######## block 1 ########
`src/rtl/sample_readout_pkg.sv`:
```
// Shared types and constants for the sample read-out path.
//   state_t          : read-out FSM states
//   HEADER_DEFAULT   : default frame start byte
//   BYTES_PER_SAMPLE : bytes emitted per FIFO sample (high byte first)
package sample_readout_pkg;

  typedef enum logic [2:0] {
    ST_IDLE    = 3'd0,
    ST_HEADER  = 3'd1,
    ST_READ    = 3'd2,
    ST_CAPTURE = 3'd3,
    ST_SEND_HI = 3'd4,
    ST_SEND_LO = 3'd5,
    ST_DONE    = 3'd6
  } state_t;

  localparam logic [7:0] HEADER_DEFAULT   = 8'hA5;
  localparam int         BYTES_PER_SAMPLE = 2;

endpackage

```
`src/rtl/sample_readout_sync_2ff.sv`:
```
// Two-flop synchroniser for a single level signal crossing into clk.
//   clk : destination clock
//   rst : synchronous active-high reset, clears both flops
//   d   : asynchronous input level
//   q   : synchronised level
module sync_2ff (
  input  logic clk,
  input  logic rst,
  input  logic d,
  output logic q
);

  logic meta;

  always_ff @(posedge clk) begin
    if (rst) begin
      meta <= 1'b0;
      q    <= 1'b0;
    end else begin
      meta <= d;
      q    <= meta;
    end
  end

endmodule

```
`src/rtl/sample_readout.sv`:
```
// Drains one frame of samples from the async sample FIFO once the write side
// reports full, and streams it to the host-link transmitter as
// HEADER, {hi, lo} per sample over a valid/ready byte interface.
//   clk_i, rst_i   : read-domain clock, synchronous active-high reset
//   fifo_data_i    : FIFO read data, valid the cycle after r_en_o
//   fifo_empty_i   : FIFO empty (read domain)
//   fifo_full_i    : FIFO full (write domain, synchronised here)
//   r_en_o         : one-cycle FIFO read strobe per sample
//   tx_data_o/tx_valid_o/tx_ready_i : byte stream to the transmitter
//   busy_o         : frame in progress
//   frame_done_o   : one-cycle pulse at frame end
module sample_readout
  import sample_readout_pkg::*;
#(
  parameter int         DATA_SIZE = 12,
  parameter int         ADDR_SIZE = 8,
  parameter logic [7:0] HEADER    = HEADER_DEFAULT
) (
  input  logic                 clk_i,
  input  logic                 rst_i,
  input  logic [DATA_SIZE-1:0] fifo_data_i,
  input  logic                 fifo_empty_i,
  input  logic                 fifo_full_i,
  output logic                 r_en_o,
  output logic [7:0]           tx_data_o,
  output logic                 tx_valid_o,
  input  logic                 tx_ready_i,
  output logic                 busy_o,
  output logic                 frame_done_o
);

  // Width of the high byte's payload; the rest of that byte is zero.
  localparam int HI_W = DATA_SIZE - 8 * (BYTES_PER_SAMPLE - 1);
  localparam logic [ADDR_SIZE:0] FRAME_LEN = {1'b1, {ADDR_SIZE{1'b0}}};

  state_t               state, next_state;
  logic                 full_s, full_d, start_q;
  logic [ADDR_SIZE:0]   cnt;
  logic [DATA_SIZE-1:0] sample_q, hi_src;
  logic                 accept;

  logic       r_en_d, tx_valid_d, busy_d, done_d;
  logic [7:0] tx_data_d;

  sync_2ff u_full_sync (
    .clk (clk_i),
    .rst (rst_i),
    .d   (fifo_full_i),
    .q   (full_s)
  );

  // Registered rising-edge detect on the synchronised full level.
  always_ff @(posedge clk_i) begin
    if (rst_i) begin
      full_d  <= 1'b0;
      start_q <= 1'b0;
    end else begin
      full_d  <= full_s;
      start_q <= full_s & ~full_d;
    end
  end

  assign accept = tx_valid_o & tx_ready_i;

  // State register
  always_ff @(posedge clk_i) begin
    if (rst_i) state <= ST_IDLE;
    else       state <= next_state;
  end

  // Next-state logic
  always_comb begin
    next_state = state;
    case (state)
      ST_IDLE:    if (start_q) next_state = ST_HEADER;
      ST_HEADER:  if (accept)  next_state = ST_READ;
      // The empty check is taken on the way into READ so r_en_o can be a
      // registered output; r_en_o high here means a read was issued.
      ST_READ:    next_state = r_en_o ? ST_CAPTURE : ST_DONE;
      ST_CAPTURE: next_state = ST_SEND_HI;
      ST_SEND_HI: if (accept)  next_state = ST_SEND_LO;
      ST_SEND_LO: if (accept)  next_state = (cnt == FRAME_LEN) ? ST_DONE : ST_READ;
      ST_DONE:    next_state = ST_IDLE;
      default:    next_state = ST_IDLE;
    endcase
  end

  // Output logic: next values of the registered outputs, keyed on next_state.
  always_comb begin
    r_en_d     = 1'b0;
    tx_valid_d = 1'b0;
    tx_data_d  = 8'h00;
    busy_d     = 1'b0;
    done_d     = 1'b0;
    // In CAPTURE the sample register is still loading, so the high byte is
    // taken straight from the FIFO bus; afterwards the register holds it.
    hi_src     = (state == ST_CAPTURE) ? fifo_data_i : sample_q;
    case (next_state)
      ST_HEADER: begin
        tx_valid_d = 1'b1;
        tx_data_d  = HEADER;
        busy_d     = 1'b1;
      end
      ST_READ: begin
        r_en_d = ~fifo_empty_i;
        busy_d = 1'b1;
      end
      ST_CAPTURE: busy_d = 1'b1;
      ST_SEND_HI: begin
        tx_valid_d = 1'b1;
        tx_data_d  = 8'(hi_src[DATA_SIZE-1 -: HI_W]);
        busy_d     = 1'b1;
      end
      ST_SEND_LO: begin
        tx_valid_d = 1'b1;
        tx_data_d  = sample_q[7:0];
        busy_d     = 1'b1;
      end
      ST_DONE:  done_d = 1'b1;
      default: ;
    endcase
  end

  always_ff @(posedge clk_i) begin
    if (rst_i) begin
      r_en_o       <= 1'b0;
      tx_valid_o   <= 1'b0;
      tx_data_o    <= 8'h00;
      busy_o       <= 1'b0;
      frame_done_o <= 1'b0;
    end else begin
      r_en_o       <= r_en_d;
      tx_valid_o   <= tx_valid_d;
      tx_data_o    <= tx_data_d;
      busy_o       <= busy_d;
      frame_done_o <= done_d;
    end
  end

  // Sample register and per-frame sample counter.
  always_ff @(posedge clk_i) begin
    if (rst_i) begin
      sample_q <= '0;
      cnt      <= '0;
    end else begin
      if (state == ST_IDLE && start_q) cnt <= '0;
      if (state == ST_CAPTURE) begin
        sample_q <= fifo_data_i;
        cnt      <= cnt + 1'b1;
      end
    end
  end

endmodule

```
`config.mk`:
```
export PLATFORM = sky130hd
export DESIGN_NAME = sample_readout
export DESIGN_NICKNAME = d
export VERILOG_FILES = /design/src/rtl/sample_readout_pkg.sv /design/src/rtl/sample_readout_sync_2ff.sv /design/src/rtl/sample_readout.sv
export SDC_FILE = /design/constraint.sdc
export NUM_CORES = 1
export LEC_CHECK = 0
export ABC_AREA = 1
export CAP_MARGIN = 40
export CORE_AREA = 3 3 72 74
export DETAILED_ROUTE_END_ITERATION = 10
export DIE_AREA = 0 0 75 77
export RECOVER_POWER = 100
export SETUP_SLACK_MARGIN = 0.15
export SKIP_LAST_GASP = 1
export SLEW_MARGIN = 20
export SYNTH_ARGS = -nofsm -noshare
export SYNTH_HDL_FRONTEND = slang
export SYNTH_SLANG_ARGS = --single-unit
export TNS_END_PERCENT = 100
```
`constraint.sdc`:
```
create_clock -name clk_i -period 3.9 [get_ports clk_i]
set_input_delay 0.585 -clock clk_i [delete_from_list [all_inputs] [get_ports clk_i]]
set_output_delay 0.585 -clock clk_i [all_outputs]
set_load 0.03 [all_outputs]
```
==> summary.rpt <==
IMPLEMENTATION SUMMARY REPORT
----------------------------------------------------
[Clock network]
  CTS-repair resized insts ........................ 0
  Clock transition time at the flip-flop clock pins of the worst setup and hold paths ........................ 0.08 ns
  Number of levels the H-tree was split into ........................ 2
  Clock buffer count from CTS ........................ 5
  Insertion Delay late pin ........................ between 0.2 and 0.3 ns
  Hold buffer count at cts ........................ 0
  Maximum count of clock buffers along a single path ........................ 2

[Synthesis]
  Leading area contributor after synthesis ........................ sky130_fd_sc_hd__dfxtp_1
  Distinct cells, synth ........................ 25
  Top area cell types ........................ sky130_fd_sc_hd__dfxtp_1, sky130_fd_sc_hd__nand2_1, sky130_fd_sc_hd__inv_1
  Yosys stat cell total ........................ roughly 220
  Primary FF master, synth ........................ sky130_fd_sc_hd__dfxtp_1
  Synthesis-stage register bit count ........................ approximately 40
  Portion of the post-synthesis area used by sequential elements ........................ around half
  Top-area cell share ........................ between 40% and 50%
  Number of synthesized flops with an enable pin ........................ 0
  Cells after Synth ........................ 217

[Power]
  Leakage ........................ between 0.8 and 0.9 nW
  Clock distribution power ........................ roughly 0.33 mW
  Switching Fraction ........................ 20.97%
  Internal power consumption ........................ 0.6238 mW
  Combinational share of power ........................ under 10%
  Highest ir drop seen on vdd ........................ 0.1615 mV
  Part of the total power dissipated in sequential elements ........................ between 50% and 60%
  Clock network fraction of total power ........................ 42.0%

[Worst setup path]
  Gate family responsible for the most delay along the worst path ........................ simple AND/OR/NAND/NOR gates
  Max FO, Critical Path ........................ 22
  Cell-by-cell listing of the critical path ........................ nand3_1 > inv_1 > nor2_1 > nand2_1 > inv_1 > nor2_1 > nand2_1 > o21ai_0
  Slowest library cell on the worst path ........................ sky130_fd_sc_hd__nand3_1
  Sum of buffers and inverters on the critical path ........................ 2
  Required time reported for the critical path endpoint ........................ ~4.1 ns

[Route]
  DRC violations left ........................ 0
  Detail Route Antenna Nets ........................ 0
  Total length of routed wires ........................ about 3.3 mm
  Drt first pass iters ........................ 4
  Mean number of vias per cell ........................ roughly 4.7

[GRT]
  Met3 routing resource usage after global routing ........................ under 10%
  Global Route met1 Usage ........................ 17.18%
  GRT Util Overall ........................ between 10% and 20%
  Number of antenna violations at the first check in global routing ........................ 0

[Placed design]
  Routability congestion estimate ........................ about 0.76

[Timing]
  Remaining max-slew budget at the tightest pin ........................ a little under a third
  Setup ws final ........................ about 1.4 ns
  Sum Neg Setup Slack ........................ 0 ns
  RSZ-0062 raised after global routing ........................ no
  Slew at the pin closest to its max-slew limit ........................ a little over 1 ns
  Ratio of final minimum period to clock period ........................ 64.57%
  Final tally of max-slew violations ........................ 0
  Worst hold margin ........................ 0.3911 ns

[Run]
  Tool warnings ........................ 27
  Maximum Capacitance Violations ........................ 0

[Final layout]
  Cell class with the largest area share ........................ flip-flops and latches
  Layout buffer count excluding clock buffers ........................ 29
  Register with the most flip-flops ........................ sample_q
  Clock buffers ........................ 6
  Count of nets after finishing ........................ about 270
  Count of antenna diodes in the layout ........................ 0
  Clk cell area share ........................ roughly 5.3%
  FF/Latch Area ........................ about 800 sq um
  Post-synthesis to final-layout area growth ........................ 26.23%
  Fraction of final layout cells with drive strength greater than 1 ........................ between 5 and 6%

[Floorplan]
  Die X-Extent ........................ 75 microns
  Std cell rows ........................ 25
  FP Util ........................ around a third
  Vertical extent of the die ........................ ~77 microns
  Chip area ........................ between 0.005 and 0.006 sq mm

[Status]
  Run status ........................ completed

[Hold path]
  HP Class ........................ flop to flop

----------------------------------------------------
==> kinds of logic after synthesis <==
family,synth area share [%]
flops,49.96
fa+ha+maj,1.561
compound gates,12.96
buf+inv,9.055
simple gates,26.46
==> layout by cell type (no fill, tap or decap), drive strengths merged, types with 6 or more instances in the layout <==
master	Yosys	routed
a21oi	19	19
inv	31	31
nor2	29	29
clkdlybuf4s50	0	15
clkbuf	2	7
nor3	6	6
nand3	12	12
o21ai	15	15
dlygate4sd3	0	13
dfxtp	40	40
nand2	48	48
==> final timing paths <==
check | start | endpoint | slack [ns] | cells after the start
worst max register to register | state[0] | busy_o | 1.38 | 8
worst max-delay path | state[0] | busy_o | 1.38 | 8
worst min register to register | full_d | start_q | 0.39 | 1
worst min-delay path | full_d | start_q | 0.39 | 1
==> metal layers <==
layer / share of wire (%) / vias to the layer above
met5: 0 / -
met4: 2.0 / 0
met3: 3.3 / 7
met2: 44 / 28
met1: 50 / 630
li1: - / 743
==> through the flow <==
stage	std cells	cell area (sq um)	power (mW)
finish	302	2023	0.7893
CTS	302	2037	0.8019
global route	302	2023	0.8187
detailed placement	294	1929	0.4694
floorplan	217	1603	0.4436
global placement	294	1929	0.4700
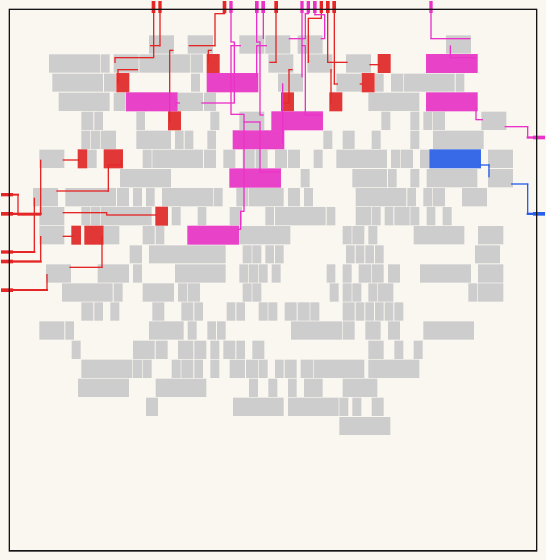
block_1/io_fan.png
Blue is busy_o, direction output, end cells 1, buffers 1, wire 10.4 microns. Magenta is tx_data_o, direction output, end cells 8, buffers 8, wire 152 microns. Red is fifo_data_i, direction input, end cells 12, buffers 12, wire 181 microns.
buffers added on ports: 28
top-level port count: 29

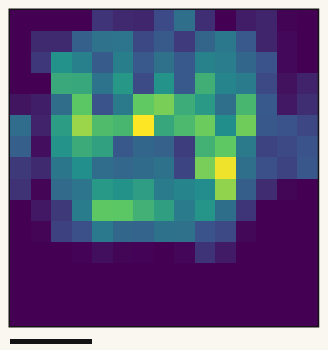
block_1/metal_density.png
The bar under the picture is 20 microns long. 15 x 15 tiles, from dark purple (low) to yellow (high), scaled to the fullest tile. Values are wire area over tile area, all layers added.
36% of the tiles are nearly empty. The emptiest ninth of the die: bottom right. The mean over all tiles is 0.090. 16% of the tiles are over half the peak. The fullest tile reaches 0.39. The densest ninth of the die: middle.
average wire length per cell after detail routing: 10.93 microns
total via count in the routed design: 1408

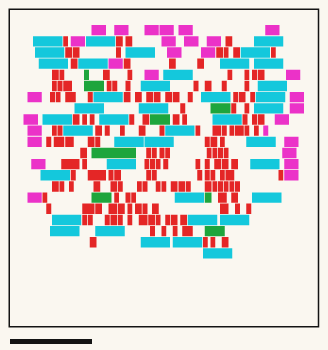
block_1/placement_by_type.png
The bar under the picture is 20 microns long.
Green is clock drivers and dummy loads, cells 8, share of their area 5.5%. Red is combinational and other logic, cells 171, share of their area 39%. Magenta is remaining buffers and delay cells, cells 29, share of their area 15%. Cyan is sequential cells, cells 40, share of their area 41%.
sequential fraction of total cell area: 39.58%
cell area after layout: 0.002023 sq mm
core box area: 0.004661 sq mm


######## block 2 ########
block_2/sizes.png
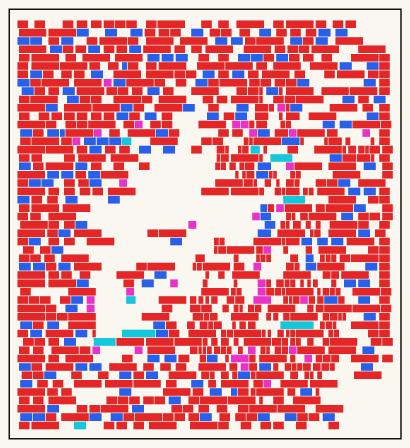
block_2/metal_density.png
The bar under the picture is 50 microns long. 25 x 28 tiles, from dark purple (low) to yellow (high), scaled to the fullest tile. Values are wire area over tile area, all layers added.
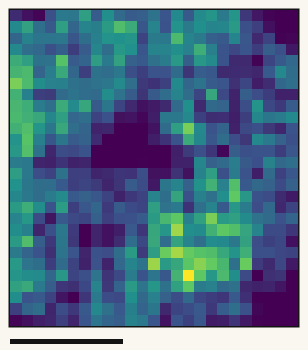
[config.mk]
export PLATFORM = sky130hd
export DESIGN_NAME = nonce_block_builder
export DESIGN_NICKNAME = d
export VERILOG_FILES = /design/src/rtl/nonce_block_builder.sv
export SDC_FILE = /design/constraint.sdc
export NUM_CORES = 1
export LEC_CHECK = 0
export CAP_MARGIN = 10
export CORE_ASPECT_RATIO = 1.1
export CORE_MARGIN = 2
export CORE_UTILIZATION = 45
export CTS_BUF_LIST = sky130_fd_sc_hd__clkbuf_4
export DETAILED_ROUTE_END_ITERATION = 6
export PLACE_DENSITY = 0.83
export SKIP_CTS_REPAIR_TIMING = 1
export SYNTH_ARGS = -nofsm -noshare
export SYNTH_HDL_FRONTEND = slang
export SYNTH_SLANG_ARGS = --single-unit
[constraint.sdc]
create_clock -name clk -period 3.2 [get_ports clk]
set_input_delay 0.32 -clock clk [delete_from_list [all_inputs] [get_ports clk]]
set_output_delay 0.32 -clock clk [all_outputs]
set_load 0.01 [all_outputs]
[src/rtl/nonce_block_builder.sv]
// nonce_block_builder: fetches header words from an upstream memory, then for
// each word offers {header, nonce} to a hash core with nonce counting up from 0.
// It stops on the first digest whose top byte is below target, or when the
// nonce reaches NONCE_LIMIT. A done pulse marks the end of the last word.
module nonce_block_builder #(
    parameter logic [31:0] NONCE_LIMIT = 32'h0000_00FF,
    parameter int          NUM_WORDS   = 4
) (
    input  logic         clk,
    input  logic         reset_L,
    input  logic         start,
    input  logic [95:0]  entrada,
    input  logic         hash_ready,
    input  logic         hash_done,
    input  logic [23:0]  hash_out,
    input  logic [7:0]   target,
    output logic [1:0]   rd_ptr,
    output logic [127:0] bloque_in,
    output logic         bloque_valid,
    output logic [31:0]  nonce_out,
    output logic         found,
    output logic         done,
    output logic         busy
);

    typedef enum logic [2:0] {
        IDLE,
        FETCH,
        LOAD,
        ISSUE,
        WAIT,
        CHECK,
        FINISH
    } state_t;

    localparam logic [1:0] LAST_PTR = 2'(NUM_WORDS - 1);

    state_t        state_q, state_d;
    logic [1:0]    rd_ptr_q, rd_ptr_d;
    logic [31:0]   nonce_q, nonce_d;
    logic [95:0]   header_q, header_d;
    logic [7:0]    hash_q, hash_d;
    logic [31:0]  nonce_out_q, nonce_out_d;
    logic          found_q, found_d;
    logic          hit;

    // Unsigned compare; target of zero can never be beaten.
    assign hit = (hash_q < target);

    // Next-state and datapath updates; everything holds unless a state acts.
    always_comb begin
        state_d     = state_q;
        rd_ptr_d    = rd_ptr_q;
        nonce_d     = nonce_q;
        header_d    = header_q;
        hash_d      = hash_q;
        nonce_out_d = nonce_out_q;
        found_d     = 1'b0;
        case (state_q)
            IDLE: begin
                if (start) begin
                    state_d  = FETCH;
                    rd_ptr_d = 2'd0;
                    nonce_d  = 32'd0;
                end
            end
            // rd_ptr is stable here; the memory registers the word at the end
            FETCH: state_d = LOAD;
            LOAD: begin
                header_d = entrada;
                state_d  = ISSUE;
            end
            ISSUE: begin
                if (hash_ready) begin
                    state_d = WAIT;
                end
            end
            WAIT: begin
                if (hash_done) begin
                    hash_d  = hash_out[23:16];
                    state_d = CHECK;
                end
            end
            CHECK: begin
                if (hit || (nonce_q == NONCE_LIMIT)) begin
                    if (hit) begin
                        nonce_out_d = nonce_q;
                        found_d     = 1'b1;
                    end
                    if (rd_ptr_q == LAST_PTR) begin
                        state_d = FINISH;
                    end else begin
                        rd_ptr_d = rd_ptr_q + 2'd1;
                        nonce_d  = 32'd0;
                        state_d  = FETCH;
                    end
                end else begin
                    // Same header, next nonce; no refetch needed.
                    nonce_d = nonce_q + 32'd1;
                    state_d = ISSUE;
                end
            end
            FINISH: state_d = IDLE;
            default: state_d = IDLE;
        endcase
    end

    // State and datapath registers with asynchronous active-low clear.
    always_ff @(posedge clk or negedge reset_L) begin
        if (!reset_L) begin
            state_q     <= IDLE;
            rd_ptr_q    <= 2'd0;
            nonce_q     <= 32'd0;
            header_q    <= 96'd0;
            hash_q      <= 8'd0;
            nonce_out_q <= 32'd0;
            found_q     <= 1'b0;
        end else begin
            state_q     <= state_d;
            rd_ptr_q    <= rd_ptr_d;
            nonce_q     <= nonce_d;
            header_q    <= header_d;
            hash_q      <= hash_d;
            nonce_out_q <= nonce_out_d;
            found_q     <= found_d;
        end
    end

    assign rd_ptr       = rd_ptr_q;
    assign bloque_in    = {header_q, nonce_q};
    assign bloque_valid = (state_q == ISSUE);
    assign nonce_out    = nonce_out_q;
    assign found        = found_q;
    assign done         = (state_q == FINISH);
    assign busy         = (state_q != IDLE);

endmodule

==> summary.rpt <==
IMPLEMENTATION SUMMARY REPORT
----------------------------------------------------
[Status]
  Run status ........................ completed

[Timing]
  Remaining max-slew budget at the tightest pin ........................ approximately 42%
  Min cycle time layout ........................ 2.547 ns
  Sum Neg Setup Slack ........................ 0 ns
  Peak clock frequency supported by timing ........................ 392.6 MHz
  Final tally of max-slew violations ........................ 0
  Ratio of final minimum period to clock period ........................ approximately 80%
  Slew at the pin closest to its max-slew limit ........................ ~0.86 ns

[Synthesis]
  Top cell types by occurrence after synthesis ........................ sky130_fd_sc_hd__dfrtp_1, sky130_fd_sc_hd__mux2_2, sky130_fd_sc_hd__o21ai_0, sky130_fd_sc_hd__nand2_1, sky130_fd_sc_hd__nand3_1
  Cells after Synth ........................ roughly 570
  Leading area contributor after synthesis ........................ sky130_fd_sc_hd__dfrtp_1
  Combined area of all synthesized cells ........................ roughly 0.0075 sq mm
  Proportion of register bits with asynchronous set or reset after synthesis ........................ 100.0%
  YS warnings ........................ 0
  Number of nets in the synthesized netlist ........................ 716
  Number of synthesized flops with an enable pin ........................ 0
  Top-area cell share ........................ roughly 58%

[Final layout]
  Count of nets after finishing ........................ approximately 1000
  Most frequent cells in the layout ........................ sky130_fd_sc_hd__clkdlybuf4s50_1, sky130_fd_sc_hd__dfrtp_1, sky130_fd_sc_hd__mux2_2
  Fraction of final layout cells with drive strength greater than 1 ........................ between 20% and 30%

[Worst setup path]
  Start of the worst register-to-register path ........................ nonce_q[9]
  Number of gates on the worst path with buffers counted ........................ 7
  Max FO, Critical Path ........................ 18
  Endpoint type of the worst setup path ........................ flop
  Worst path arrival time ........................ roughly 3.0 ns
  Last element of the critical path ........................ nonce_q[14]
  Worst R2R Path Depth ........................ 7
  Critical path class ........................ flop to flop

[Power]
  Leakage ........................ between 4 and 5 nW
  Combinational share of power ........................ 45.3%
  Part of the total power dissipated in sequential elements ........................ between 30% and 40%
  Switching Fraction ........................ between 30% and 40%
  Internal power consumption ........................ ~5.7 mW

[Run]
  Maximum Capacitance Violations ........................ 0

[GRT]
  Sum of overflow across all layers after global routing ........................ 0
  Number of antenna violations at the first check in global routing ........................ 1
  Met3 routing resource usage after global routing ........................ between 7 and 8%
  Most congested layer reported by global routing ........................ met2
  Global-route wire length before repair ........................ about 31 mm

[Clock network]
  Clock transition time at the flip-flop clock pins of the worst setup and hold paths ........................ around 0.14 ns
  Insertion Delay late pin ........................ 0.56 ns
  Number of levels the H-tree was split into ........................ 4
  TritonCTS clock tree ........................ done

[Route]
  DRC violation total after the first TritonRoute iteration ........................ about 300
  Highest layer used for signal routing ........................ met4
  Mean number of vias per cell ........................ 5.311
  Total via count in the routed design ........................ 5709

[Hold path]
  HP Class ........................ primary input to asynchronous set/reset pin

[Floorplan]
  Vertical extent of the die ........................ between 100 and 150 microns
  Std cell rows ........................ ~49
  FP Util ........................ approximately 46%

[Placed design]
  Routability congestion estimate ........................ 0.8063
  Pre-CTS setup slack ........................ 0.3898 ns
  Post-placement cell count ........................ 1041

----------------------------------------------------
About block_2/sizes.png:
Red is _0 and _1 cells, cells 676, share 78%, most used clkdlybuf4s50_1. Cyan is _6 and larger, cells 9, share 1.0%. Magenta is _3 and _4 cells, cells 33, share 3.8%, most used clkbuf_4. Blue is _2 cells, cells 152, share 17%, most used mux2_2.
post-synthesis to final-layout area growth: 44.53%
cell area after layout: 0.01082 sq mm
setup ws final: 0.6529 ns
layout buffer count excluding clock buffers: 294

About block_2/metal_density.png:
The mean over all tiles is 0.17. 16% of the tiles are over half the peak. The fullest tile reaches 0.55. 7.3% of the tiles are nearly empty.
total length of routed wires: 18.97 mm
GRT Util Overall: 21.72%

logic make-up after synthesis:
family / Yosys count / synth area share [%]
DFF: 174 / 58.16
muxes: 138 / 20.73
and+or+nand+nor: 134 / 10.26
AOI/OAI and AO/OA: 74 / 6.318
buffers and inverters: 44 / 2.908
adders and majority gates: 9 / 1.504
xor gates and xnor gates: 1 / 0.1170
sequential cells by signal, indices dropped and copies added, names as in the netlist:
signal     flops
found          1
hash_q         8
header_q      96
nonce_out     32
nonce_q       32
rd_ptr         2
state_q        3
power by group through the flow:
stage	logic, mW	registers (mW)	clock network [mW]
after CTS	3.84	3.35	1.29
after detailed placement	3.82	3.39	0
after global routing	4.07	3.44	1.38
after global placement	3.78	3.34	0
after floorplan	1.63	3.63	0
final	3.79	3.34	1.25
area by class of cell:
class / instances / area (sq um)
fill: 1260 / 5489
inverter: 14 / 52.55
tap: 204 / 255.2
multi-input combinational: 356 / 2924
antenna: 1 / 2.502
clock inverter: 14 / 141.4
timing repair buffer: 294 / 2954
clock buffer: 18 / 135.1
sequential: 174 / 4354

######## block 3 ########
[src/rtl/mem_pkg.sv]
// Shared defaults and types for the memory request responder.
// Pure declarations; no logic, no latency, no flow control.
package mem_pkg;

  localparam int MEM_ADDR_WIDTH   = 4;
  localparam int MEM_DATA_WIDTH   = 32;
  localparam int MEM_READ_LATENCY = 1;

  typedef enum logic {
    MEM_RD = 1'b0,
    MEM_WR = 1'b1
  } mem_op_e;

  typedef logic [MEM_ADDR_WIDTH-1:0] addr_t;
  typedef logic [MEM_DATA_WIDTH-1:0] data_t;

endpackage

[src/rtl/mem_rd_pipe.sv]
// Read-return delay line of {valid, data} stages, synchronously cleared.
// Latency READ_LATENCY cycles; no backpressure, accepts one entry every cycle.
module mem_rd_pipe #(
  parameter int DATA_WIDTH   = 32,
  parameter int READ_LATENCY = 1
) (
  input  logic                  clk,
  input  logic                  rst,
  input  logic                  in_vld,
  input  logic [DATA_WIDTH-1:0] in_dat,
  output logic                  out_vld,
  output logic [DATA_WIDTH-1:0] out_dat
);

  if (READ_LATENCY < 1 || READ_LATENCY > 4) begin : g_bad_latency
    $error("mem_rd_pipe: READ_LATENCY must be in 1..4");
  end

  logic [READ_LATENCY-1:0] stage_vld;
  logic [DATA_WIDTH-1:0]   stage_dat [READ_LATENCY];
  logic [READ_LATENCY-1:0] prev_vld;
  logic [DATA_WIDTH-1:0]   prev_dat  [READ_LATENCY];

  always_comb begin
    prev_vld    = '0;
    prev_dat[0] = in_dat;
    prev_vld[0] = in_vld;
    for (int i = 1; i < READ_LATENCY; i++) begin
      prev_vld[i] = stage_vld[i-1];
      prev_dat[i] = stage_dat[i-1];
    end
  end

  // The final stage only loads on a valid entry so the output holds between reads.
  always_ff @(posedge clk) begin
    if (rst) begin
      stage_vld <= '0;
      for (int i = 0; i < READ_LATENCY; i++) stage_dat[i] <= '0;
    end else begin
      for (int i = 0; i < READ_LATENCY; i++) begin
        stage_vld[i] <= prev_vld[i];
        if (i != READ_LATENCY - 1 || prev_vld[i]) stage_dat[i] <= prev_dat[i];
      end
    end
  end

  assign out_vld = stage_vld[READ_LATENCY-1];
  assign out_dat = stage_dat[READ_LATENCY-1];

endmodule

[src/rtl/mem_responder.sv]
// Single-port synchronous RAM answering en/wen/Addr/Data_in requests.
// Writes commit at the edge; reads return after READ_LATENCY cycles; no backpressure.
module mem_responder
  import mem_pkg::*;
#(
  parameter int ADDR_WIDTH   = MEM_ADDR_WIDTH,
  parameter int DATA_WIDTH   = MEM_DATA_WIDTH,
  parameter int READ_LATENCY = MEM_READ_LATENCY
) (
  input  logic                  clk,
  input  logic                  rst,
  input  logic                  en,
  input  logic                  wen,
  input  logic [ADDR_WIDTH-1:0] Addr,
  input  logic [DATA_WIDTH-1:0] Data_in,
  output logic [DATA_WIDTH-1:0] Data_out,
  output logic                  Valid
);

  localparam int DEPTH = 2 ** ADDR_WIDTH;

  logic [DATA_WIDTH-1:0] mem [DEPTH];
  mem_op_e               op;
  logic                  rd_vld;
  logic [DATA_WIDTH-1:0] rd_dat;

  assign op     = mem_op_e'(wen);
  assign rd_vld = en && (op == MEM_RD);
  assign rd_dat = mem[Addr];

  always_ff @(posedge clk) begin
    if (rst) begin
      for (int i = 0; i < DEPTH; i++) mem[i] <= '0;
    end else if (en && op == MEM_WR) begin
      mem[Addr] <= Data_in;
    end
  end

  // Reset also clears the pipe input stage, so requests seen during reset vanish.
  mem_rd_pipe #(
    .DATA_WIDTH  (DATA_WIDTH),
    .READ_LATENCY(READ_LATENCY)
  ) u_rd_pipe (
    .clk    (clk),
    .rst    (rst),
    .in_vld (rd_vld),
    .in_dat (rd_dat),
    .out_vld(Valid),
    .out_dat(Data_out)
  );

  always_ff @(posedge clk) begin
    if (!rst) begin
      assert (!$isunknown(en) && !(en && $isunknown(wen)))
      else $error("mem_responder: unknown en/wen outside reset");
    end
  end

endmodule

[config.mk]
export PLATFORM = sky130hd
export DESIGN_NAME = mem_responder
export DESIGN_NICKNAME = d
export VERILOG_FILES = /design/src/rtl/mem_pkg.sv /design/src/rtl/mem_rd_pipe.sv /design/src/rtl/mem_responder.sv
export SDC_FILE = /design/constraint.sdc
export NUM_CORES = 1
export LEC_CHECK = 0
export CAP_MARGIN = 20
export CORE_MARGIN = 2
export CORE_UTILIZATION = 45
export DETAILED_ROUTE_END_ITERATION = 10
export HOLD_SLACK_MARGIN = 0.08
export PLACE_DENSITY_LB_ADDON = 0.12
export SETUP_SLACK_MARGIN = 0.02
export SLEW_MARGIN = 20
export SYNTH_ARGS = -nofsm -noshare
export SYNTH_HDL_FRONTEND = slang
export SYNTH_SLANG_ARGS = --single-unit
[constraint.sdc]
create_clock -name clk -period 2.98 [get_ports clk]
set_clock_uncertainty 0.15 [all_clocks]
set_input_delay 0.894 -clock clk [delete_from_list [all_inputs] [get_ports clk]]
set_output_delay 0.894 -clock clk [all_outputs]
set_load 0.01 [all_outputs]
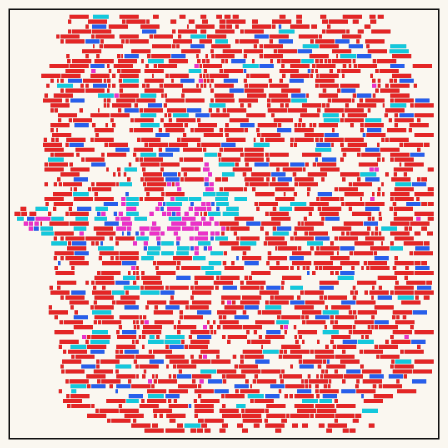
block_3/sizes.png
Cyan is _6 and larger, cells 120, share 7.1%, most used clkbuf_16. Red is _0 and _1 cells, cells 1313, share 78%, most used edfxtp_1. Magenta is _3 and _4 cells, cells 89, share 5.3%, most used buf_4. Blue is _2 cells, cells 162, share 9.6%, most used mux4_2.
layout buffer count excluding clock buffers: 190
cell area after layout: 0.02877 sq mm
setup ws final: 0.3567 ns

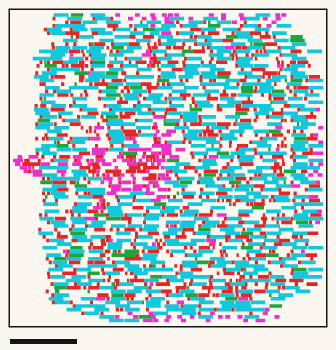
block_3/placement_by_type.png
The bar under the picture is 50 microns long.
Red is combinational and other logic, cells 844, share of their area 27%. Magenta is remaining buffers and delay cells, cells 190, share of their area 8.1%. Cyan is sequential cells, cells 545, share of their area 59%. Green is clock drivers and dummy loads, cells 105, share of their area 6.6%.
Post-Route Utilization: 53.67%
core box area: 0.05360 sq mm

==> summary.rpt <==
IMPLEMENTATION SUMMARY REPORT
----------------------------------------------------
[Status]
  Run status ........................ completed

[Clock network]
  TritonCTS clock tree ........................ done
  Clock transition time at the flip-flop clock pins of the worst setup and hold paths ........................ approximately 0.060 ns
  Hold buffer count at cts ........................ 0

[Final layout]
  MI comb cells ........................ around 840
  Number of inserted filler cells in the final layout ........................ 4347
  Post-synthesis to final-layout area growth ........................ 18.47%
  FF/Latch Area ........................ roughly 0.016 sq mm
  Count of antenna diodes in the layout ........................ 2
  Combinational share of cell area ........................ between 20 and 30%
  Clock buffers ........................ between 70 and 80

[Synthesis]
  Main logic family after synthesis ........................ simple AND/OR/NAND/NOR gates
  Top area cell types ........................ sky130_fd_sc_hd__edfxtp_1, sky130_fd_sc_hd__and2_1, sky130_fd_sc_hd__mux4_2
  Top-area cell share ........................ 67.28%
  Leading area contributor after synthesis ........................ sky130_fd_sc_hd__edfxtp_1
  Combined area of all synthesized cells ........................ about 0.024 sq mm
  Number of synthesized flops with an enable pin ........................ ~540
  Mux area share ........................ about an eighth
  YS warnings ........................ 0
  Primary FF master, synth ........................ sky130_fd_sc_hd__edfxtp_1
  Compound-Gate Fraction of Synth Area ........................ less than 1%
  Most frequently used cell type in the post-synthesis netlist ........................ sky130_fd_sc_hd__edfxtp_1
  Number of nets in the synthesized netlist ........................ 1571

[Power]
  Part of the total power dissipated in sequential elements ........................ 51.5%
  Seq pwr ........................ between 8 and 9 mW
  Internal power consumption ........................ roughly 14 mW
  Leakage ........................ about 10 nW
  NetSw ........................ around 3.8 mW
  Power Density ........................ slightly above 600 mW/mm^2
  Combinational gate power ........................ 1.34 mW

[Route]
  Mean number of vias per cell ........................ approximately 5.7
  Wire length on met3 ........................ about 4.5 mm
  Highest layer used for signal routing ........................ met4
  Average wire length per cell after detail routing ........................ 28.19 microns

[GRT]
  Maximum number of pins on one net before global-route repair ........................ about 58
  Global Route met1 Usage ........................ ~35%
  GRT Util Overall ........................ 24.59%

[Worst setup path]
  Required time reported for the critical path endpoint ........................ slightly below 2 ns
  Cell-by-cell listing of the critical path ........................ clkdlybuf4s50_1
  Gate family responsible for the most delay along the worst path ........................ buffers and inverters
  Launching element type of the critical path ........................ flop
  Critical path class ........................ flop to primary output

[Floorplan]
  Chip area ........................ between 0.05 and 0.06 sq mm
  Count of inserted tapcells ........................ 696
  FP Util ........................ between 40 and 50%

[Placed design]
  Pre-CTS setup slack ........................ ~0.0075 ns

[Run]
  Maximum Capacitance Violations ........................ 0
  Tool warnings ........................ 26

[Timing]
  Slew at the pin closest to its max-slew limit ........................ about 0.75 ns

----------------------------------------------------
-- final timing paths --
path	start	end	slack, ns	cells past startpoint
hold / removal	mem[11][2]	u_rd_pipe.stage_dat[0][2]	0.64	3
setup / recovery	u_rd_pipe.stage_dat[0][20]	Data_out[20]	0.36	1
setup reg to reg	mem[7][24]	u_rd_pipe.stage_dat[0][24]	1.27	3
hold reg to reg	mem[11][2]	u_rd_pipe.stage_dat[0][2]	0.64	3
-- state kept, by name, indices dropped and copies added (netlist names) --
signal,count
mem,512
u_rd_pipe.stage_dat,32
u_rd_pipe.out_vld,1
-- worst reg2reg max path, delay by kind of cell (launching register included) --
kind,cells,cell delay [ns]
DFF,1,0.42
and+or+nand+nor,2,0.34
muxes,1,0.49
-- per-stage QoR --
stage	setup TNS (ns)	hold slack, ns	util (%)	area, sq um	std cells
after floorplan	0	0.5880	-	24280	1531
after global placement	-0.02606	0.6189	50.22	26920	2275
after detailed placement	0	0.6332	50.22	26920	2275
after CTS	0	0.6485	53.66	28760	2380
after global routing	0	0.6658	53.67	28770	2382
final	0	0.6355	53.67	28770	2382

######## block 4 ########
block_4/congestion.png
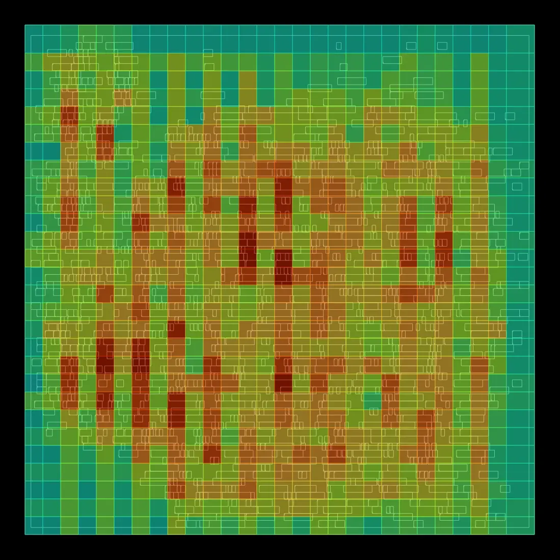
block_4/metal_density.png
The bar under the picture is 50 microns long. 39 x 39 tiles, from dark purple (low) to yellow (high), scaled to the fullest tile. Values are wire area over tile area, all layers added.
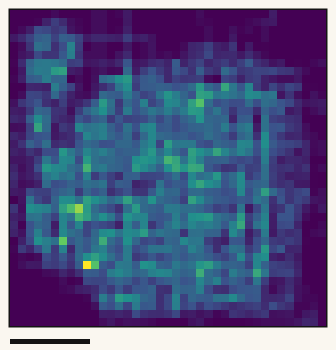
block_4/placement_by_type.png
The bar under the picture is 50 microns long.
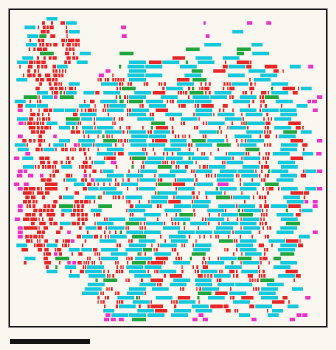
===== src/rtl/led_matrix_capture.sv =====
// rtl/led_matrix_capture.sv - rebuilds an 8x8 bicolour frame from a multiplexed LED scan bus
module led_matrix_capture #(
    parameter int MIN_DWELL = 4,
    parameter int TIMEOUT   = 4096
) (
    input  logic       clk,
    input  logic       nst,
    input  logic [7:0] led_row,
    input  logic [7:0] led_r_col,
    input  logic [7:0] led_g_col,
    input  logic [2:0] rd_row,
    output logic [7:0] rd_r,
    output logic [7:0] rd_g,
    output logic       frame_done,
    output logic       row_err,
    output logic       scan_lost
);

    localparam logic [7:0]  DWELL = 8'(MIN_DWELL);
    localparam logic [15:0] TO    = 16'(TIMEOUT);

    logic [23:0] tuple_in;
    logic [23:0] s_tuple_q;
    logic [7:0]  run_q, run_d;
    logic [15:0] to_q, to_d;
    logic [7:0]  seen_q, seen_d;
    logic [7:0]  seen_set;
    logic [3:0]  zero_cnt;
    logic [2:0]  row_idx;
    logic        accept, valid, multi, frame_full, timed_out;
    logic        frame_done_q, row_err_q, scan_lost_q;
    logic [7:0]  rd_r_q, rd_g_q;
    logic [7:0]  work_r_q [8];
    logic [7:0]  work_g_q [8];
    logic [7:0]  disp_r_q [8];
    logic [7:0]  disp_g_q [8];

    assign tuple_in = {led_row, led_r_col, led_g_col};

    // Dwell tracking, row classification and timeout/seen next-state.
    always_comb begin
        run_d = 8'd1;
        if (tuple_in == s_tuple_q) begin
            run_d = (run_q == 8'hFF) ? run_q : run_q + 8'd1;
        end
        // run_d restarts at 1 on any change, so hitting DWELL means the bus is stable
        accept   = (run_d == DWELL);
        zero_cnt = 4'd0;
        row_idx  = 3'd0;
        for (int i = 0; i < 8; i++) begin
            if (!led_row[i]) begin
                zero_cnt = zero_cnt + 4'd1;
                row_idx  = 3'(i);
            end
        end
        valid      = accept && (zero_cnt == 4'd1);
        multi      = accept && (zero_cnt >= 4'd2);
        seen_set   = seen_q | (8'd1 << row_idx);
        frame_full = valid && (seen_set == 8'hFF);
        to_d       = 16'd0;
        if (!valid) begin
            to_d = (to_q == 16'hFFFF) ? to_q : to_q + 16'd1;
        end
        timed_out = !valid && (to_d == TO);
        seen_d    = seen_q;
        if (frame_full) begin
            seen_d = 8'h00;
        end else if (valid) begin
            seen_d = seen_set;
        end else if (timed_out) begin
            seen_d = 8'h00;
        end
    end

    // Control state: sampler, counters, seen mask and status pulses.
    always_ff @(posedge clk) begin
        if (!nst) begin
            s_tuple_q    <= 24'd0;
            run_q        <= 8'd0;
            to_q         <= 16'd0;
            seen_q       <= 8'd0;
            frame_done_q <= 1'b0;
            row_err_q    <= 1'b0;
            scan_lost_q  <= 1'b0;
        end else begin
            s_tuple_q    <= tuple_in;
            run_q        <= run_d;
            to_q         <= to_d;
            seen_q       <= seen_d;
            frame_done_q <= frame_full;
            row_err_q    <= multi;
            if (valid) begin
                scan_lost_q <= 1'b0;
            end else if (timed_out) begin
                scan_lost_q <= 1'b1;
            end
        end
    end

    // Working/display buffers and the registered read port.
    always_ff @(posedge clk) begin
        if (!nst) begin
            for (int j = 0; j < 8; j++) begin
                work_r_q[j] <= 8'd0;
                work_g_q[j] <= 8'd0;
                disp_r_q[j] <= 8'd0;
                disp_g_q[j] <= 8'd0;
            end
            rd_r_q <= 8'd0;
            rd_g_q <= 8'd0;
        end else begin
            // read samples the display before any copy on this edge lands
            rd_r_q <= disp_r_q[rd_row];
            rd_g_q <= disp_g_q[rd_row];
            if (valid) begin
                work_r_q[row_idx] <= led_r_col;
                work_g_q[row_idx] <= led_g_col;
            end
            if (frame_full) begin
                // the row completing the frame bypasses the working buffer
                for (int j = 0; j < 8; j++) begin
                    disp_r_q[j] <= (3'(j) == row_idx) ? led_r_col : work_r_q[j];
                    disp_g_q[j] <= (3'(j) == row_idx) ? led_g_col : work_g_q[j];
                end
            end
        end
    end

    assign rd_r       = rd_r_q;
    assign rd_g       = rd_g_q;
    assign frame_done = frame_done_q;
    assign row_err    = row_err_q;
    assign scan_lost  = scan_lost_q;

endmodule


===== config.mk =====
export PLATFORM = sky130hd
export DESIGN_NAME = led_matrix_capture
export DESIGN_NICKNAME = d
export VERILOG_FILES = /design/src/rtl/led_matrix_capture.sv
export SDC_FILE = /design/constraint.sdc
export NUM_CORES = 1
export LEC_CHECK = 0
export CAP_MARGIN = 25
export CORE_MARGIN = 2
export CORE_UTILIZATION = 40
export CTS_CLUSTER_SIZE = 10
export DETAILED_ROUTE_END_ITERATION = 10
export PLACE_DENSITY_LB_ADDON = 0.2
export SLEW_MARGIN = 25
export SYNTH_ARGS = -nofsm -noshare
export SYNTH_HDL_FRONTEND = slang
export SYNTH_SLANG_ARGS = --single-unit

===== constraint.sdc =====
create_clock -name clk -period 11.75 [get_ports clk]
set_clock_uncertainty 0.1 [all_clocks]
set_input_delay 2.35 -clock clk [delete_from_list [all_inputs] [get_ports clk]]
set_output_delay 2.35 -clock clk [all_outputs]
set_load 0.005 [all_outputs]

==> summary.rpt <==
IMPLEMENTATION SUMMARY REPORT
----------------------------------------------------
[Status]
  Run status ........................ completed

[Power]
  Highest ir drop seen on vdd ........................ around 0.12 mV

[Final layout]
  Most frequent cells in the layout ........................ sky130_fd_sc_hd__nand2_1, sky130_fd_sc_hd__edfxtp_1, sky130_fd_sc_hd__nor2_1
  Fraction of final layout cells with drive strength greater than 1 ........................ between 8 and 9%
  Count of antenna diodes in the layout ........................ 0

[Synthesis]
  Number of synthesized flops with an enable pin ........................ 256
  Post-synthesis chip area from yosys ........................ ~0.015 sq mm
  Combined area of all synthesized cells ........................ 0.01493 sq mm
  Synthesis-stage register bit count ........................ 331
  Cells after Synth ........................ about 1300
  Area fraction in and, or, nand and nor cells after synthesis ........................ around 17%
  Mux area share ........................ around 7.5%
  Yosys stat cell total ........................ roughly 1300

[Worst setup path]
  Launching element type of the critical path ........................ primary input
  Worst R2R Path Depth ........................ 9

[Clock network]
  TritonCTS clock tree ........................ done

[Timing]
  Setup violations, final ........................ 0

[Placed design]
  Placed inst area ........................ 0.01576 sq mm
  Post-placement cell count ........................ about 1800

[GRT]
  Global-route wire length before repair ........................ between 50 and 60 mm
  Vias in the first global route ........................ 9772

[Run]
  Tool warnings ........................ 27

[Hold path]
  Hold Path Cell Cnt ........................ 2

[Route]
  Sum of routed wire segments on met1 ........................ 16.84 mm

----------------------------------------------------
## Picture notes: block_4/congestion.png
average wire length per cell after detail routing: 20.19 microns
Post-Route Utilization: 46.20%
GRT Util Overall: 19.70%
Global Route met1 Usage: 28.11%

## Picture notes: block_4/metal_density.png
4.2% of the tiles are over half the peak. The densest ninth of the die: middle. The fullest tile reaches 0.74. 19% of the tiles are nearly empty. The emptiest ninth of the die: top right.
total via count in the routed design: 10090
total length of routed wires: 37.56 mm

## Picture notes: block_4/placement_by_type.png
Green is clock drivers and dummy loads, cells 74, share of their area 7.3%. Cyan is sequential cells, cells 331, share of their area 56%. Red is combinational and other logic, cells 923, share of their area 33%. Magenta is remaining buffers and delay cells, cells 64, share of their area 3.7%.
std cell rows: 70
cell area after layout: 0.01696 sq mm
core box area: 0.03670 sq mm
sequential fraction of total cell area: 54.20%

==> worst min path at each step <==
stage           endpoint      start
2_1_floorplan  seen_q[2]  seen_q[2]
3_3_place_gp   seen_q[1]  seen_q[1]
3_5_place_dp   seen_q[2]  seen_q[2]
4_1_cts        seen_q[0]  seen_q[0]
5_1_grt        scan_lost  scan_lost
6_report       seen_q[0]  seen_q[0]
==> metal layers <==
metal | vias up | GRT usage [%]
li1 | 4764 | -
met5 | - | 0
met4 | 0 | 5.653
met2 | 343 | 31.80
met3 | 58 | 2.407
met1 | 4929 | 28.11
==> final cells by class <==
class                   count  area, sq um
flip-flops and latches    331         9189
fillers                  3334        19740
multi-input cells         898         5281
clock inverters             6        60.06
inverters                  25        93.84
repair buffers             64        609.3
clock buffers              68         1136
well taps                 468        585.6
==> registers in the layout (all words and copies together) (netlist names), 16 cells and up <==
name       flops
s_tuple_q     24
disp_g_q      64
work_g_q      64
to_q          16
disp_r_q      64
work_r_q      64
==> report_power, final <==
| group | internal, mW | switching, mW |
|---|---|---|
| Combinational | 0.0938 | 0.140 |
| Sequential | 1.32 | 0.0178 |
| Clock | 0.661 | 0.481 |
| Total | 2.07 | 0.639 |

######## block 5 ########
--- src/rtl/util_pkg.sv ---
// Shared types and constants for the conv-array utilization accumulator.
package util_pkg;

    typedef enum logic [1:0] {
        IDLE = 2'd0,
        RUN  = 2'd1,
        DONE = 2'd2
    } state_e;

    localparam int unsigned PM_SCALE = 1000;
    localparam int unsigned PM_W     = 10;
    localparam int unsigned QUOT_W   = 11;

    // Report record at the default widths (CNT_W=32, LAYER_W=8).
    typedef struct packed {
        logic [7:0]  layer;
        logic [31:0] cycles;
        logic [31:0] active;
        logic [31:0] mac;
        logic [31:0] stall;
        logic [9:0]  util_pm;
        logic [1:0]  flags;
    } layer_rpt_t;

endpackage

--- src/rtl/util_div.sv ---
// Restoring divider: one load cycle, then one quotient bit per cycle for QUOT_W cycles.
module util_div #(
    parameter int unsigned NUM_W  = 42,
    parameter int unsigned DEN_W  = 36,
    parameter int unsigned QUOT_W = 11
) (
    input  logic              clk,
    input  logic              rst,
    input  logic              start,
    input  logic [NUM_W-1:0]  num,
    input  logic [DEN_W-1:0]  den,
    output logic              busy,
    output logic              done,
    output logic [QUOT_W-1:0] quot
);

    localparam int unsigned ITER_W = $clog2(QUOT_W);

    logic              busy_q;
    logic [ITER_W-1:0] iter_q;
    logic [DEN_W-1:0]  rem_q;
    logic [DEN_W-1:0]  den_q;
    logic [QUOT_W-1:0] low_q;
    logic [QUOT_W-2:0] qacc_q;
    logic [QUOT_W-1:0] quot_q;

    logic [DEN_W:0]    trial;
    logic              ge;
    logic [DEN_W-1:0]  rem_nx;

    always_comb begin
        trial  = {rem_q, low_q[QUOT_W-1]};
        ge     = (trial >= {1'b0, den_q});
        rem_nx = DEN_W'(ge ? trial - {1'b0, den_q} : trial);
        done   = busy_q && (iter_q == ITER_W'(QUOT_W - 1));
    end

    // The quotient never exceeds QUOT_W bits, so the high part of num is already below den.
    always_ff @(posedge clk) begin
        if (rst) begin
            busy_q <= 1'b0;
            iter_q <= '0;
            rem_q  <= '0;
            den_q  <= '0;
            low_q  <= '0;
            qacc_q <= '0;
            quot_q <= '0;
        end else if (start) begin
            busy_q <= 1'b1;
            iter_q <= '0;
            rem_q  <= DEN_W'(num >> QUOT_W);
            den_q  <= den;
            low_q  <= num[QUOT_W-1:0];
            qacc_q <= '0;
        end else if (busy_q) begin
            rem_q  <= rem_nx;
            low_q  <= low_q << 1;
            iter_q <= iter_q + ITER_W'(1);
            qacc_q <= {qacc_q[QUOT_W-3:0], ge};
            if (done) begin
                busy_q <= 1'b0;
                quot_q <= {qacc_q, ge};
            end
        end
    end

    assign busy = busy_q;
    assign quot = quot_q;

endmodule

--- src/rtl/utilization_accum.sv ---
// Per-layer activity counters for the conv array, with a permille utilization report
// delivered over valid/ready.
module utilization_accum
    import util_pkg::*;
#(
    parameter int unsigned NUM_PE  = 9,
    parameter int unsigned CNT_W   = 32,
    parameter int unsigned LAYER_W = 8
) (
    input  logic               clk,
    input  logic               rst,
    input  logic               dataflow_en,
    input  logic [NUM_PE-1:0]  conv_vld,
    input  logic               weight_req_row,
    input  logic               weight_req_frame,
    input  logic               input_loader_req,
    input  logic               layer_start,
    input  logic               layer_done,
    input  logic               sim_done,
    output logic               rpt_valid,
    input  logic               rpt_ready,
    output logic [LAYER_W-1:0] rpt_layer,
    output logic [CNT_W-1:0]   rpt_cycles,
    output logic [CNT_W-1:0]   rpt_active,
    output logic [CNT_W-1:0]   rpt_mac,
    output logic [CNT_W-1:0]   rpt_stall,
    output logic [PM_W-1:0]    rpt_util_pm,
    output logic [1:0]         rpt_flags,
    output logic               err_protocol,
    output logic               err_overflow,
    output logic               sim_finished
);

    localparam int unsigned PC_W  = $clog2(NUM_PE + 1);
    localparam int unsigned NUM_W = CNT_W + 10;
    localparam int unsigned DEN_W = CNT_W + 4;

    // Returns {saturated, sum}; the sum sticks at all-ones.
    function automatic logic [CNT_W:0] sat_add(input logic [CNT_W-1:0] a,
                                               input logic [CNT_W-1:0] b);
        logic [CNT_W:0] s;
        s = {1'b0, a} + {1'b0, b};
        if (s[CNT_W]) begin
            return {1'b1, {CNT_W{1'b1}}};
        end
        return s;
    endfunction

    state_e state_q, state_d;

    logic [CNT_W-1:0]   cyc_q, act_q, mac_q, stl_q;
    logic               sat_q;
    logic [LAYER_W-1:0] layer_q;

    logic [LAYER_W-1:0] rpt_layer_q;
    logic [CNT_W-1:0]   rpt_cycles_q, rpt_active_q, rpt_mac_q, rpt_stall_q;
    logic [1:0]         rpt_flags_q;
    logic               rpt_valid_q, rpt_valid_d;
    logic               err_prot_q, err_ovf_q;

    logic               in_run, counting, closing, trunc, pending, accept;
    logic [PC_W-1:0]    vld_cnt;
    logic [CNT_W-1:0]   cyc_b, act_b, mac_b, stl_b;
    logic [CNT_W:0]     cyc_s, act_s, mac_s, stl_s;
    logic               sat_n;
    logic [NUM_W-1:0]   mac_ext, div_num;
    logic [DEN_W-1:0]   div_den;
    logic               div_busy, div_done;
    logic [QUOT_W-1:0]  div_quot;

    // FSM: state register
    always_ff @(posedge clk) begin
        if (rst) begin
            state_q <= IDLE;
        end else begin
            state_q <= state_d;
        end
    end

    // FSM: next state
    always_comb begin
        state_d = state_q;
        unique case (state_q)
            IDLE: begin
                if (sim_done) begin
                    state_d = DONE;
                end else if (layer_start) begin
                    state_d = RUN;
                end
            end
            RUN: begin
                if (sim_done) begin
                    state_d = DONE;
                end else if (layer_done && !layer_start) begin
                    state_d = IDLE;
                end
            end
            DONE:    state_d = DONE;
            default: state_d = IDLE;
        endcase
    end

    // FSM: outputs
    always_comb begin
        in_run       = (state_q == RUN);
        counting     = in_run || ((state_q == IDLE) && layer_start && !sim_done);
        closing      = in_run && (layer_done || sim_done);
        trunc        = in_run && sim_done;
        sim_finished = (state_q == DONE) && !div_busy && !rpt_valid_q;
    end

    always_comb begin
        vld_cnt = '0;
        for (int i = 0; i < NUM_PE; i++) begin
            vld_cnt = vld_cnt + PC_W'(conv_vld[i]);
        end
    end

    // A layer opened from IDLE counts its start cycle from zero.
    always_comb begin
        cyc_b = in_run ? cyc_q : '0;
        act_b = in_run ? act_q : '0;
        mac_b = in_run ? mac_q : '0;
        stl_b = in_run ? stl_q : '0;
        cyc_s = sat_add(cyc_b, CNT_W'(1));
        act_s = sat_add(act_b, CNT_W'(dataflow_en));
        mac_s = sat_add(mac_b, dataflow_en ? CNT_W'(vld_cnt) : '0);
        stl_s = sat_add(stl_b, CNT_W'(!dataflow_en &&
                        (weight_req_row || weight_req_frame || input_loader_req)));
        sat_n = (in_run && sat_q) | cyc_s[CNT_W] | act_s[CNT_W] | mac_s[CNT_W] | stl_s[CNT_W];
    end

    always_ff @(posedge clk) begin
        if (rst || !counting || closing) begin
            cyc_q <= '0;
            act_q <= '0;
            mac_q <= '0;
            stl_q <= '0;
            sat_q <= 1'b0;
        end else begin
            cyc_q <= cyc_s[CNT_W-1:0];
            act_q <= act_s[CNT_W-1:0];
            mac_q <= mac_s[CNT_W-1:0];
            stl_q <= stl_s[CNT_W-1:0];
            sat_q <= sat_n;
        end
    end

    // mac*1000 as shifts; denominator is the PE-slot count of the layer.
    always_comb begin
        mac_ext = NUM_W'(mac_s[CNT_W-1:0]);
        div_num = (mac_ext << 10) - (mac_ext << 4) - (mac_ext << 3);
        div_den = DEN_W'(cyc_s[CNT_W-1:0]) * DEN_W'(NUM_PE);
    end

    assign pending = rpt_valid_q && !rpt_ready;
    assign accept  = closing && !div_busy && !pending;

    util_div #(
        .NUM_W  (NUM_W),
        .DEN_W  (DEN_W),
        .QUOT_W (QUOT_W)
    ) u_div (
        .clk   (clk),
        .rst   (rst),
        .start (accept),
        .num   (div_num),
        .den   (div_den),
        .busy  (div_busy),
        .done  (div_done),
        .quot  (div_quot)
    );

    always_comb begin
        rpt_valid_d = rpt_valid_q;
        if (div_done) begin
            rpt_valid_d = 1'b1;
        end else if (rpt_valid_q && rpt_ready) begin
            rpt_valid_d = 1'b0;
        end
    end

    // Snapshot only on an accepted close, so fields stay put while the divide runs
    // and while the report waits for the consumer.
    always_ff @(posedge clk) begin
        if (rst) begin
            layer_q      <= '0;
            rpt_layer_q  <= '0;
            rpt_cycles_q <= '0;
            rpt_active_q <= '0;
            rpt_mac_q    <= '0;
            rpt_stall_q  <= '0;
            rpt_flags_q  <= '0;
            rpt_valid_q  <= 1'b0;
            err_prot_q   <= 1'b0;
            err_ovf_q    <= 1'b0;
        end else begin
            if (accept) begin
                rpt_layer_q  <= layer_q;
                rpt_cycles_q <= cyc_s[CNT_W-1:0];
                rpt_active_q <= act_s[CNT_W-1:0];
                rpt_mac_q    <= mac_s[CNT_W-1:0];
                rpt_stall_q  <= stl_s[CNT_W-1:0];
                rpt_flags_q  <= {trunc, sat_n};
            end
            if (closing) begin
                layer_q <= layer_q + LAYER_W'(1);
            end
            rpt_valid_q <= rpt_valid_d;
            err_prot_q  <= err_prot_q | (in_run && layer_start && !layer_done && !sim_done) |
                           (!in_run && layer_done);
            err_ovf_q   <= err_ovf_q | (closing && !accept);
        end
    end

    assign rpt_valid    = rpt_valid_q;
    assign rpt_layer    = rpt_layer_q;
    assign rpt_cycles   = rpt_cycles_q;
    assign rpt_active   = rpt_active_q;
    assign rpt_mac      = rpt_mac_q;
    assign rpt_stall    = rpt_stall_q;
    assign rpt_flags    = rpt_flags_q;
    assign rpt_util_pm  = (div_quot > QUOT_W'(PM_SCALE)) ? PM_W'(PM_SCALE) : div_quot[PM_W-1:0];
    assign err_protocol = err_prot_q;
    assign err_overflow = err_ovf_q;

endmodule
--- config.mk ---
export PLATFORM = sky130hd
export DESIGN_NAME = utilization_accum
export DESIGN_NICKNAME = d
export VERILOG_FILES = /design/src/rtl/util_pkg.sv /design/src/rtl/util_div.sv /design/src/rtl/utilization_accum.sv
export SDC_FILE = /design/constraint.sdc
export NUM_CORES = 1
export LEC_CHECK = 0
export CAP_MARGIN = 25
export CORE_MARGIN = 4
export CORE_UTILIZATION = 65
export CTS_CLUSTER_DIAMETER = 50
export CTS_CLUSTER_SIZE = 40
export DETAILED_ROUTE_END_ITERATION = 10
export DONT_BUFFER_PORTS = 1
export PLACE_DENSITY = 0.81
export SKIP_CTS_REPAIR_TIMING = 1
export SYNTH_ARGS = -nofsm -noshare
export SYNTH_HDL_FRONTEND = slang
export SYNTH_HIERARCHICAL = 1
export SYNTH_SLANG_ARGS = --single-unit
--- constraint.sdc ---
create_clock -name clk -period 9.8 [get_ports clk]
set_clock_uncertainty 0.15 [all_clocks]
set_input_delay 1.47 -clock clk [delete_from_list [all_inputs] [get_ports clk]]
set_output_delay 1.47 -clock clk [all_outputs]
set_load 0.005 [all_outputs]
==> summary.rpt <==
IMPLEMENTATION SUMMARY REPORT
----------------------------------------------------
[Status]
  Run status ........................ completed

[Route]
  DRC violation total after the first TritonRoute iteration ........................ 1409
  WL met2 ........................ 29.94 mm
  Highest layer used for signal routing ........................ met4
  Drt first pass iters ........................ 5
  Mean number of vias per cell ........................ 6.229

[Clock network]
  Clock buffer count from CTS ........................ 39
  TritonCTS clock tree ........................ done
  Maximum count of clock buffers along a single path ........................ 3
  Clock transition time at the flip-flop clock pins of the worst setup and hold paths ........................ 0.08 ns
  Insertion Delay late pin ........................ 0.58 ns
  Number of levels the H-tree was split into ........................ 2

[Hold path]
  Hold Path Cell Cnt ........................ 2
  Startpoint of the tightest hold check path ........................ layer_q[5]
  HP Class ........................ flop to flop

[GRT]
  Sum of overflow across all layers after global routing ........................ 0
  GRT Util Overall ........................ 31.05%
  Vias in the first global route ........................ between 20000 and 25000
  Most congested layer reported by global routing ........................ met2
  Global Route met1 Usage ........................ 41.25%
  Number of antenna violations at the first check in global routing ........................ 0

[Final layout]
  Registers ........................ 389
  Number of inverters outside the clock class in the layout ........................ ~160
  Clock buffers ........................ roughly 44
  FF/Latch Area ........................ 0.007789 sq mm
  Combined area of the multi-input logic cells ........................ between 0.01 and 0.015 sq mm
  Final-layout non-clock buffer area share ........................ under 10%
  Cell class with the largest area share ........................ logic gates
  Top logic cell by instance count in the layout ........................ sky130_fd_sc_hd__nor2_1

[Worst setup path]
  Slowest library cell on the worst path ........................ sky130_fd_sc_hd__fa_1
  Start of the worst register-to-register path ........................ state_q[0]
  Max FO, Critical Path ........................ 11
  Worst r2r dst ........................ u_div/den_q[34]
  Worst path arrival time ........................ 9.34 ns
  Minimum setup slack among reg-to-reg paths ........................ ~2.2 ns
  Critical path class ........................ primary input to flop
  Gate family responsible for the most delay along the worst path ........................ adder cells
  Startpoint of the most critical setup path ........................ conv_vld[0]
  Launching element type of the critical path ........................ primary input
  Slowest stage delay, CP ........................ 0.55 ns
  Worst path most repeated cell ........................ sky130_fd_sc_hd__fa_1
  Worst R2R Path Depth ........................ 23
  Required time reported for the critical path endpoint ........................ 10.10 ns

[Power]
  Part of the total power dissipated in sequential elements ........................ 36.3%
  Combinational share of power ........................ between 20% and 30%
  Power Density ........................ 177.1 mW/mm^2
  Combinational gate power ........................ about 1.2 mW
  Clock distribution power ........................ ~1.6 mW
  Leakage ........................ between 10 and 15 nW
  Internal power consumption ........................ a little under 3 mW
  Seq pwr ........................ 1.65 mW

[Placed design]
  Routability congestion estimate ........................ roughly 1.0

[Synthesis]
  Distinct cells, synth ........................ 98
  Syn avg cell area ........................ ~8.1 sq um
  Top-area cell share ........................ approximately a third
  Number of synthesized flops with an enable pin ........................ 0
  Portion of the post-synthesis area used by sequential elements ........................ between 30% and 40%
  Combined area of all synthesized cells ........................ ~0.024 sq mm
  Post-synthesis chip area from yosys ........................ between 0.02 and 0.025 sq mm
  Cells after Synth ........................ just under 3000

[Floorplan]
  Chip area ........................ 0.04005 sq mm
  Die X-Extent ........................ roughly 200 microns

[Timing]
  Sum Neg Setup Slack ........................ 0 ns
  Peak clock frequency supported by timing ........................ 110.6 MHz
  Final count of hold timing violations ........................ 0
  Remaining max-slew budget at the tightest pin ........................ 25.79%
  Ratio of final minimum period to clock period ........................ between 90 and 100%

[Run]
  Tool warnings ........................ ~42

----------------------------------------------------
per-stage QoR:
| step | setup WS [ns] | std cells |
|---|---|---|
| 2_1_floorplan | 0.6010 | 2969 |
| 6_report | 0.7573 | 3377 |
| 3_5_place_dp | 0.2446 | 3305 |
| 5_1_grt | 0.3550 | 3377 |
| 4_1_cts | 0.8464 | 3376 |
| 3_3_place_gp | 0.3855 | 3303 |
cells by family after synthesis:
family	count (synthesis)	synth area share [%]
AOI/OAI and AO/OA	687	18.86
and+or+nand+nor	1105	21.79
adders and majority gates	187	10.78
xor gates and xnor gates	198	7.227
muxes	78	3.264
DFF	389	32.45
other	1	0.01563
buffers and inverters	322	5.616
state kept, by name (all words and copies together), names as in the netlist:
name          count
u_div/den_q      36
u_div/rem_q      36
act_q            32
cyc_q            32
mac_q            32
rpt_active       32
rpt_cycles       32
rpt_mac          32
rpt_stall        32
stl_q            32
u_div/low_q      11
u_div/quot       11
u_div/qacc_q     10
layer_q           8
rpt_layer         8
u_div/iter_q      4
rpt_flags         2
state_q           2
err_overflow      1
err_protocol      1
rpt_valid         1
sat_q             1
u_div/busy        1
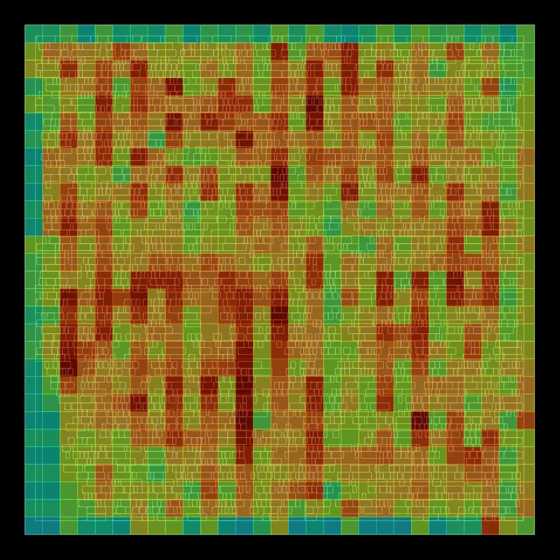
block_5/congestion.png
Post-Route Utilization: 70.13%
average wire length per cell after detail routing: 19.22 microns

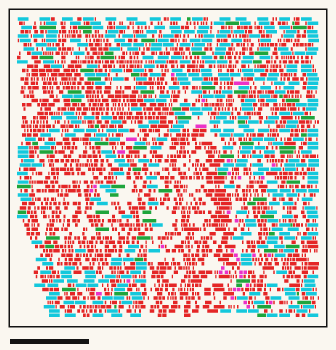
block_5/placement_by_type.png
The bar under the picture is 50 microns long.
Cyan is sequential cells, cells 389, share of their area 31%. Red is combinational and other logic, cells 2413, share of their area 62%. Magenta is remaining buffers and delay cells, cells 36, share of their area 1.3%. Green is clock drivers and dummy loads, cells 71, share of their area 5.8%.
cell area after layout: 0.02561 sq mm
core box area: 0.03652 sq mm
std cell rows: 70
sequential fraction of total cell area: 30.41%

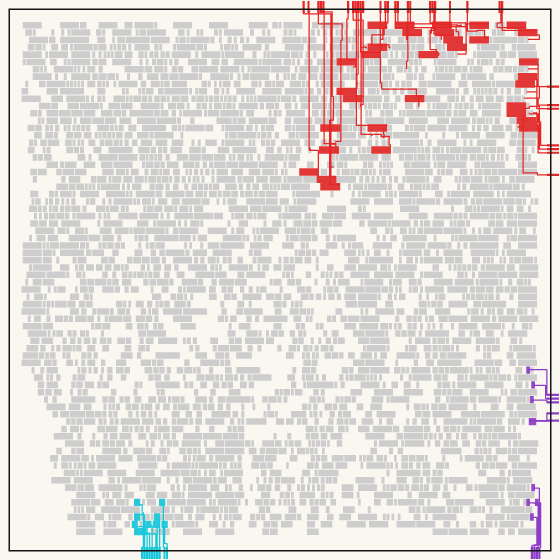
block_5/io_fan.png
Red is rpt_active, direction output, end cells 32, buffers 0, wire 1090 microns. Cyan is rpt_util_pm, direction output, end cells 10, buffers 0, wire 121 microns. Purple is conv_vld, direction input, end cells 9, buffers 0, wire 134 microns.
buffers added on ports: 0
top-level port count: 171


######## block 6 ########
### src/rtl/regfile_wb_arbiter.sv
// Write-back arbiter for the register file's single write port: one-entry buffer per
// producer (ALU, ID), fixed ALU priority with a starvation bound, same-register ordering.
module regfile_wb_arbiter #(
  parameter int STARVE_LIMIT = 3
) (
  input  logic        clk_i,
  input  logic        reset_i,
  input  logic        alu_valid_i,
  input  logic [2:0]  alu_addr_i,
  input  logic [31:0] alu_data_i,
  output logic        alu_ready_o,
  input  logic        id_valid_i,
  input  logic [2:0]  id_addr_i,
  input  logic [31:0] id_data_i,
  output logic        id_ready_o,
  output logic        write_enable_o,
  output logic [2:0]  write_addr_o,
  output logic [31:0] write_value_alu_o,
  output logic [31:0] write_value_id_o,
  output logic        write_data_sel_o,
  output logic [7:0]  busy_mask_o
);

  localparam logic [2:0] LIMIT = 3'(STARVE_LIMIT);

  typedef enum logic {EMPTY = 1'b0, FULL = 1'b1} buf_state_e;

  buf_state_e  alu_st_q, alu_st_d, id_st_q, id_st_d;
  logic [2:0]  alu_addr_q, alu_addr_d, id_addr_q, id_addr_d;
  logic [31:0] alu_data_q, alu_data_d, id_data_q, id_data_d;
  logic        alu_older_q, alu_older_d;
  logic [2:0]  starve_q, starve_d;
  logic        we_q, we_d, sel_q, sel_d;
  logic [2:0]  waddr_q, waddr_d;
  logic [31:0] val_alu_q, val_alu_d, val_id_q, val_id_d;
  logic        grant_alu, grant_id, alu_keep, id_keep;

  // Same-register pairs follow acceptance order, even against the starvation bound.
  always_comb begin
    // NOTE: every combinational output gets a default first so no path infers a latch.
    grant_alu = 1'b0;
    grant_id  = 1'b0;
    if (alu_st_q == FULL && id_st_q == FULL) begin
      if (alu_addr_q == id_addr_q) begin
        grant_alu = alu_older_q;
        grant_id  = !alu_older_q;
      end else if (starve_q == LIMIT) begin
        grant_id = 1'b1;
      end else begin
        grant_alu = 1'b1;
      end
    end else begin
      grant_alu = (alu_st_q == FULL);
      grant_id  = (id_st_q == FULL);
    end
  end

  assign alu_ready_o = !reset_i && (alu_st_q == EMPTY || grant_alu);
  assign id_ready_o  = !reset_i && (id_st_q == EMPTY || grant_id);

  always_comb begin
    alu_st_d   = alu_st_q;
    alu_addr_d = alu_addr_q;
    alu_data_d = alu_data_q;
    id_st_d    = id_st_q;
    id_addr_d  = id_addr_q;
    id_data_d  = id_data_q;
    if (grant_alu) alu_st_d = EMPTY;
    if (grant_id)  id_st_d  = EMPTY;
    if (alu_valid_i && alu_ready_o) begin
      alu_st_d   = FULL;
      alu_addr_d = alu_addr_i;
      alu_data_d = alu_data_i;
    end
    if (id_valid_i && id_ready_o) begin
      id_st_d   = FULL;
      id_addr_d = id_addr_i;
      id_data_d = id_data_i;
    end

    // A buffer that stays FULL is older than one refilled this edge; ties go to ID.
    alu_keep    = (alu_st_q == FULL) && !grant_alu;
    id_keep     = (id_st_q == FULL) && !grant_id;
    alu_older_d = (alu_keep && id_keep) ? alu_older_q : alu_keep;

    starve_d = starve_q;
    if (id_st_q == EMPTY || grant_id) starve_d = 3'd0;
    else if (grant_alu && starve_q != LIMIT) starve_d = starve_q + 3'd1;

    we_d      = grant_alu || grant_id;
    waddr_d   = waddr_q;
    sel_d     = sel_q;
    val_alu_d = val_alu_q;
    val_id_d  = val_id_q;
    if (grant_alu) begin
      waddr_d   = alu_addr_q;
      sel_d     = 1'b1;
      val_alu_d = alu_data_q;
      val_id_d  = 32'd0;
    end else if (grant_id) begin
      waddr_d   = id_addr_q;
      sel_d     = 1'b0;
      val_alu_d = 32'd0;
      val_id_d  = id_data_q;
    end
  end

  // NOTE: sequential state uses non-blocking assignments so all registers update together.
  always_ff @(posedge clk_i) begin
    if (reset_i) begin
      alu_st_q    <= EMPTY;
      alu_addr_q  <= '0;
      alu_data_q  <= '0;
      id_st_q     <= EMPTY;
      id_addr_q   <= '0;
      id_data_q   <= '0;
      alu_older_q <= 1'b0;
      starve_q    <= '0;
      we_q        <= 1'b0;
      waddr_q     <= '0;
      sel_q       <= 1'b0;
      val_alu_q   <= '0;
      val_id_q    <= '0;
    end else begin
      alu_st_q    <= alu_st_d;
      alu_addr_q  <= alu_addr_d;
      alu_data_q  <= alu_data_d;
      id_st_q     <= id_st_d;
      id_addr_q   <= id_addr_d;
      id_data_q   <= id_data_d;
      alu_older_q <= alu_older_d;
      starve_q    <= starve_d;
      we_q        <= we_d;
      waddr_q     <= waddr_d;
      sel_q       <= sel_d;
      val_alu_q   <= val_alu_d;
      val_id_q    <= val_id_d;
    end
  end

  always_comb begin
    busy_mask_o = 8'h00;
    if (alu_st_q == FULL) busy_mask_o[alu_addr_q] = 1'b1;
    if (id_st_q == FULL)  busy_mask_o[id_addr_q]  = 1'b1;
    if (we_q)             busy_mask_o[waddr_q]    = 1'b1;
  end

  assign write_enable_o    = we_q;
  assign write_addr_o      = waddr_q;
  assign write_data_sel_o  = sel_q;
  assign write_value_alu_o = val_alu_q;
  assign write_value_id_o  = val_id_q;

endmodule

### config.mk
export PLATFORM = sky130hd
export DESIGN_NAME = regfile_wb_arbiter
export DESIGN_NICKNAME = d
export VERILOG_FILES = /design/src/rtl/regfile_wb_arbiter.sv
export SDC_FILE = /design/constraint.sdc
export NUM_CORES = 1
export LEC_CHECK = 0
export CORE_MARGIN = 4
export CORE_UTILIZATION = 35
export DETAILED_ROUTE_END_ITERATION = 12
export GPL_ROUTABILITY_DRIVEN = 0
export PLACE_DENSITY = 0.58
export SKIP_CTS_REPAIR_TIMING = 1
export SYNTH_ARGS = -nofsm -noshare
export SYNTH_HDL_FRONTEND = slang
export SYNTH_SLANG_ARGS = --single-unit
### constraint.sdc
create_clock -name clk_i -period 3 [get_ports clk_i]
set_input_delay 0.6 -clock clk_i [delete_from_list [all_inputs] [get_ports clk_i]]
set_output_delay 0.6 -clock clk_i [all_outputs]
set_load 0.02 [all_outputs]
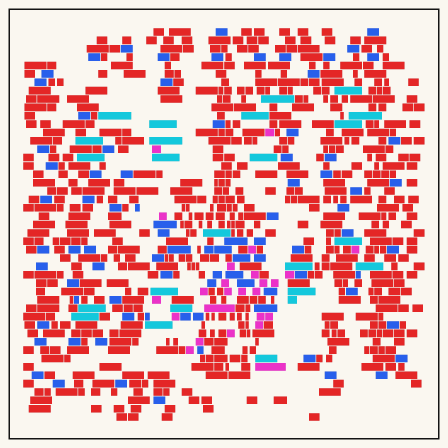
block_6/sizes.png
Magenta is _3 and _4 cells, cells 25, share 3.5%, most used buf_4. Blue is _2 cells, cells 85, share 12%, most used mux2_2. Cyan is _6 and larger, cells 24, share 3.3%, most used clkbuf_16. Red is _0 and _1 cells, cells 590, share 81%, most used clkdlybuf4s50_1.
layout buffer count excluding clock buffers: 172
setup ws final: -0.02116 ns
cell area after layout: 0.008421 sq mm
post-synthesis to final-layout area growth: 40.03%

==> summary.rpt <==
IMPLEMENTATION SUMMARY REPORT
----------------------------------------------------
[Timing]
  Sum Neg Setup Slack ........................ -0.02116 ns
  Worst hold margin ........................ about 0.47 ns
  Final tally of max-slew violations ........................ 0
  RSZ-0062 raised after global routing ........................ yes
  Setup ws final ........................ -0.02116 ns
  Setup violations, final ........................ 1

[Floorplan]
  Vertical extent of the die ........................ about 140 microns
  Count of inserted tapcells ........................ 220

[Status]
  Violated checks ........................ setup timing
  Run status ........................ complete, but fails checks

[Run]
  Maximum Capacitance Violations ........................ 0

[Clock network]
  Maximum count of clock buffers along a single path ........................ 2
  Number of sinks on the clock net ........................ ~150

[Synthesis]
  Proportion of register bits with asynchronous set or reset after synthesis ........................ 0%

[Power]
  Combinational gate power ........................ 0.631 mW
  Internal power consumption ........................ around 3.7 mW
  Part of the total power dissipated in sequential elements ........................ between 40% and 50%
  Power Density ........................ 587.2 mW/mm^2
  Switching Fraction ........................ between 20% and 30%

[Worst setup path]
  Worst path arrival time ........................ 2.42 ns
  Endpoint type of the worst setup path ........................ primary output

[GRT]
  Vias in the first global route ........................ between 5000 and 6000

----------------------------------------------------
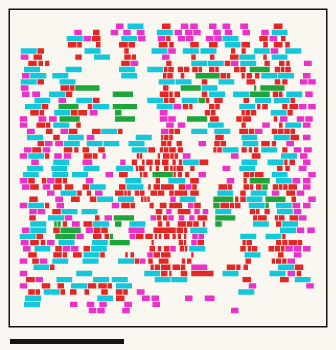
block_6/placement_by_type.png
The bar under the picture is 50 microns long.
Magenta is remaining buffers and delay cells, cells 172, share of their area 21%. Cyan is sequential cells, cells 145, share of their area 36%. Green is clock drivers and dummy loads, cells 32, share of their area 7.6%. Red is combinational and other logic, cells 375, share of their area 36%.
std cell rows: 47
sequential fraction of total cell area: 34.53%
core box area: 0.01670 sq mm

## metrics by stage
step / setup WS [ns] / power [mW] / cells
4_1_cts: -0.2472 / 5.000 / 944
5_1_grt: -0.1665 / 5.145 / 944
2_1_floorplan: 0.6443 / 2.484 / 571
6_report: -0.02116 / 4.945 / 945
3_3_place_gp: 0.2433 / 2.751 / 912
3_5_place_dp: 0.1960 / 2.765 / 912
## worst reg2reg max path: cells and delay by family (launching register included)
family,cells,cell delay [ns]
and+or+nand+nor,1,0.52
DFF,1,0.43
buffers and inverters,2,0.43
muxes,1,0.39
AOI/OAI and AO/OA,1,0.22
xor gates and xnor gates,1,0.16
## kinds of logic after synthesis
| kind of cell | after synthesis | share of synthesized area [%] |
|---|---|---|
| AND-OR/OR-AND | 164 | 20.50 |
| flip-flops | 145 | 48.27 |
| AND/OR/NAND/NOR | 128 | 12.23 |
| multiplexers | 71 | 13.27 |
| buffers and inverters | 54 | 4.099 |
| XOR/XNOR | 6 | 0.9990 |
| adder cells (fa/ha/maj) | 3 | 0.6243 |
## layer usage
metal  track usage, %  part of all wire [%]
met1            21.67                    45
met2            27.21                    45
met3            7.241                   8.5
met4            5.922                   1.7
met5                0                     0

######## block 7 ########
block_7/placement_by_type.png
The bar under the picture is 100 microns long.
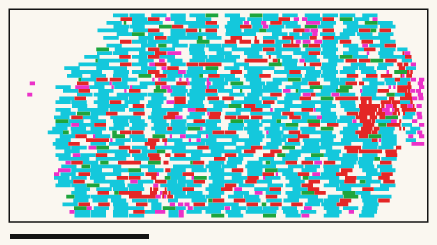
block_7/metal_density.png
The bar under the picture is 100 microns long. 30 x 15 tiles, from dark purple (low) to yellow (high), scaled to the fullest tile. Values are wire area over tile area, all layers added.
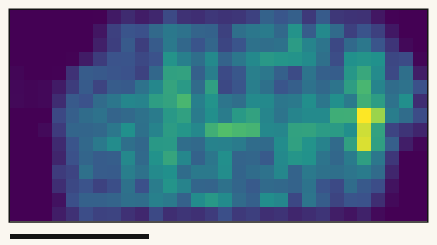
File: config.mk
export PLATFORM = sky130hd
export DESIGN_NAME = instruction_issuer
export DESIGN_NICKNAME = d
export VERILOG_FILES = /design/src/rtl/jericalla_pkg.sv /design/src/rtl/hazard_window.sv /design/src/rtl/instruction_issuer.sv
export SDC_FILE = /design/constraint.sdc
export NUM_CORES = 1
export LEC_CHECK = 0
export ABC_CLOCK_PERIOD_IN_PS = 4920
export CAP_MARGIN = 25
export CORE_ASPECT_RATIO = 0.5
export CORE_MARGIN = 2
export CORE_UTILIZATION = 55
export CTS_CLUSTER_DIAMETER = 40
export CTS_CLUSTER_SIZE = 40
export DETAILED_ROUTE_END_ITERATION = 10
export GPL_TIMING_DRIVEN = 0
export HOLD_SLACK_MARGIN = 0.08
export PLACE_DENSITY = 0.72
export SETUP_SLACK_MARGIN = 0.2
export SLEW_MARGIN = 5
export SYNTH_ARGS = -nofsm -noshare
export SYNTH_HDL_FRONTEND = slang
export SYNTH_SLANG_ARGS = --single-unit
File: constraint.sdc
create_clock -name clk -period 4.92 [get_ports clk]
set_input_delay 0.492 -clock clk [delete_from_list [all_inputs] [get_ports clk]]
set_output_delay 0.492 -clock clk [all_outputs]
set_load 0.02 [all_outputs]
File: src/rtl/jericalla_pkg.sv
// jericalla_pkg: opcodes, instruction field layout and issuer state encoding shared by the jericalla issuer.
package jericalla_pkg;
  localparam int OP_W = 4;
  localparam int REG_W = 5;
  localparam int OP_LSB = 15;
  localparam int WA_LSB = 10;
  localparam int RA1_LSB = 5;
  localparam int RA2_LSB = 0;
  localparam logic [OP_W-1:0] OP_NOP = 4'h0;
  localparam logic [OP_W-1:0] OP_STORE = 4'h1;
  localparam logic [OP_W-1:0] OP_HALT = 4'hF;
  typedef enum logic [1:0] {IDLE, RUN, STALL, DONE} state_t;
  function automatic logic writes_reg(input logic [OP_W-1:0] op);
    return !(op inside {OP_NOP, OP_STORE, OP_HALT});
  endfunction
endpackage

File: src/rtl/hazard_window.sv
// hazard_window: shift register of recently issued {writes, wa} entries with a combinational RAW hazard check.
module hazard_window
  import jericalla_pkg::*;
#(
  parameter int HAZARD_WINDOW = 2
) (
  input  logic             clk,
  input  logic             reset,
  input  logic             clear,
  input  logic             shift,
  input  logic             in_writes,
  input  logic [REG_W-1:0] in_wa,
  input  logic [REG_W-1:0] ra1,
  input  logic [REG_W-1:0] ra2,
  output logic             hazard
);
  logic [HAZARD_WINDOW-1:0] wr;
  logic [REG_W-1:0] wa [HAZARD_WINDOW];
  always_ff @(posedge clk) begin
    if (reset || clear) begin
      wr <= '0;
    end else if (shift) begin
      for (int i = HAZARD_WINDOW - 1; i > 0; i--) begin
        wr[i] <= wr[i-1];
        wa[i] <= wa[i-1];
      end
      wr[0] <= in_writes;
      wa[0] <= in_wa;
    end
  end
  always_comb begin
    hazard = 1'b0;
    for (int i = 0; i < HAZARD_WINDOW; i++)
      hazard = hazard || (wr[i] && (wa[i] == ra1 || wa[i] == ra2));
  end
endmodule

File: src/rtl/instruction_issuer.sv
// instruction_issuer: program memory + PC sequencer feeding the jericalla datapath; RAW interlock built only with INSTR_ISSUER_HAZARD_STALL_EN.
module instruction_issuer
  import jericalla_pkg::*;
#(
  parameter int DEPTH = 32,
  parameter int ADDR_W = 5,
  parameter int INSTR_W = 19,
  parameter int HAZARD_WINDOW = 2
) (
  input  logic               clk,
  input  logic               reset,
  input  logic               prog_we,
  input  logic [ADDR_W-1:0]  prog_addr,
  input  logic [INSTR_W-1:0] prog_data,
  input  logic               start,
  output logic [INSTR_W-1:0] instruction,
  output logic               issue_valid,
  output logic [ADDR_W-1:0]  pc,
  output logic               busy,
  output logic               done
);
  logic [INSTR_W-1:0] mem [DEPTH];
  state_t state, state_nx;
  logic [ADDR_W-1:0] pc_nx;
  logic [INSTR_W-1:0] word, instr_nx;
  logic [OP_W-1:0] op;
  logic valid_nx, hazard, last, start_run;
  assign word = mem[pc];
  assign op = word[OP_LSB +: OP_W];
  assign last = pc == ADDR_W'(DEPTH - 1);
  assign busy = state == RUN || state == STALL;
  assign done = state == DONE;
  assign start_run = !busy && start && !prog_we;
`ifdef INSTR_ISSUER_HAZARD_STALL_EN
  // Window is cleared on start so a rerun never stalls on words from the previous run.
  hazard_window #(.HAZARD_WINDOW(HAZARD_WINDOW)) u_window (
    .clk      (clk),
    .reset    (reset),
    .clear    (start_run),
    .shift    (busy),
    .in_writes(valid_nx && writes_reg(op)),
    .in_wa    (word[WA_LSB +: REG_W]),
    .ra1      (word[RA1_LSB +: REG_W]),
    .ra2      (word[RA2_LSB +: REG_W]),
    .hazard   (hazard)
  );
`else
  logic unused_window;
  assign unused_window = HAZARD_WINDOW != 0;
  assign hazard = 1'b0;
`endif
  always_ff @(posedge clk)
    if (prog_we && !busy) mem[prog_addr] <= prog_data;
  always_comb begin
    state_nx = state;
    pc_nx = pc;
    instr_nx = '0;
    valid_nx = 1'b0;
    if (start_run) begin
      state_nx = RUN;
      pc_nx = '0;
    end else if (busy) begin
      if (op == OP_HALT) state_nx = DONE;
      else if (hazard) state_nx = STALL;
      else begin
        instr_nx = word;
        valid_nx = 1'b1;
        state_nx = last ? DONE : RUN;
        pc_nx = last ? pc : pc + 1'b1;
      end
    end
  end
  always_ff @(posedge clk) begin
    if (reset) begin
      state <= IDLE;
      pc <= '0;
      instruction <= '0;
      issue_valid <= 1'b0;
    end else begin
      state <= state_nx;
      pc <= pc_nx;
      instruction <= instr_nx;
      issue_valid <= valid_nx;
    end
  end
endmodule
==> summary.rpt <==
IMPLEMENTATION SUMMARY REPORT
----------------------------------------------------
[Timing]
  Min cycle time layout ........................ 3.785 ns
  Sum Neg Setup Slack ........................ 0 ns

[Synthesis]
  Combined area of all synthesized cells ........................ between 0.02 and 0.025 sq mm
  Synthesis-stage register bit count ........................ around 640
  YS warnings ........................ 0
  Cells after Synth ........................ roughly 1000
  Most frequently used cell type in the post-synthesis netlist ........................ sky130_fd_sc_hd__edfxtp_1
  Number of synthesized flops with an enable pin ........................ 608

[Floorplan]
  Die X-Extent ........................ around 300 microns
  Vertical extent of the die ........................ around 150 microns

[Clock network]
  Maximum count of clock buffers along a single path ........................ 3
  Number of sinks on the clock net ........................ about 640
  Hold buffer count at cts ........................ 0

[Route]
  Detail Route Antenna Nets ........................ 0

[Final layout]
  Combined area of the multi-input logic cells ........................ slightly above 0.005 sq mm

[Worst setup path]
  Launching element type of the critical path ........................ flop
  Endpoint type of the worst setup path ........................ flop

[Run]
  Tool warnings ........................ 26

[Status]
  Run status ........................ completed

[Placed design]
  Pre-CTS setup slack ........................ between 1 and 1.5 ns

----------------------------------------------------
About block_7/placement_by_type.png:
Cyan is sequential cells, cells 640, share of their area 70%. Green is clock drivers and dummy loads, cells 83, share of their area 5.8%. Magenta is remaining buffers and delay cells, cells 132, share of their area 4.6%. Red is combinational and other logic, cells 313, share of their area 19%.
std cell rows: 54
sequential fraction of total cell area: 68.40%
Post-Route Utilization: 63.60%
core box area: 0.04344 sq mm
cell area after layout: 0.02763 sq mm

About block_7/metal_density.png:
12% of the tiles are over half the peak. The mean over all tiles is 0.19. The emptiest ninth of the die: top left. 16% of the tiles are nearly empty. The fullest tile reaches 0.67.
total length of routed wires: 53.29 mm
total via count in the routed design: 11160

-- power breakdown --
part	internal (mW)	switching, mW	total (mW)
registers	6.07	0.0354	6.10
logic	1.10	1.16	2.26
clock network	1.93	2.00	3.93
-- stage by stage --
| stage | utilization [%] | cells | area, sq um | power, mW |
|---|---|---|---|---|
| after CTS | 62.93 | 1739 | 27340 | 12.31 |
| after detailed placement | 59.33 | 1656 | 25780 | 8.461 |
| after global routing | 63.60 | 1756 | 27630 | 12.65 |
| final | 63.60 | 1756 | 27630 | 12.29 |
| after floorplan | - | 1002 | 24110 | 7.709 |
| after global placement | 58.44 | 1644 | 25390 | 8.390 |
-- sequential cells by signal, summed over array words and instances (netlist names), named ones only --
register / cells
instruction: 19
issue_valid: 1
mem: 608
pc: 5
state: 2
-- per-layer routing --
layer  up-vias  track usage (%)
li1       4536                -
met1      5964            35.33
met2       563            37.09
met3        97            4.247
met4         0            6.048
met5         -                0
-- final cells by class --
class / instances / share of cell area (%)
sequential: 640 / 68.40
multi-input combinational: 312 / 18.79
clock buffer: 52 / 4.515
timing repair buffer: 83 / 3.686
tap: 588 / 2.663
clock inverter: 31 / 1.150
buffer: 49 / 0.7834
inverter: 1 / 0.01359

######## block 8 ########
`src/rtl/adc_disp_pkg.sv`:
```
// Shared types and helpers for the ADC voltage display: FSM states, datapath
// widths and the active-low seven-segment decoder.
package adc_disp_pkg;

    localparam int MV_W   = 13;
    localparam int PROD_W = 21;

    localparam logic [6:0] SEG_BLANK = 7'h7F;

    typedef enum logic [2:0] {
        IDLE     = 3'd0,
        WAIT_ADC = 3'd1,
        MULT     = 3'd2,
        BCD      = 3'd3,
        LOAD     = 3'd4
    } state_t;

    // Active-low {g,f,e,d,c,b,a}; non-decimal nibbles blank the digit.
    function automatic logic [6:0] seg_decode(input logic [3:0] nib);
        case (nib)
            4'd0:    return 7'h40;
            4'd1:    return 7'h79;
            4'd2:    return 7'h24;
            4'd3:    return 7'h30;
            4'd4:    return 7'h19;
            4'd5:    return 7'h12;
            4'd6:    return 7'h02;
            4'd7:    return 7'h78;
            4'd8:    return 7'h00;
            4'd9:    return 7'h10;
            default: return SEG_BLANK;
        endcase
    endfunction

endpackage

```
`src/rtl/bin2bcd_seq.sv`:
```
// Sequential double-dabble: converts a 13-bit binary value to four BCD digits,
// one bit per cycle; the start cycle performs the first iteration.
module bin2bcd_seq
    import adc_disp_pkg::*;
(
    input  logic            clock,
    input  logic            reset,
    input  logic            start,
    input  logic [MV_W-1:0] bin,
    output logic            done,
    output logic [15:0]     bcd
);

    logic [MV_W-1:0] bin_sh;
    logic [3:0]      iter;
    logic            running;

    // Add 3 to every digit >= 5, then shift the next binary bit into the BCD field.
    function automatic logic [16+MV_W-1:0] dabble(input logic [15:0] b, input logic [MV_W-1:0] s);
        logic [15:0] adj;
        for (int i = 0; i < 4; i++)
            adj[4*i +: 4] = (b[4*i +: 4] >= 4'd5) ? b[4*i +: 4] + 4'd3 : b[4*i +: 4];
        return {adj, s} << 1;
    endfunction

    always_ff @(posedge clock or negedge reset) begin
        if (!reset) begin
            bin_sh  <= '0;
            bcd     <= '0;
            iter    <= '0;
            running <= 1'b0;
            done    <= 1'b0;
        end else begin
            // NOTE: sequential state uses non-blocking assignments so every register samples pre-edge values.
            done <= 1'b0;
            if (start) begin
                {bcd, bin_sh} <= dabble(16'h0000, bin);
                iter          <= 4'd1;
                running       <= 1'b1;
            end else if (running) begin
                {bcd, bin_sh} <= dabble(bcd, bin_sh);
                iter          <= iter + 4'd1;
                if (iter == 4'(MV_W - 1)) begin
                    running <= 1'b0;
                    done    <= 1'b1;
                end
            end
        end
    end

endmodule

```
`src/rtl/adc_volt_display.sv`:
```
// Paces TLC549 conversions, scales each code to mV, converts to BCD and scans a
// 4-digit "X.XXX" display. Define ADC_AVG4_EN to average four captures per update.
module adc_volt_display
    import adc_disp_pkg::*;
#(
    parameter int              SAMPLE_DIV = 2500000,
    parameter int              SCAN_DIV   = 50000,
    parameter logic [MV_W-1:0] VREF_MV    = 13'd5000
) (
    input  logic        clock,
    input  logic        reset,
    input  logic        adc_data_ready,
    input  logic [7:0]  adc_data,
    output logic        adc_enable,
    output logic [15:0] bcd,
    output logic        bcd_valid,
    output logic        busy,
    output logic [7:0]  seg,
    output logic [3:0]  dig
);

    localparam int SW  = $clog2(SAMPLE_DIV);
    localparam int SCW = (SCAN_DIV > 2) ? $clog2(SCAN_DIV) : 1;

    state_t            state;
    logic [SW-1:0]     sample_cnt;
    logic              tick;
    logic              pending;
    logic [7:0]        mul_sh;
    logic [2:0]        mul_step;
    logic [PROD_W-1:0] prod;
    logic [PROD_W-1:0] addend;
    logic [PROD_W-1:0] prod_next;
    logic              bcd_start;
    logic              bcd_done;
    logic [15:0]       bcd_result;
    logic [MV_W-1:0]   mv;
    logic [SCW-1:0]    scan_cnt;
    logic [1:0]        digit_sel;

`ifdef ADC_AVG4_EN
    logic [9:0]        acc;
    logic [1:0]        avg_idx;
    logic [9:0]        sum_next;
    assign sum_next = acc + 10'(adc_data);
`endif

    assign tick = (sample_cnt == SW'(SAMPLE_DIV - 1));
    assign busy = (state != IDLE);

    always_ff @(posedge clock or negedge reset) begin
        if (!reset)
            sample_cnt <= '0;
        else if (tick)
            sample_cnt <= '0;
        else
            sample_cnt <= sample_cnt + 1'b1;
    end

    always_comb begin
        // NOTE: default assignment first so no latch is inferred when mul_sh[0] is 0.
        addend = '0;
        if (mul_sh[0])
            addend = PROD_W'(VREF_MV) << mul_step;
        prod_next = prod + addend;
    end

    // The BCD converter starts on the final multiply step, fed the completed product.
    assign mv        = prod_next[PROD_W-1 -: MV_W];
    assign bcd_start = (state == MULT) && (mul_step == 3'd7);

    bin2bcd_seq u_bin2bcd (
        .clock (clock),
        .reset (reset),
        .start (bcd_start),
        .bin   (mv),
        .done  (bcd_done),
        .bcd   (bcd_result)
    );

    always_ff @(posedge clock or negedge reset) begin
        if (!reset) begin
            state      <= IDLE;
            adc_enable <= 1'b0;
            pending    <= 1'b0;
            mul_sh     <= '0;
            mul_step   <= '0;
            prod       <= '0;
            bcd        <= '0;
            bcd_valid  <= 1'b0;
`ifdef ADC_AVG4_EN
            acc        <= '0;
            avg_idx    <= '0;
`endif
        end else begin
            bcd_valid <= 1'b0;
            if (tick && state != IDLE)
                pending <= 1'b1;
            case (state)
                IDLE: begin
                    if (tick || pending) begin
                        state      <= WAIT_ADC;
                        adc_enable <= 1'b1;
                        pending    <= 1'b0;
                    end
                end
                WAIT_ADC: begin
                    if (adc_data_ready) begin
                        adc_enable <= 1'b0;
                        prod       <= '0;
                        mul_step   <= '0;
`ifdef ADC_AVG4_EN
                        if (avg_idx == 2'd3) begin
                            mul_sh <= sum_next[9:2];
                            state  <= MULT;
                        end else begin
                            acc     <= sum_next;
                            avg_idx <= avg_idx + 2'd1;
                            state   <= IDLE;
                        end
`else
                        mul_sh <= adc_data;
                        state  <= MULT;
`endif
                    end
                end
                MULT: begin
                    prod     <= prod_next;
                    mul_sh   <= mul_sh >> 1;
                    mul_step <= mul_step + 3'd1;
                    if (mul_step == 3'd7)
                        state <= BCD;
                end
                BCD: begin
                    if (bcd_done)
                        state <= LOAD;
                end
                LOAD: begin
                    bcd       <= bcd_result;
                    bcd_valid <= 1'b1;
                    state     <= IDLE;
`ifdef ADC_AVG4_EN
                    acc       <= '0;
                    avg_idx   <= '0;
`endif
                end
                default: state <= IDLE;
            endcase
        end
    end

    // Display scan reads only the registered bcd, so mid-conversion values never show.
    always_ff @(posedge clock or negedge reset) begin
        if (!reset) begin
            scan_cnt  <= '0;
            digit_sel <= '0;
            seg       <= 8'hFF;
            dig       <= 4'hF;
        end else begin
            if (scan_cnt == SCW'(SCAN_DIV - 1)) begin
                scan_cnt  <= '0;
                digit_sel <= digit_sel + 2'd1;
            end else begin
                scan_cnt <= scan_cnt + 1'b1;
            end
            dig <= ~(4'b0001 << digit_sel);
            seg <= {digit_sel != 2'd3, seg_decode(bcd[{digit_sel, 2'b00} +: 4])};
        end
    end

endmodule

```
`config.mk`:
```
export PLATFORM = sky130hd
export DESIGN_NAME = adc_volt_display
export DESIGN_NICKNAME = d
export VERILOG_FILES = /design/src/rtl/adc_disp_pkg.sv /design/src/rtl/bin2bcd_seq.sv /design/src/rtl/adc_volt_display.sv
export SDC_FILE = /design/constraint.sdc
export NUM_CORES = 1
export LEC_CHECK = 0
export ABC_CLOCK_PERIOD_IN_PS = 4800
export CELL_PAD_IN_SITES_DETAIL_PLACEMENT = 0
export CELL_PAD_IN_SITES_GLOBAL_PLACEMENT = 1
export CORE_MARGIN = 3
export CORE_UTILIZATION = 30
export CTS_BUF_LIST = sky130_fd_sc_hd__clkbuf_8
export DETAILED_ROUTE_END_ITERATION = 12
export GPL_ROUTABILITY_DRIVEN = 0
export PLACE_DENSITY = 0.52
export SETUP_SLACK_MARGIN = 0.2
export SYNTH_ARGS = -nofsm -noshare
export SYNTH_HDL_FRONTEND = slang
export SYNTH_HIERARCHICAL = 1
export SYNTH_SLANG_ARGS = --single-unit
```
`constraint.sdc`:
```
create_clock -name clock -period 4.8 [get_ports clock]
set_input_delay 0.72 -clock clock [delete_from_list [all_inputs] [get_ports clock]]
set_output_delay 0.72 -clock clock [all_outputs]
set_load 0.005 [all_outputs]
```
==> summary.rpt <==
IMPLEMENTATION SUMMARY REPORT
----------------------------------------------------
[Final layout]
  Combinational share of cell area ........................ a little over two fifths
  Post-synthesis to final-layout area growth ........................ 15.23%
  Cell area after layout ........................ around 0.0084 sq mm
  FF/Latch Area ........................ roughly 0.0034 sq mm

[Clock network]
  CTS-repair resized insts ........................ 0

[Worst setup path]
  Slowest library cell on the worst path ........................ sky130_fd_sc_hd__dfrtp_1
  Required time reported for the critical path endpoint ........................ 5.10 ns

[GRT]
  Maximum number of pins on one net before global-route repair ........................ 104

[Route]
  Mean number of vias per cell ........................ ~4.8
  Highest layer used for signal routing ........................ met4

[Status]
  Run status ........................ completed

[Synthesis]
  Primary FF master, synth ........................ sky130_fd_sc_hd__dfrtp_1
  Leading area contributor after synthesis ........................ sky130_fd_sc_hd__dfrtp_1
  Number of nets in the synthesized netlist ........................ roughly 770
  Cells after Synth ........................ roughly 710
  Proportion of register bits with asynchronous set or reset after synthesis ........................ 100.0%

[Power]
  Highest ir drop seen on vdd ........................ 0.1469 mV

[Timing]
  Sum Neg Setup Slack ........................ 0 ns
  Ratio of final minimum period to clock period ........................ roughly two thirds
  Min cycle time layout ........................ approximately 3.1 ns
  Peak clock frequency supported by timing ........................ between 300 and 400 MHz

[Placed design]
  Post-placement cell count ........................ roughly 1000

[Floorplan]
  Vertical extent of the die ........................ 162.1 microns
  Std cell rows ........................ around 56

----------------------------------------------------
-- flip-flops by register name, summed over array words and instances, names as in the netlist --
register and cells:
adc_enable 1, bcd 16, bcd_valid 1, dig 3
digit_sel 2, mul_sh 8, mul_step 3, pending 1
prod 18, sample_cnt 22, scan_cnt 16, seg 8
state 3, u_bin2bcd/bcd 16, u_bin2bcd/bin_sh 12, u_bin2bcd/done 1
u_bin2bcd/iter 4, u_bin2bcd/running 1
-- per-layer routing --
metal | vias up | global-route usage, %
met5 | - | 0
met4 | 0 | 3.528
met3 | 13 | 3.392
met2 | 75 | 20.73
met1 | 2555 | 17.62
li1 | 2558 | -
-- kinds of logic (layout without fill, tap and decap cells) --
logic type / Yosys count / in the layout / synth area share (%)
flip-flops: 136 / 136 / 46.75
AND-OR/OR-AND: 143 / 143 / 13.49
multiplexers: 39 / 39 / 6.162
adder cells (fa/ha/maj): 46 / 46 / 7.977
XOR/XNOR: 56 / 56 / 6.710
buffers and inverters: 64 / 111 / 3.766
AND/OR/NAND/NOR: 224 / 224 / 15.15
-- power by group --
group	switching (mW)	internal (mW)
clock network	0.486	0.516
registers	0	1.15
logic	0.0241	0.00825
total	0.510	1.67
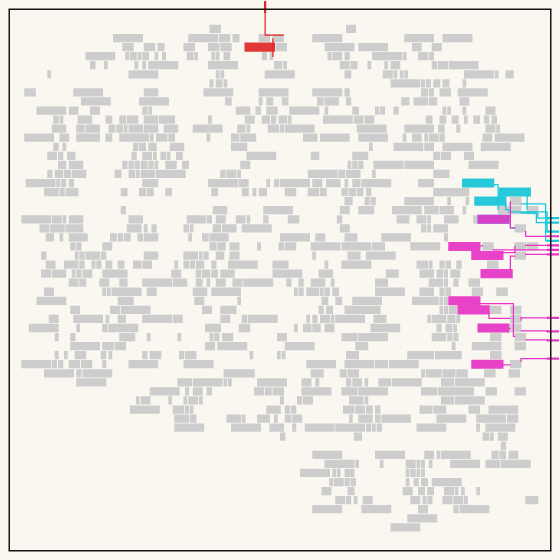
block_8/io_fan.png
Cyan is dig, direction output, end cells 4, buffers 4, wire 79.5 microns. Magenta is seg, direction output, end cells 8, buffers 8, wire 126 microns. Red is adc_enable, direction output, end cells 1, buffers 1, wire 18.7 microns.
buffers added on ports: 41
top-level port count: 42

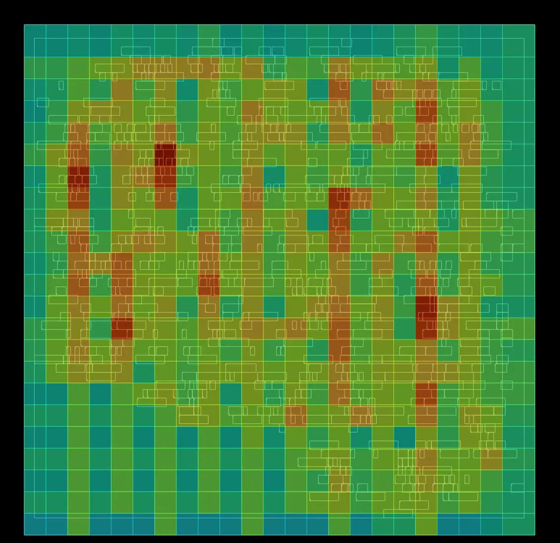
block_8/congestion.png
most congested layer reported by global routing: met2
GRT Util Overall: 13.01%

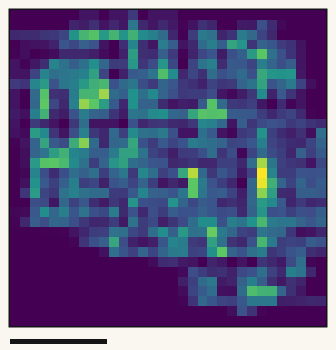
block_8/metal_density.png
The bar under the picture is 50 microns long. 32 x 32 tiles, from dark purple (low) to yellow (high), scaled to the fullest tile. Values are wire area over tile area, all layers added.
The emptiest ninth of the die: bottom left. 26% of the tiles are nearly empty. The fullest tile reaches 0.46. The mean over all tiles is 0.093.
total via count in the routed design: 5201
average wire length per cell after detail routing: 14.94 microns
total length of routed wires: 16.04 mm


######## block 9 ########
block_9/sizes.png
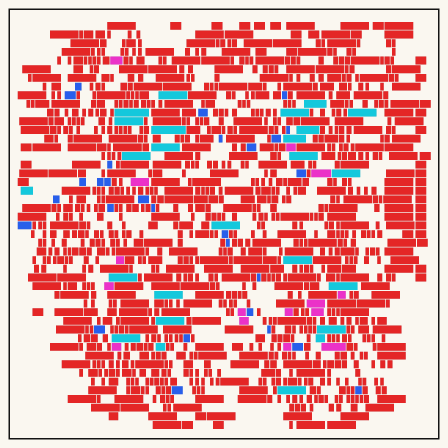
block_9/congestion.png
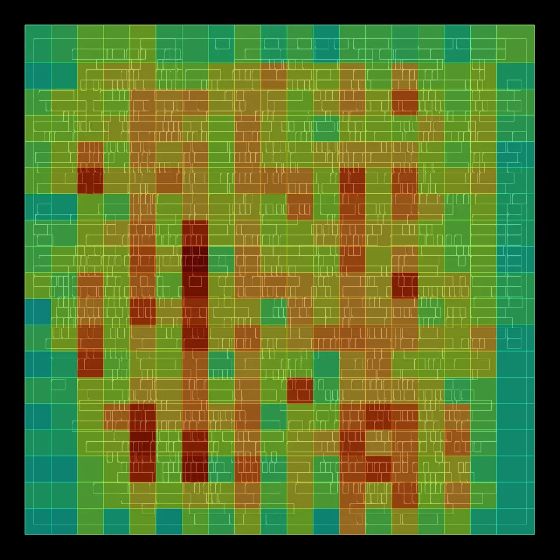
### src/rtl/stopwatch_bcd.sv
// Centisecond BCD stopwatch (HH:MM:SS.cc) with debounced start/stop, lap and clear buttons.
// A lap freezes the display on a captured time while the live count keeps running underneath.

module stopwatch_bcd_debounce #(
  parameter int DEBOUNCE_CYC = 1000000
) (
  input  logic clk,
  input  logic reset,
  input  logic btn_raw,
  output logic press
);

  localparam int DB_W = $clog2(DEBOUNCE_CYC + 1);

  logic            sync1_q;
  logic            sync2_q;
  logic            level_q;
  logic            level_d;
  logic [DB_W-1:0] cnt_q;
  logic [DB_W-1:0] cnt_d;
  logic            press_q;
  logic            press_d;

  // The counter tracks how long the synchronised input has disagreed with the
  // accepted level; any agreeing sample restarts the run.
  always_comb begin
    level_d = level_q;
    cnt_d   = '0;
    if (sync2_q != level_q) begin
      if (cnt_q == DB_W'(DEBOUNCE_CYC - 1)) begin
        level_d = sync2_q;
      end else begin
        cnt_d = cnt_q + DB_W'(1);
      end
    end
    press_d = level_d & ~level_q;
  end

  always_ff @(posedge clk or posedge reset) begin
    if (reset) begin
      sync1_q <= 1'b0;
      sync2_q <= 1'b0;
      level_q <= 1'b0;
      cnt_q   <= '0;
      press_q <= 1'b0;
    end else begin
      sync1_q <= btn_raw;
      sync2_q <= sync1_q;
      level_q <= level_d;
      cnt_q   <= cnt_d;
      press_q <= press_d;
    end
  end

  assign press = press_q;

endmodule

module stopwatch_bcd #(
  parameter int TICK_DIV     = 1000000,
  parameter int DEBOUNCE_CYC = 1000000
) (
  input  logic        clk,
  input  logic        reset,
  input  logic        btn_start_stop,
  input  logic        btn_lap,
  input  logic        btn_clear,
  output logic [31:0] hex,
  output logic        running,
  output logic        lap_active
);

  localparam int PS_W = $clog2(TICK_DIV + 1);

  typedef enum logic [1:0] {
    IDLE    = 2'd0,
    RUN     = 2'd1,
    STOPPED = 2'd2,
    LAP     = 2'd3
  } state_t;

  state_t            state_q;
  state_t            state_d;
  logic [PS_W-1:0]   presc_q;
  logic [PS_W-1:0]   presc_d;
  logic [31:0]       cnt_q;
  logic [31:0]       cnt_d;
  logic [31:0]       lap_q;
  logic [31:0]       lap_d;
  logic [31:0]       hex_q;
  logic [31:0]       hex_d;
  logic              ss_press;
  logic              lap_press;
  logic              clr_press;
  logic              counting;
  logic              tick;
  logic              clear_now;

  stopwatch_bcd_debounce #(.DEBOUNCE_CYC(DEBOUNCE_CYC)) u_db_ss (
    .clk     (clk),
    .reset   (reset),
    .btn_raw (btn_start_stop),
    .press   (ss_press)
  );

  stopwatch_bcd_debounce #(.DEBOUNCE_CYC(DEBOUNCE_CYC)) u_db_lap (
    .clk     (clk),
    .reset   (reset),
    .btn_raw (btn_lap),
    .press   (lap_press)
  );

  stopwatch_bcd_debounce #(.DEBOUNCE_CYC(DEBOUNCE_CYC)) u_db_clr (
    .clk     (clk),
    .reset   (reset),
    .btn_raw (btn_clear),
    .press   (clr_press)
  );

  // Seconds tens and minutes tens roll over at 5; every other digit at 9.
  function automatic logic [3:0] digit_max(input int idx);
    return ((idx == 3) || (idx == 5)) ? 4'd5 : 4'd9;
  endfunction

  function automatic logic [31:0] bcd_inc(input logic [31:0] v);
    logic [31:0] r;
    logic        carry;
    r     = v;
    carry = 1'b1;
    for (int i = 0; i < 8; i++) begin
      if (carry) begin
        if (v[4*i +: 4] >= digit_max(i)) begin
          r[4*i +: 4] = 4'd0;
        end else begin
          r[4*i +: 4] = v[4*i +: 4] + 4'd1;
          carry       = 1'b0;
        end
      end
    end
    return r;
  endfunction

  assign counting  = (state_q == RUN) || (state_q == LAP);
  assign tick      = counting && (presc_q == PS_W'(TICK_DIV - 1));
  assign clear_now = (state_q == STOPPED) && clr_press;

  always_comb begin
    state_d = state_q;
    lap_d   = lap_q;
    unique case (state_q)
      IDLE: begin
        if (ss_press) state_d = RUN;
      end
      RUN: begin
        if (ss_press) begin
          state_d = STOPPED;
        end else if (lap_press) begin
          state_d = LAP;
          lap_d   = cnt_q;
        end
      end
      LAP: begin
        if (ss_press) begin
          state_d = STOPPED;
        end else if (lap_press) begin
          state_d = RUN;
        end
      end
      STOPPED: begin
        if (clr_press) begin
          state_d = IDLE;
        end else if (ss_press) begin
          state_d = RUN;
        end
      end
      default: state_d = IDLE;
    endcase
  end

  // Prescaler and count hold while stopped so a resume keeps the partial tick.
  always_comb begin
    presc_d = presc_q;
    cnt_d   = cnt_q;
    if (counting) begin
      presc_d = tick ? '0 : presc_q + PS_W'(1);
    end
    if (tick) begin
      cnt_d = bcd_inc(cnt_q);
    end
    if (clear_now) begin
      presc_d = '0;
      cnt_d   = '0;
    end
    hex_d = (state_q == LAP) ? lap_q : cnt_q;
  end

  always_ff @(posedge clk or posedge reset) begin
    if (reset) begin
      state_q <= IDLE;
      presc_q <= '0;
      cnt_q   <= '0;
      lap_q   <= '0;
      hex_q   <= '0;
    end else begin
      state_q <= state_d;
      presc_q <= presc_d;
      cnt_q   <= cnt_d;
      lap_q   <= lap_d;
      hex_q   <= hex_d;
    end
  end

  assign hex        = hex_q;
  assign running    = (state_q == RUN) || (state_q == LAP);
  assign lap_active = (state_q == LAP);

endmodule

### config.mk
export PLATFORM = sky130hd
export DESIGN_NAME = stopwatch_bcd
export DESIGN_NICKNAME = d
export VERILOG_FILES = /design/src/rtl/stopwatch_bcd.sv
export SDC_FILE = /design/constraint.sdc
export NUM_CORES = 1
export LEC_CHECK = 0
export ABC_AREA = 1
export CORE_MARGIN = 2
export CORE_UTILIZATION = 55
export CTS_CLUSTER_DIAMETER = 30
export DETAILED_ROUTE_END_ITERATION = 8
export PLACE_DENSITY = 0.73
export SKIP_CTS_REPAIR_TIMING = 1
export SLEW_MARGIN = 20
export SYNTH_ARGS = -nofsm -noshare
export SYNTH_HDL_FRONTEND = slang
export SYNTH_SLANG_ARGS = --single-unit
### constraint.sdc
create_clock -name clk -period 10.8 [get_ports clk]
set_clock_uncertainty 0.2 [all_clocks]
set_input_delay 2.16 -clock clk [delete_from_list [all_inputs] [get_ports clk]]
set_output_delay 2.16 -clock clk [all_outputs]
set_load 0.02 [all_outputs]
==> summary.rpt <==
IMPLEMENTATION SUMMARY REPORT
----------------------------------------------------
[Synthesis]
  Fraction of the mapped netlist area in adder cells ........................ 3.759%
  Syn avg cell area ........................ 8.487 sq um
  Portion of the post-synthesis area used by sequential elements ........................ roughly 50%
  Post-synthesis chip area from yosys ........................ about 0.0093 sq mm
  Number of nets in the synthesized netlist ........................ around 1100
  Primary FF master, synth ........................ sky130_fd_sc_hd__dfrtp_1
  Top area cell types ........................ sky130_fd_sc_hd__dfrtp_1, sky130_fd_sc_hd__nand2_1, sky130_fd_sc_hd__nor2_1
  Yosys stat cell total ........................ approximately 1100
  Leading area contributor after synthesis ........................ sky130_fd_sc_hd__dfrtp_1
  Number of synthesized flops with an enable pin ........................ 0
  Main logic family after synthesis ........................ simple AND/OR/NAND/NOR gates
  YS warnings ........................ 0
  Synthesis-stage register bit count ........................ between 150 and 200
  Most frequently used cell type in the post-synthesis netlist ........................ sky130_fd_sc_hd__nand2_1
  Top cell types by occurrence after synthesis ........................ sky130_fd_sc_hd__nand2_1, sky130_fd_sc_hd__dfrtp_1, sky130_fd_sc_hd__nor2_1, sky130_fd_sc_hd__inv_1, sky130_fd_sc_hd__o21ai_0
  Compound-Gate Fraction of Synth Area ........................ roughly 8%

[Power]
  Clock network fraction of total power ........................ 45.0%
  Highest ir drop seen on vdd ........................ roughly 0.11 mV
  Total Power ........................ ~1.4 mW
  Combinational gate power ........................ around 0.026 mW
  Part of the total power dissipated in sequential elements ........................ ~53%
  Combinational share of power ........................ 2.0%
  Switching Fraction ........................ a little over a fifth

[Route]
  Total via count in the routed design ........................ 7130
  Wire length on met3 ........................ 553 microns
  Average wire length per cell after detail routing ........................ around 13 microns
  Sum of routed wire segments on met1 ........................ 8.635 mm
  Highest layer used for signal routing ........................ met4
  DRC violations left ........................ 0
  Total length of routed wires ........................ between 15 and 20 mm
  DRC violation total after the first TritonRoute iteration ........................ approximately 560
  Detail Route Antenna Nets ........................ 0
  Mean number of vias per cell ........................ 5.212

[Placed design]
  Detailed placement HPWL ........................ 12.05 mm
  Buffers added on ports ........................ 38
  Routability congestion estimate ........................ 0.8726

[Worst setup path]
  Number of gates on the worst path with buffers counted ........................ 3
  Critical path class ........................ flop to primary output
  Worst r2r dst ........................ cnt_q[29]
  Start of the worst register-to-register path ........................ presc_q[0]
  Sum of buffers and inverters on the critical path ........................ 2
  Cell-by-cell listing of the critical path ........................ nand2_1 > inv_2 > clkdlybuf4s50_1
  Worst R2R Path Depth ........................ 8
  Gate family responsible for the most delay along the worst path ........................ buffers and inverters
  Slowest library cell on the worst path ........................ sky130_fd_sc_hd__clkdlybuf4s50_1

[Floorplan]
  Vertical extent of the die ........................ around 130 microns
  FP Util ........................ between 50% and 60%
  Top-level port count ........................ 39

[Clock network]
  Number of levels the H-tree was split into ........................ 4
  Master cell of the clock root buffer ........................ sky130_fd_sc_hd__clkbuf_16
  TritonCTS clock tree ........................ done
  Maximum count of clock buffers along a single path ........................ 2
  Clock buffer count from CTS ........................ 17
  Insertion Delay late pin ........................ around 0.43 ns

[GRT]
  Vias in the first global route ........................ 6663
  Maximum number of pins on one net before global-route repair ........................ ~120
  Global-route wire length before repair ........................ 30.84 mm
  Global Route met1 Usage ........................ 28.85%

[Final layout]
  Post-synthesis to final-layout area growth ........................ 12.27%
  Top logic cell by instance count in the layout ........................ sky130_fd_sc_hd__nand2_1
  Count of nets after finishing ........................ about 1200
  Count of antenna diodes in the layout ........................ 0
  Number of inserted filler cells in the final layout ........................ approximately 1400

[Timing]
  Remaining max-slew budget at the tightest pin ........................ between 30% and 40%
  Slew at the pin closest to its max-slew limit ........................ around 0.90 ns
  Sum Neg Setup Slack ........................ 0 ns
  RSZ-0062 raised after global routing ........................ no

[Status]
  Run status ........................ completed

----------------------------------------------------
## Picture notes: block_9/sizes.png
Cyan is _6 and larger, cells 25, share 2.2%, most used clkbuf_16. Red is _0 and _1 cells, cells 1080, share 94%, most used nand2_1. Magenta is _3 and _4 cells, cells 15, share 1.3%. Blue is _2 cells, cells 28, share 2.4%, most used inv_2.
cell area after layout: 0.01046 sq mm
setup ws final: 5.951 ns
layout buffer count excluding clock buffers: 40

## Picture notes: block_9/congestion.png
Post-Route Utilization: 63.09%
GRT Util Overall: 21.02%
most congested layer reported by global routing: met2

==> sequential cells by signal, indices dropped and copies added, names as in the netlist, 2 cells and up <==
register and cells:
cnt_q 32, presc_q 20, state_q 2, hex 32
u_db_lap.cnt_q 20, u_db_ss.cnt_q 20, lap_q 32, u_db_clr.cnt_q 20
==> worst min-delay path by stage <==
stage	cells past startpoint	startpoint	end	slack (ns)
2_1_floorplan	0	u_db_clr.sync1_q	u_db_clr.sync2_q	0.13
3_3_place_gp	0	u_db_clr.sync1_q	u_db_clr.sync2_q	0.13
3_5_place_dp	0	u_db_clr.sync1_q	u_db_clr.sync2_q	0.13
4_1_cts	0	u_db_clr.sync1_q	u_db_clr.sync2_q	0.15
5_1_grt	0	u_db_lap.sync1_q	u_db_lap.sync2_q	0.16
6_report	0	u_db_clr.sync1_q	u_db_clr.sync2_q	0.15
==> final cells by class <==
type | instances | area, sq um | share of cell area [%]
Sequential cell | 190 | 4755 | 45.44
Inverter | 125 | 476.7 | 4.556
Timing Repair Buffer | 40 | 395.4 | 3.779
Clock inverter | 12 | 136.4 | 1.304
Clock buffer | 20 | 436.7 | 4.174
Multi-Input combinational cell | 761 | 3988 | 38.11
Tap cell | 220 | 275.3 | 2.631

######## block 10 ########
[src/rtl/num_join_if.sv]
// Handshake/data bundle between the digit-entry logic (master) and num_join (slave).
// The optional neg input exists only when NUM_JOIN_NEG_EN is defined.
interface num_join_if;
  // start is a request sampled only while the assembler is idle; done is a
  // single-cycle completion strobe that qualifies out_num and err.
  logic        start;
  logic        sp;
  logic [3:0]  d0, d1, d2, d3, d4, d5, d6, d7;
`ifdef NUM_JOIN_NEG_EN
  logic        neg;
`endif
  logic        busy;
  logic        done;
  logic [31:0] out_num;
  logic        err;
  logic [1:0]  dbg_state;

  modport master (
    output start, sp, d0, d1, d2, d3, d4, d5, d6, d7,
`ifdef NUM_JOIN_NEG_EN
    output neg,
`endif
    input  busy, done, out_num, err, dbg_state
  );

  modport slave (
    input  start, sp, d0, d1, d2, d3, d4, d5, d6, d7,
`ifdef NUM_JOIN_NEG_EN
    input  neg,
`endif
    output busy, done, out_num, err, dbg_state
  );
endinterface

[src/rtl/num_join.sv]
// Sequential eight-digit (BCD or hex) to 32-bit binary assembler, MSD first, one digit per cycle.
// Optional NUM_JOIN_NEG_EN adds a neg input that two's-complements decimal results.
module num_join (
  input  logic      clk,
  input  logic      rst,
  num_join_if.slave bus
);

  typedef enum logic [1:0] {
    IDLE = 2'd0,
    RUN  = 2'd1,
    DONE = 2'd2
  } state_t;

  state_t      state_q, state_d;
  logic [31:0] acc_q, acc_d;
  logic [2:0]  idx_q, idx_d;
  logic        err_acc_q, err_acc_d;
  logic [31:0] dig_q, dig_d;
  logic        sp_q, sp_d;
  logic        neg_q, neg_d;
  logic [31:0] out_num_q, out_num_d;
  logic        err_q, err_d;

  logic [3:0]  cur_dig;
  logic [31:0] acc_step;
  logic        err_step;
  logic        neg_in;

`ifdef NUM_JOIN_NEG_EN
  assign neg_in = bus.neg;
`else
  assign neg_in = 1'b0;
`endif

  // Decimal step is acc*10 built from two shifts so no constant multiplier is needed.
  always_comb begin
    cur_dig  = dig_q[{idx_q, 2'b00} +: 4];
    acc_step = sp_q ? {acc_q[27:0], cur_dig}
                    : (acc_q << 3) + (acc_q << 1) + {28'd0, cur_dig};
    err_step = err_acc_q | (~sp_q & (cur_dig > 4'd9));
  end

  always_comb begin
    state_d   = state_q;
    acc_d     = acc_q;
    idx_d     = idx_q;
    err_acc_d = err_acc_q;
    dig_d     = dig_q;
    sp_d      = sp_q;
    neg_d     = neg_q;
    out_num_d = out_num_q;
    err_d     = err_q;
    case (state_q)
      IDLE: begin
        if (bus.start) begin
          dig_d     = {bus.d7, bus.d6, bus.d5, bus.d4, bus.d3, bus.d2, bus.d1, bus.d0};
          sp_d      = bus.sp;
          neg_d     = neg_in;
          acc_d     = 32'd0;
          idx_d     = 3'd7;
          err_acc_d = 1'b0;
          state_d   = RUN;
        end
      end
      RUN: begin
        acc_d     = acc_step;
        err_acc_d = err_step;
        idx_d     = idx_q - 3'd1;
        if (idx_q == 3'd0) begin
          out_num_d = (!sp_q && neg_q) ? (~acc_step + 32'd1) : acc_step;
          err_d     = err_step;
          state_d   = DONE;
        end
      end
      DONE: state_d = IDLE;
      default: state_d = IDLE;
    endcase
  end

  always_ff @(posedge clk) begin
    if (rst) begin
      state_q   <= IDLE;
      acc_q     <= 32'd0;
      idx_q     <= 3'd0;
      err_acc_q <= 1'b0;
      dig_q     <= 32'd0;
      sp_q      <= 1'b0;
      neg_q     <= 1'b0;
      out_num_q <= 32'd0;
      err_q     <= 1'b0;
    end else begin
      state_q   <= state_d;
      acc_q     <= acc_d;
      idx_q     <= idx_d;
      err_acc_q <= err_acc_d;
      dig_q     <= dig_d;
      sp_q      <= sp_d;
      neg_q     <= neg_d;
      out_num_q <= out_num_d;
      err_q     <= err_d;
    end
  end

  assign bus.busy      = (state_q == RUN) || (state_q == DONE);
  assign bus.done      = (state_q == DONE);
  assign bus.out_num   = out_num_q;
  assign bus.err       = err_q;
  assign bus.dbg_state = state_q;

endmodule
[src/flat_wrapper.sv]
// flat-port wrapper written by rule: the top's interface ports become plain ports
module num_join_flat 
  (clk, rst, bus_start, bus_sp, bus_d0, bus_d1, bus_d2, bus_d3, bus_d4, bus_d5, bus_d6, bus_d7, bus_busy, bus_done, bus_out_num, bus_err, bus_dbg_state);
  num_join_if bus_i ();
  input  logic clk;
  input  logic rst;
  input wire logic [$bits(bus_i.start)-1:0] bus_start;
  input wire logic [$bits(bus_i.sp)-1:0] bus_sp;
  input wire logic [$bits(bus_i.d0)-1:0] bus_d0;
  input wire logic [$bits(bus_i.d1)-1:0] bus_d1;
  input wire logic [$bits(bus_i.d2)-1:0] bus_d2;
  input wire logic [$bits(bus_i.d3)-1:0] bus_d3;
  input wire logic [$bits(bus_i.d4)-1:0] bus_d4;
  input wire logic [$bits(bus_i.d5)-1:0] bus_d5;
  input wire logic [$bits(bus_i.d6)-1:0] bus_d6;
  input wire logic [$bits(bus_i.d7)-1:0] bus_d7;
  output wire logic [$bits(bus_i.busy)-1:0] bus_busy;
  output wire logic [$bits(bus_i.done)-1:0] bus_done;
  output wire logic [$bits(bus_i.out_num)-1:0] bus_out_num;
  output wire logic [$bits(bus_i.err)-1:0] bus_err;
  output wire logic [$bits(bus_i.dbg_state)-1:0] bus_dbg_state;
  assign bus_i.start = bus_start;
  assign bus_i.sp = bus_sp;
  assign bus_i.d0 = bus_d0;
  assign bus_i.d1 = bus_d1;
  assign bus_i.d2 = bus_d2;
  assign bus_i.d3 = bus_d3;
  assign bus_i.d4 = bus_d4;
  assign bus_i.d5 = bus_d5;
  assign bus_i.d6 = bus_d6;
  assign bus_i.d7 = bus_d7;
  assign bus_busy = bus_i.busy;
  assign bus_done = bus_i.done;
  assign bus_out_num = bus_i.out_num;
  assign bus_err = bus_i.err;
  assign bus_dbg_state = bus_i.dbg_state;
  num_join u_core (.clk(clk), .rst(rst), .bus(bus_i));
endmodule
[config.mk]
export PLATFORM = sky130hd
export DESIGN_NAME = num_join_flat
export DESIGN_NICKNAME = d
export VERILOG_FILES = /design/src/rtl/num_join_if.sv /design/src/rtl/num_join.sv /design/src/flat_wrapper.sv
export SDC_FILE = /design/constraint.sdc
export NUM_CORES = 1
export LEC_CHECK = 0
export CAP_MARGIN = 20
export CELL_PAD_IN_SITES_DETAIL_PLACEMENT = 0
export CELL_PAD_IN_SITES_GLOBAL_PLACEMENT = 1
export CORE_UTILIZATION = 38
export DETAILED_ROUTE_END_ITERATION = 12
export GPL_TIMING_DRIVEN = 0
export PLACE_DENSITY_LB_ADDON = 0.1
export REMOVE_ABC_BUFFERS = 1
export SLEW_MARGIN = 20
export SYNTH_ARGS = -nofsm -noshare
export SYNTH_HDL_FRONTEND = slang
export SYNTH_SLANG_ARGS = --single-unit
[constraint.sdc]
create_clock -name clk -period 3.75 [get_ports clk]
set_input_delay 1.125 -clock clk [delete_from_list [all_inputs] [get_ports clk]]
set_output_delay 1.125 -clock clk [all_outputs]
set_load 0.01 [all_outputs]
==> summary.rpt <==
IMPLEMENTATION SUMMARY REPORT
----------------------------------------------------
[Worst setup path]
  Slowest stage delay, CP ........................ between 0.5 and 0.6 ns
  Slowest library cell on the worst path ........................ sky130_fd_sc_hd__mux4_2
  Worst path most repeated cell ........................ sky130_fd_sc_hd__inv_2
  Max FO, Critical Path ........................ 6
  Sum of buffers and inverters on the critical path ........................ 2
  Required time reported for the critical path endpoint ........................ roughly 4.0 ns
  Launching element type of the critical path ........................ flop
  Endpoint type of the worst setup path ........................ flop

[Final layout]
  Number of inverters outside the clock class in the layout ........................ 20
  Top logic cell by instance count in the layout ........................ sky130_fd_sc_hd__nand2_1
  Number of inserted filler cells in the final layout ........................ around 1600
  Combinational share of cell area ........................ around 54%
  Final-layout non-clock buffer area share ........................ about an eighth
  Layout Cells excl Fill ........................ between 1000 and 1500
  Clk cell area share ........................ under 10%
  FF/Latch Area ........................ 0.002068 sq mm
  Sequential fraction of total cell area ........................ 25.74%
  Registers ........................ 103
  Post-synthesis to final-layout area growth ........................ 27.63%
  Cell area after layout ........................ roughly 0.008 sq mm
  Count of antenna diodes in the layout ........................ 0
  MI comb cells ........................ between 600 and 700
  Clock buffers ........................ 9

[Synthesis]
  Syn avg cell area ........................ between 8 and 9 sq um
  Primary FF master, synth ........................ sky130_fd_sc_hd__dfxtp_1
  Top cell types by occurrence after synthesis ........................ sky130_fd_sc_hd__nand2_1, sky130_fd_sc_hd__dfxtp_1, sky130_fd_sc_hd__a21oi_1, sky130_fd_sc_hd__nor2_1, sky130_fd_sc_hd__ha_1
  Yosys stat cell total ........................ roughly 780
  Leading area contributor after synthesis ........................ sky130_fd_sc_hd__dfxtp_1
  Combined area of all synthesized cells ........................ ~0.0063 sq mm
  Area fraction in and, or, nand and nor cells after synthesis ........................ around a fifth

[Floorplan]
  Vertical extent of the die ........................ approximately 130 microns
  Count of inserted tapcells ........................ approximately 220
  Die X-Extent ........................ roughly 130 microns
  Top-level port count ........................ about 73
  Std cell rows ........................ around 46
  FP Util ........................ around 39%

[Timing]
  Sum Neg Setup Slack ........................ -0.4140 ns
  Setup violations, final ........................ 13
  Min cycle time layout ........................ between 3 and 4 ns
  Worst hold margin ........................ between 0.4 and 0.5 ns
  Setup ws final ........................ -0.06331 ns
  Setup clock skew after layout ........................ 0.009468 ns
  Final count of hold timing violations ........................ 0
  Final tally of max-slew violations ........................ 0
  RSZ-0062 raised after global routing ........................ yes

[Status]
  Run status ........................ complete, but fails checks
  Violated checks ........................ setup timing

[Placed design]
  Pre-CTS setup slack ........................ -1.108 ns
  Buffers added on ports ........................ a little over 70
  Detailed placement HPWL ........................ 12.35 mm

[Clock network]
  CTS-repair resized insts ........................ 32
  TritonCTS clock tree ........................ done
  Number of levels the H-tree was split into ........................ 3
  Master cell of the clock root buffer ........................ sky130_fd_sc_hd__clkbuf_16

[Route]
  DRC violation total after the first TritonRoute iteration ........................ about 370

[GRT]
  Vias in the first global route ........................ 5612
  Sum of overflow across all layers after global routing ........................ 0
  Maximum number of pins on one net before global-route repair ........................ 75

----------------------------------------------------
layer usage:
layer	part of all wire, %	track usage (%)	vias to the layer above
met5	0	0	-
met4	1.8	7.032	0
met3	3.3	3.217	25
met2	47	35.64	118
met1	48	28.35	2799
li1	-	-	2933
path summary, 6_finish.rpt:
kind,from,depth (start not counted),to
min reg2reg,u_core.dig_q[27],2,u_core.dig_q[27]
min,u_core.dig_q[27],2,u_core.dig_q[27]
max reg2reg,u_core.idx_q[0],15,u_core.bus.out_num[18]
max,u_core.idx_q[0],15,u_core.bus.out_num[18]
worst min-delay path, stage by stage, from the launching register on:
cell	delay, ns
sky130_fd_sc_hd__dfxtp_1	0.31
sky130_fd_sc_hd__nand2_1	0.05
sky130_fd_sc_hd__a21oi_1	0.05
power breakdown:
| part | total (mW) | switching [mW] | internal, mW | leakage [nW] |
|---|---|---|---|---|
| logic | 0.795 | 0.433 | 0.362 | 2.24 |
| clock network | 1.00 | 0.517 | 0.485 | 0.152 |
| registers | 1.26 | 0.0714 | 1.18 | 0.839 |
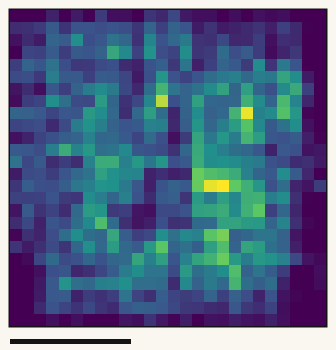
block_10/metal_density.png
The bar under the picture is 50 microns long. 26 x 26 tiles, from dark purple (low) to yellow (high), scaled to the fullest tile. Values are wire area over tile area, all layers added.
The mean over all tiles is 0.16. The fullest tile reaches 0.59. 13% of the tiles are over half the peak.
GRT Util Overall: 21.41%
total length of routed wires: 17.70 mm
total via count in the routed design: 5875
average wire length per cell after detail routing: 16.71 microns

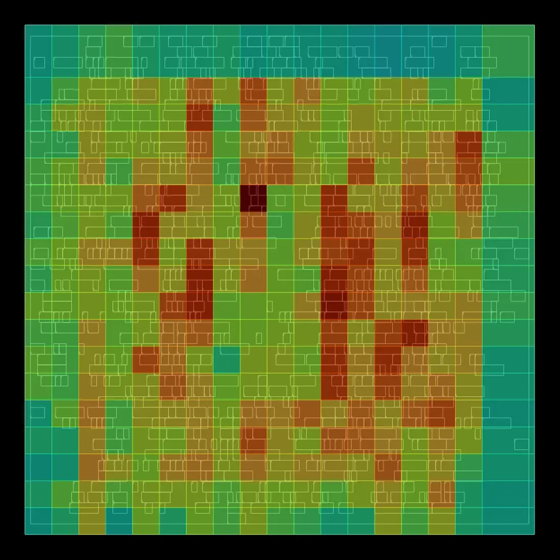
block_10/congestion.png
Post-Route Utilization: 50.21%
met2 global-route usage: 35.64%



==> notes/layouts.md <==
Pictures saved along the way, in no particular order.

Nets reached from selected ports.
panel A
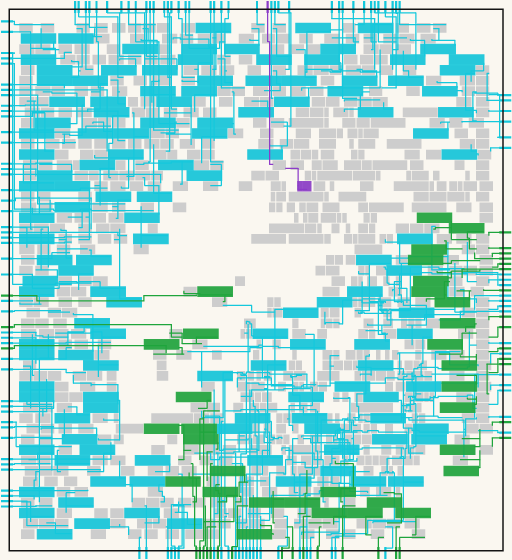
panel B
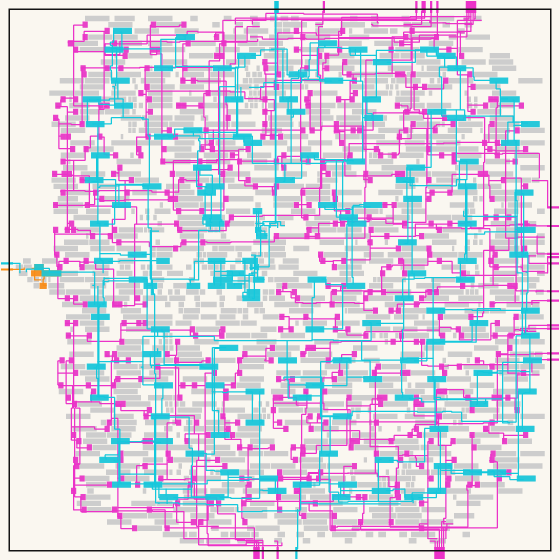
panel C
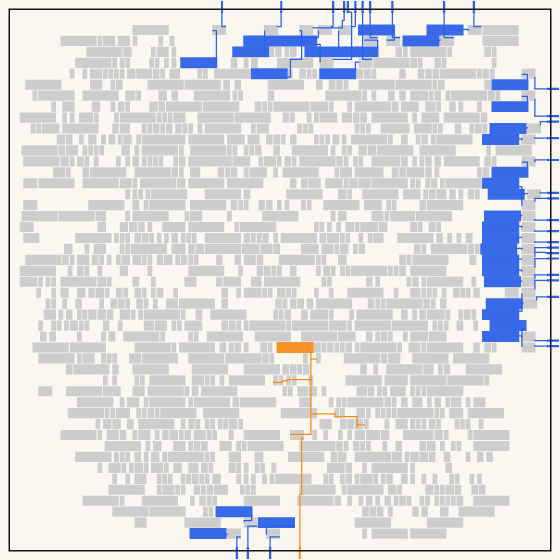
panel D
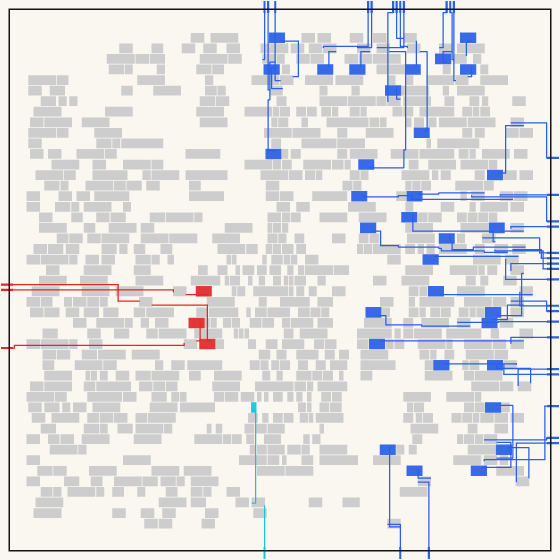
panel E
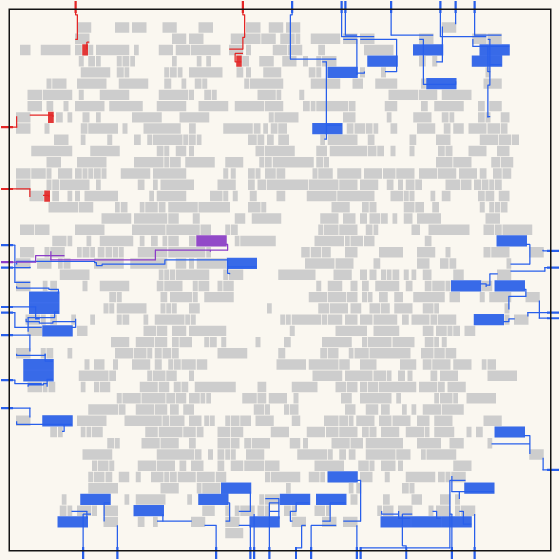
panel F
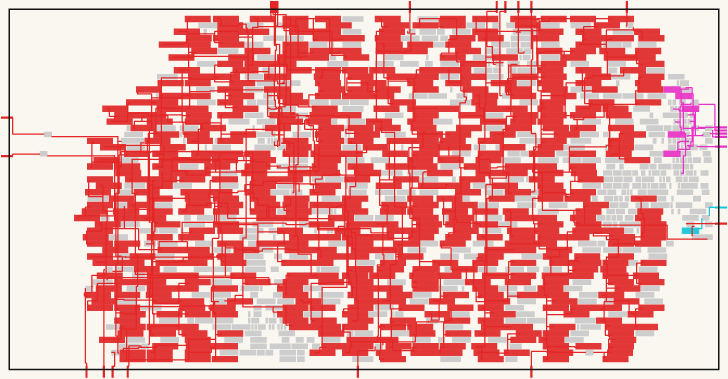
For block 10, see panel E.
For block 2, see panel A.
For block 6, see panel D.
For block 7, see panel F.
For block 9, see panel C.
For block 3, see panel B.

Key to panel A:
Cyan is bloque_in, direction output, end cells 128, buffers 128, wire 5710 microns. Green is nonce_out, direction output, end cells 32, buffers 32, wire 789 microns. Purple is hash_done, direction input, end cells 2, buffers 1, wire 52.1 microns.


## Gallery

Routing congestion.
image #1
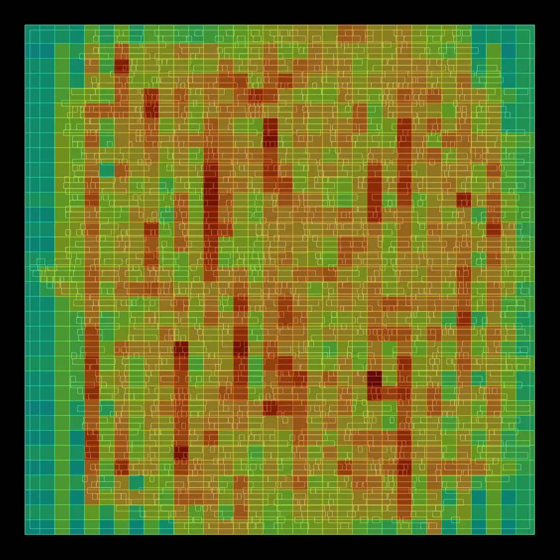
image #2
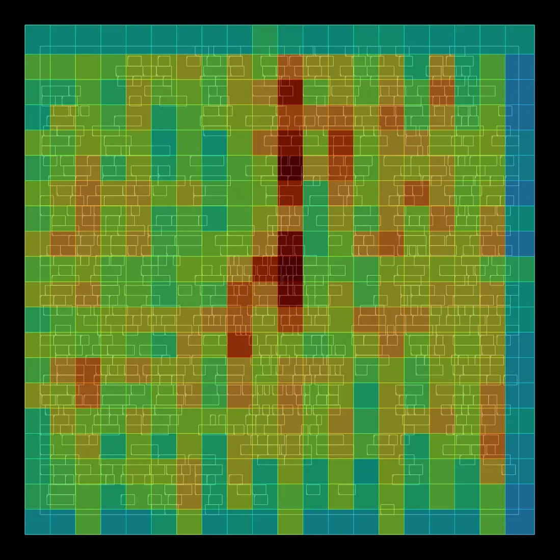
image #3
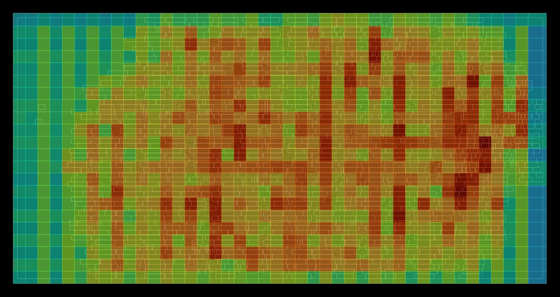
image #4
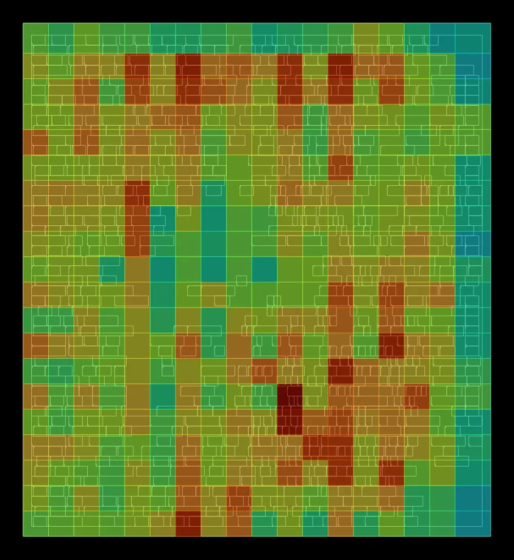
- lowest track usage: image #2
Image #4 is block 2.
Image #1 is block 3.
Image #2 is block 6.
Image #3 is block 7.

Power and IR drop assume default switching activity.
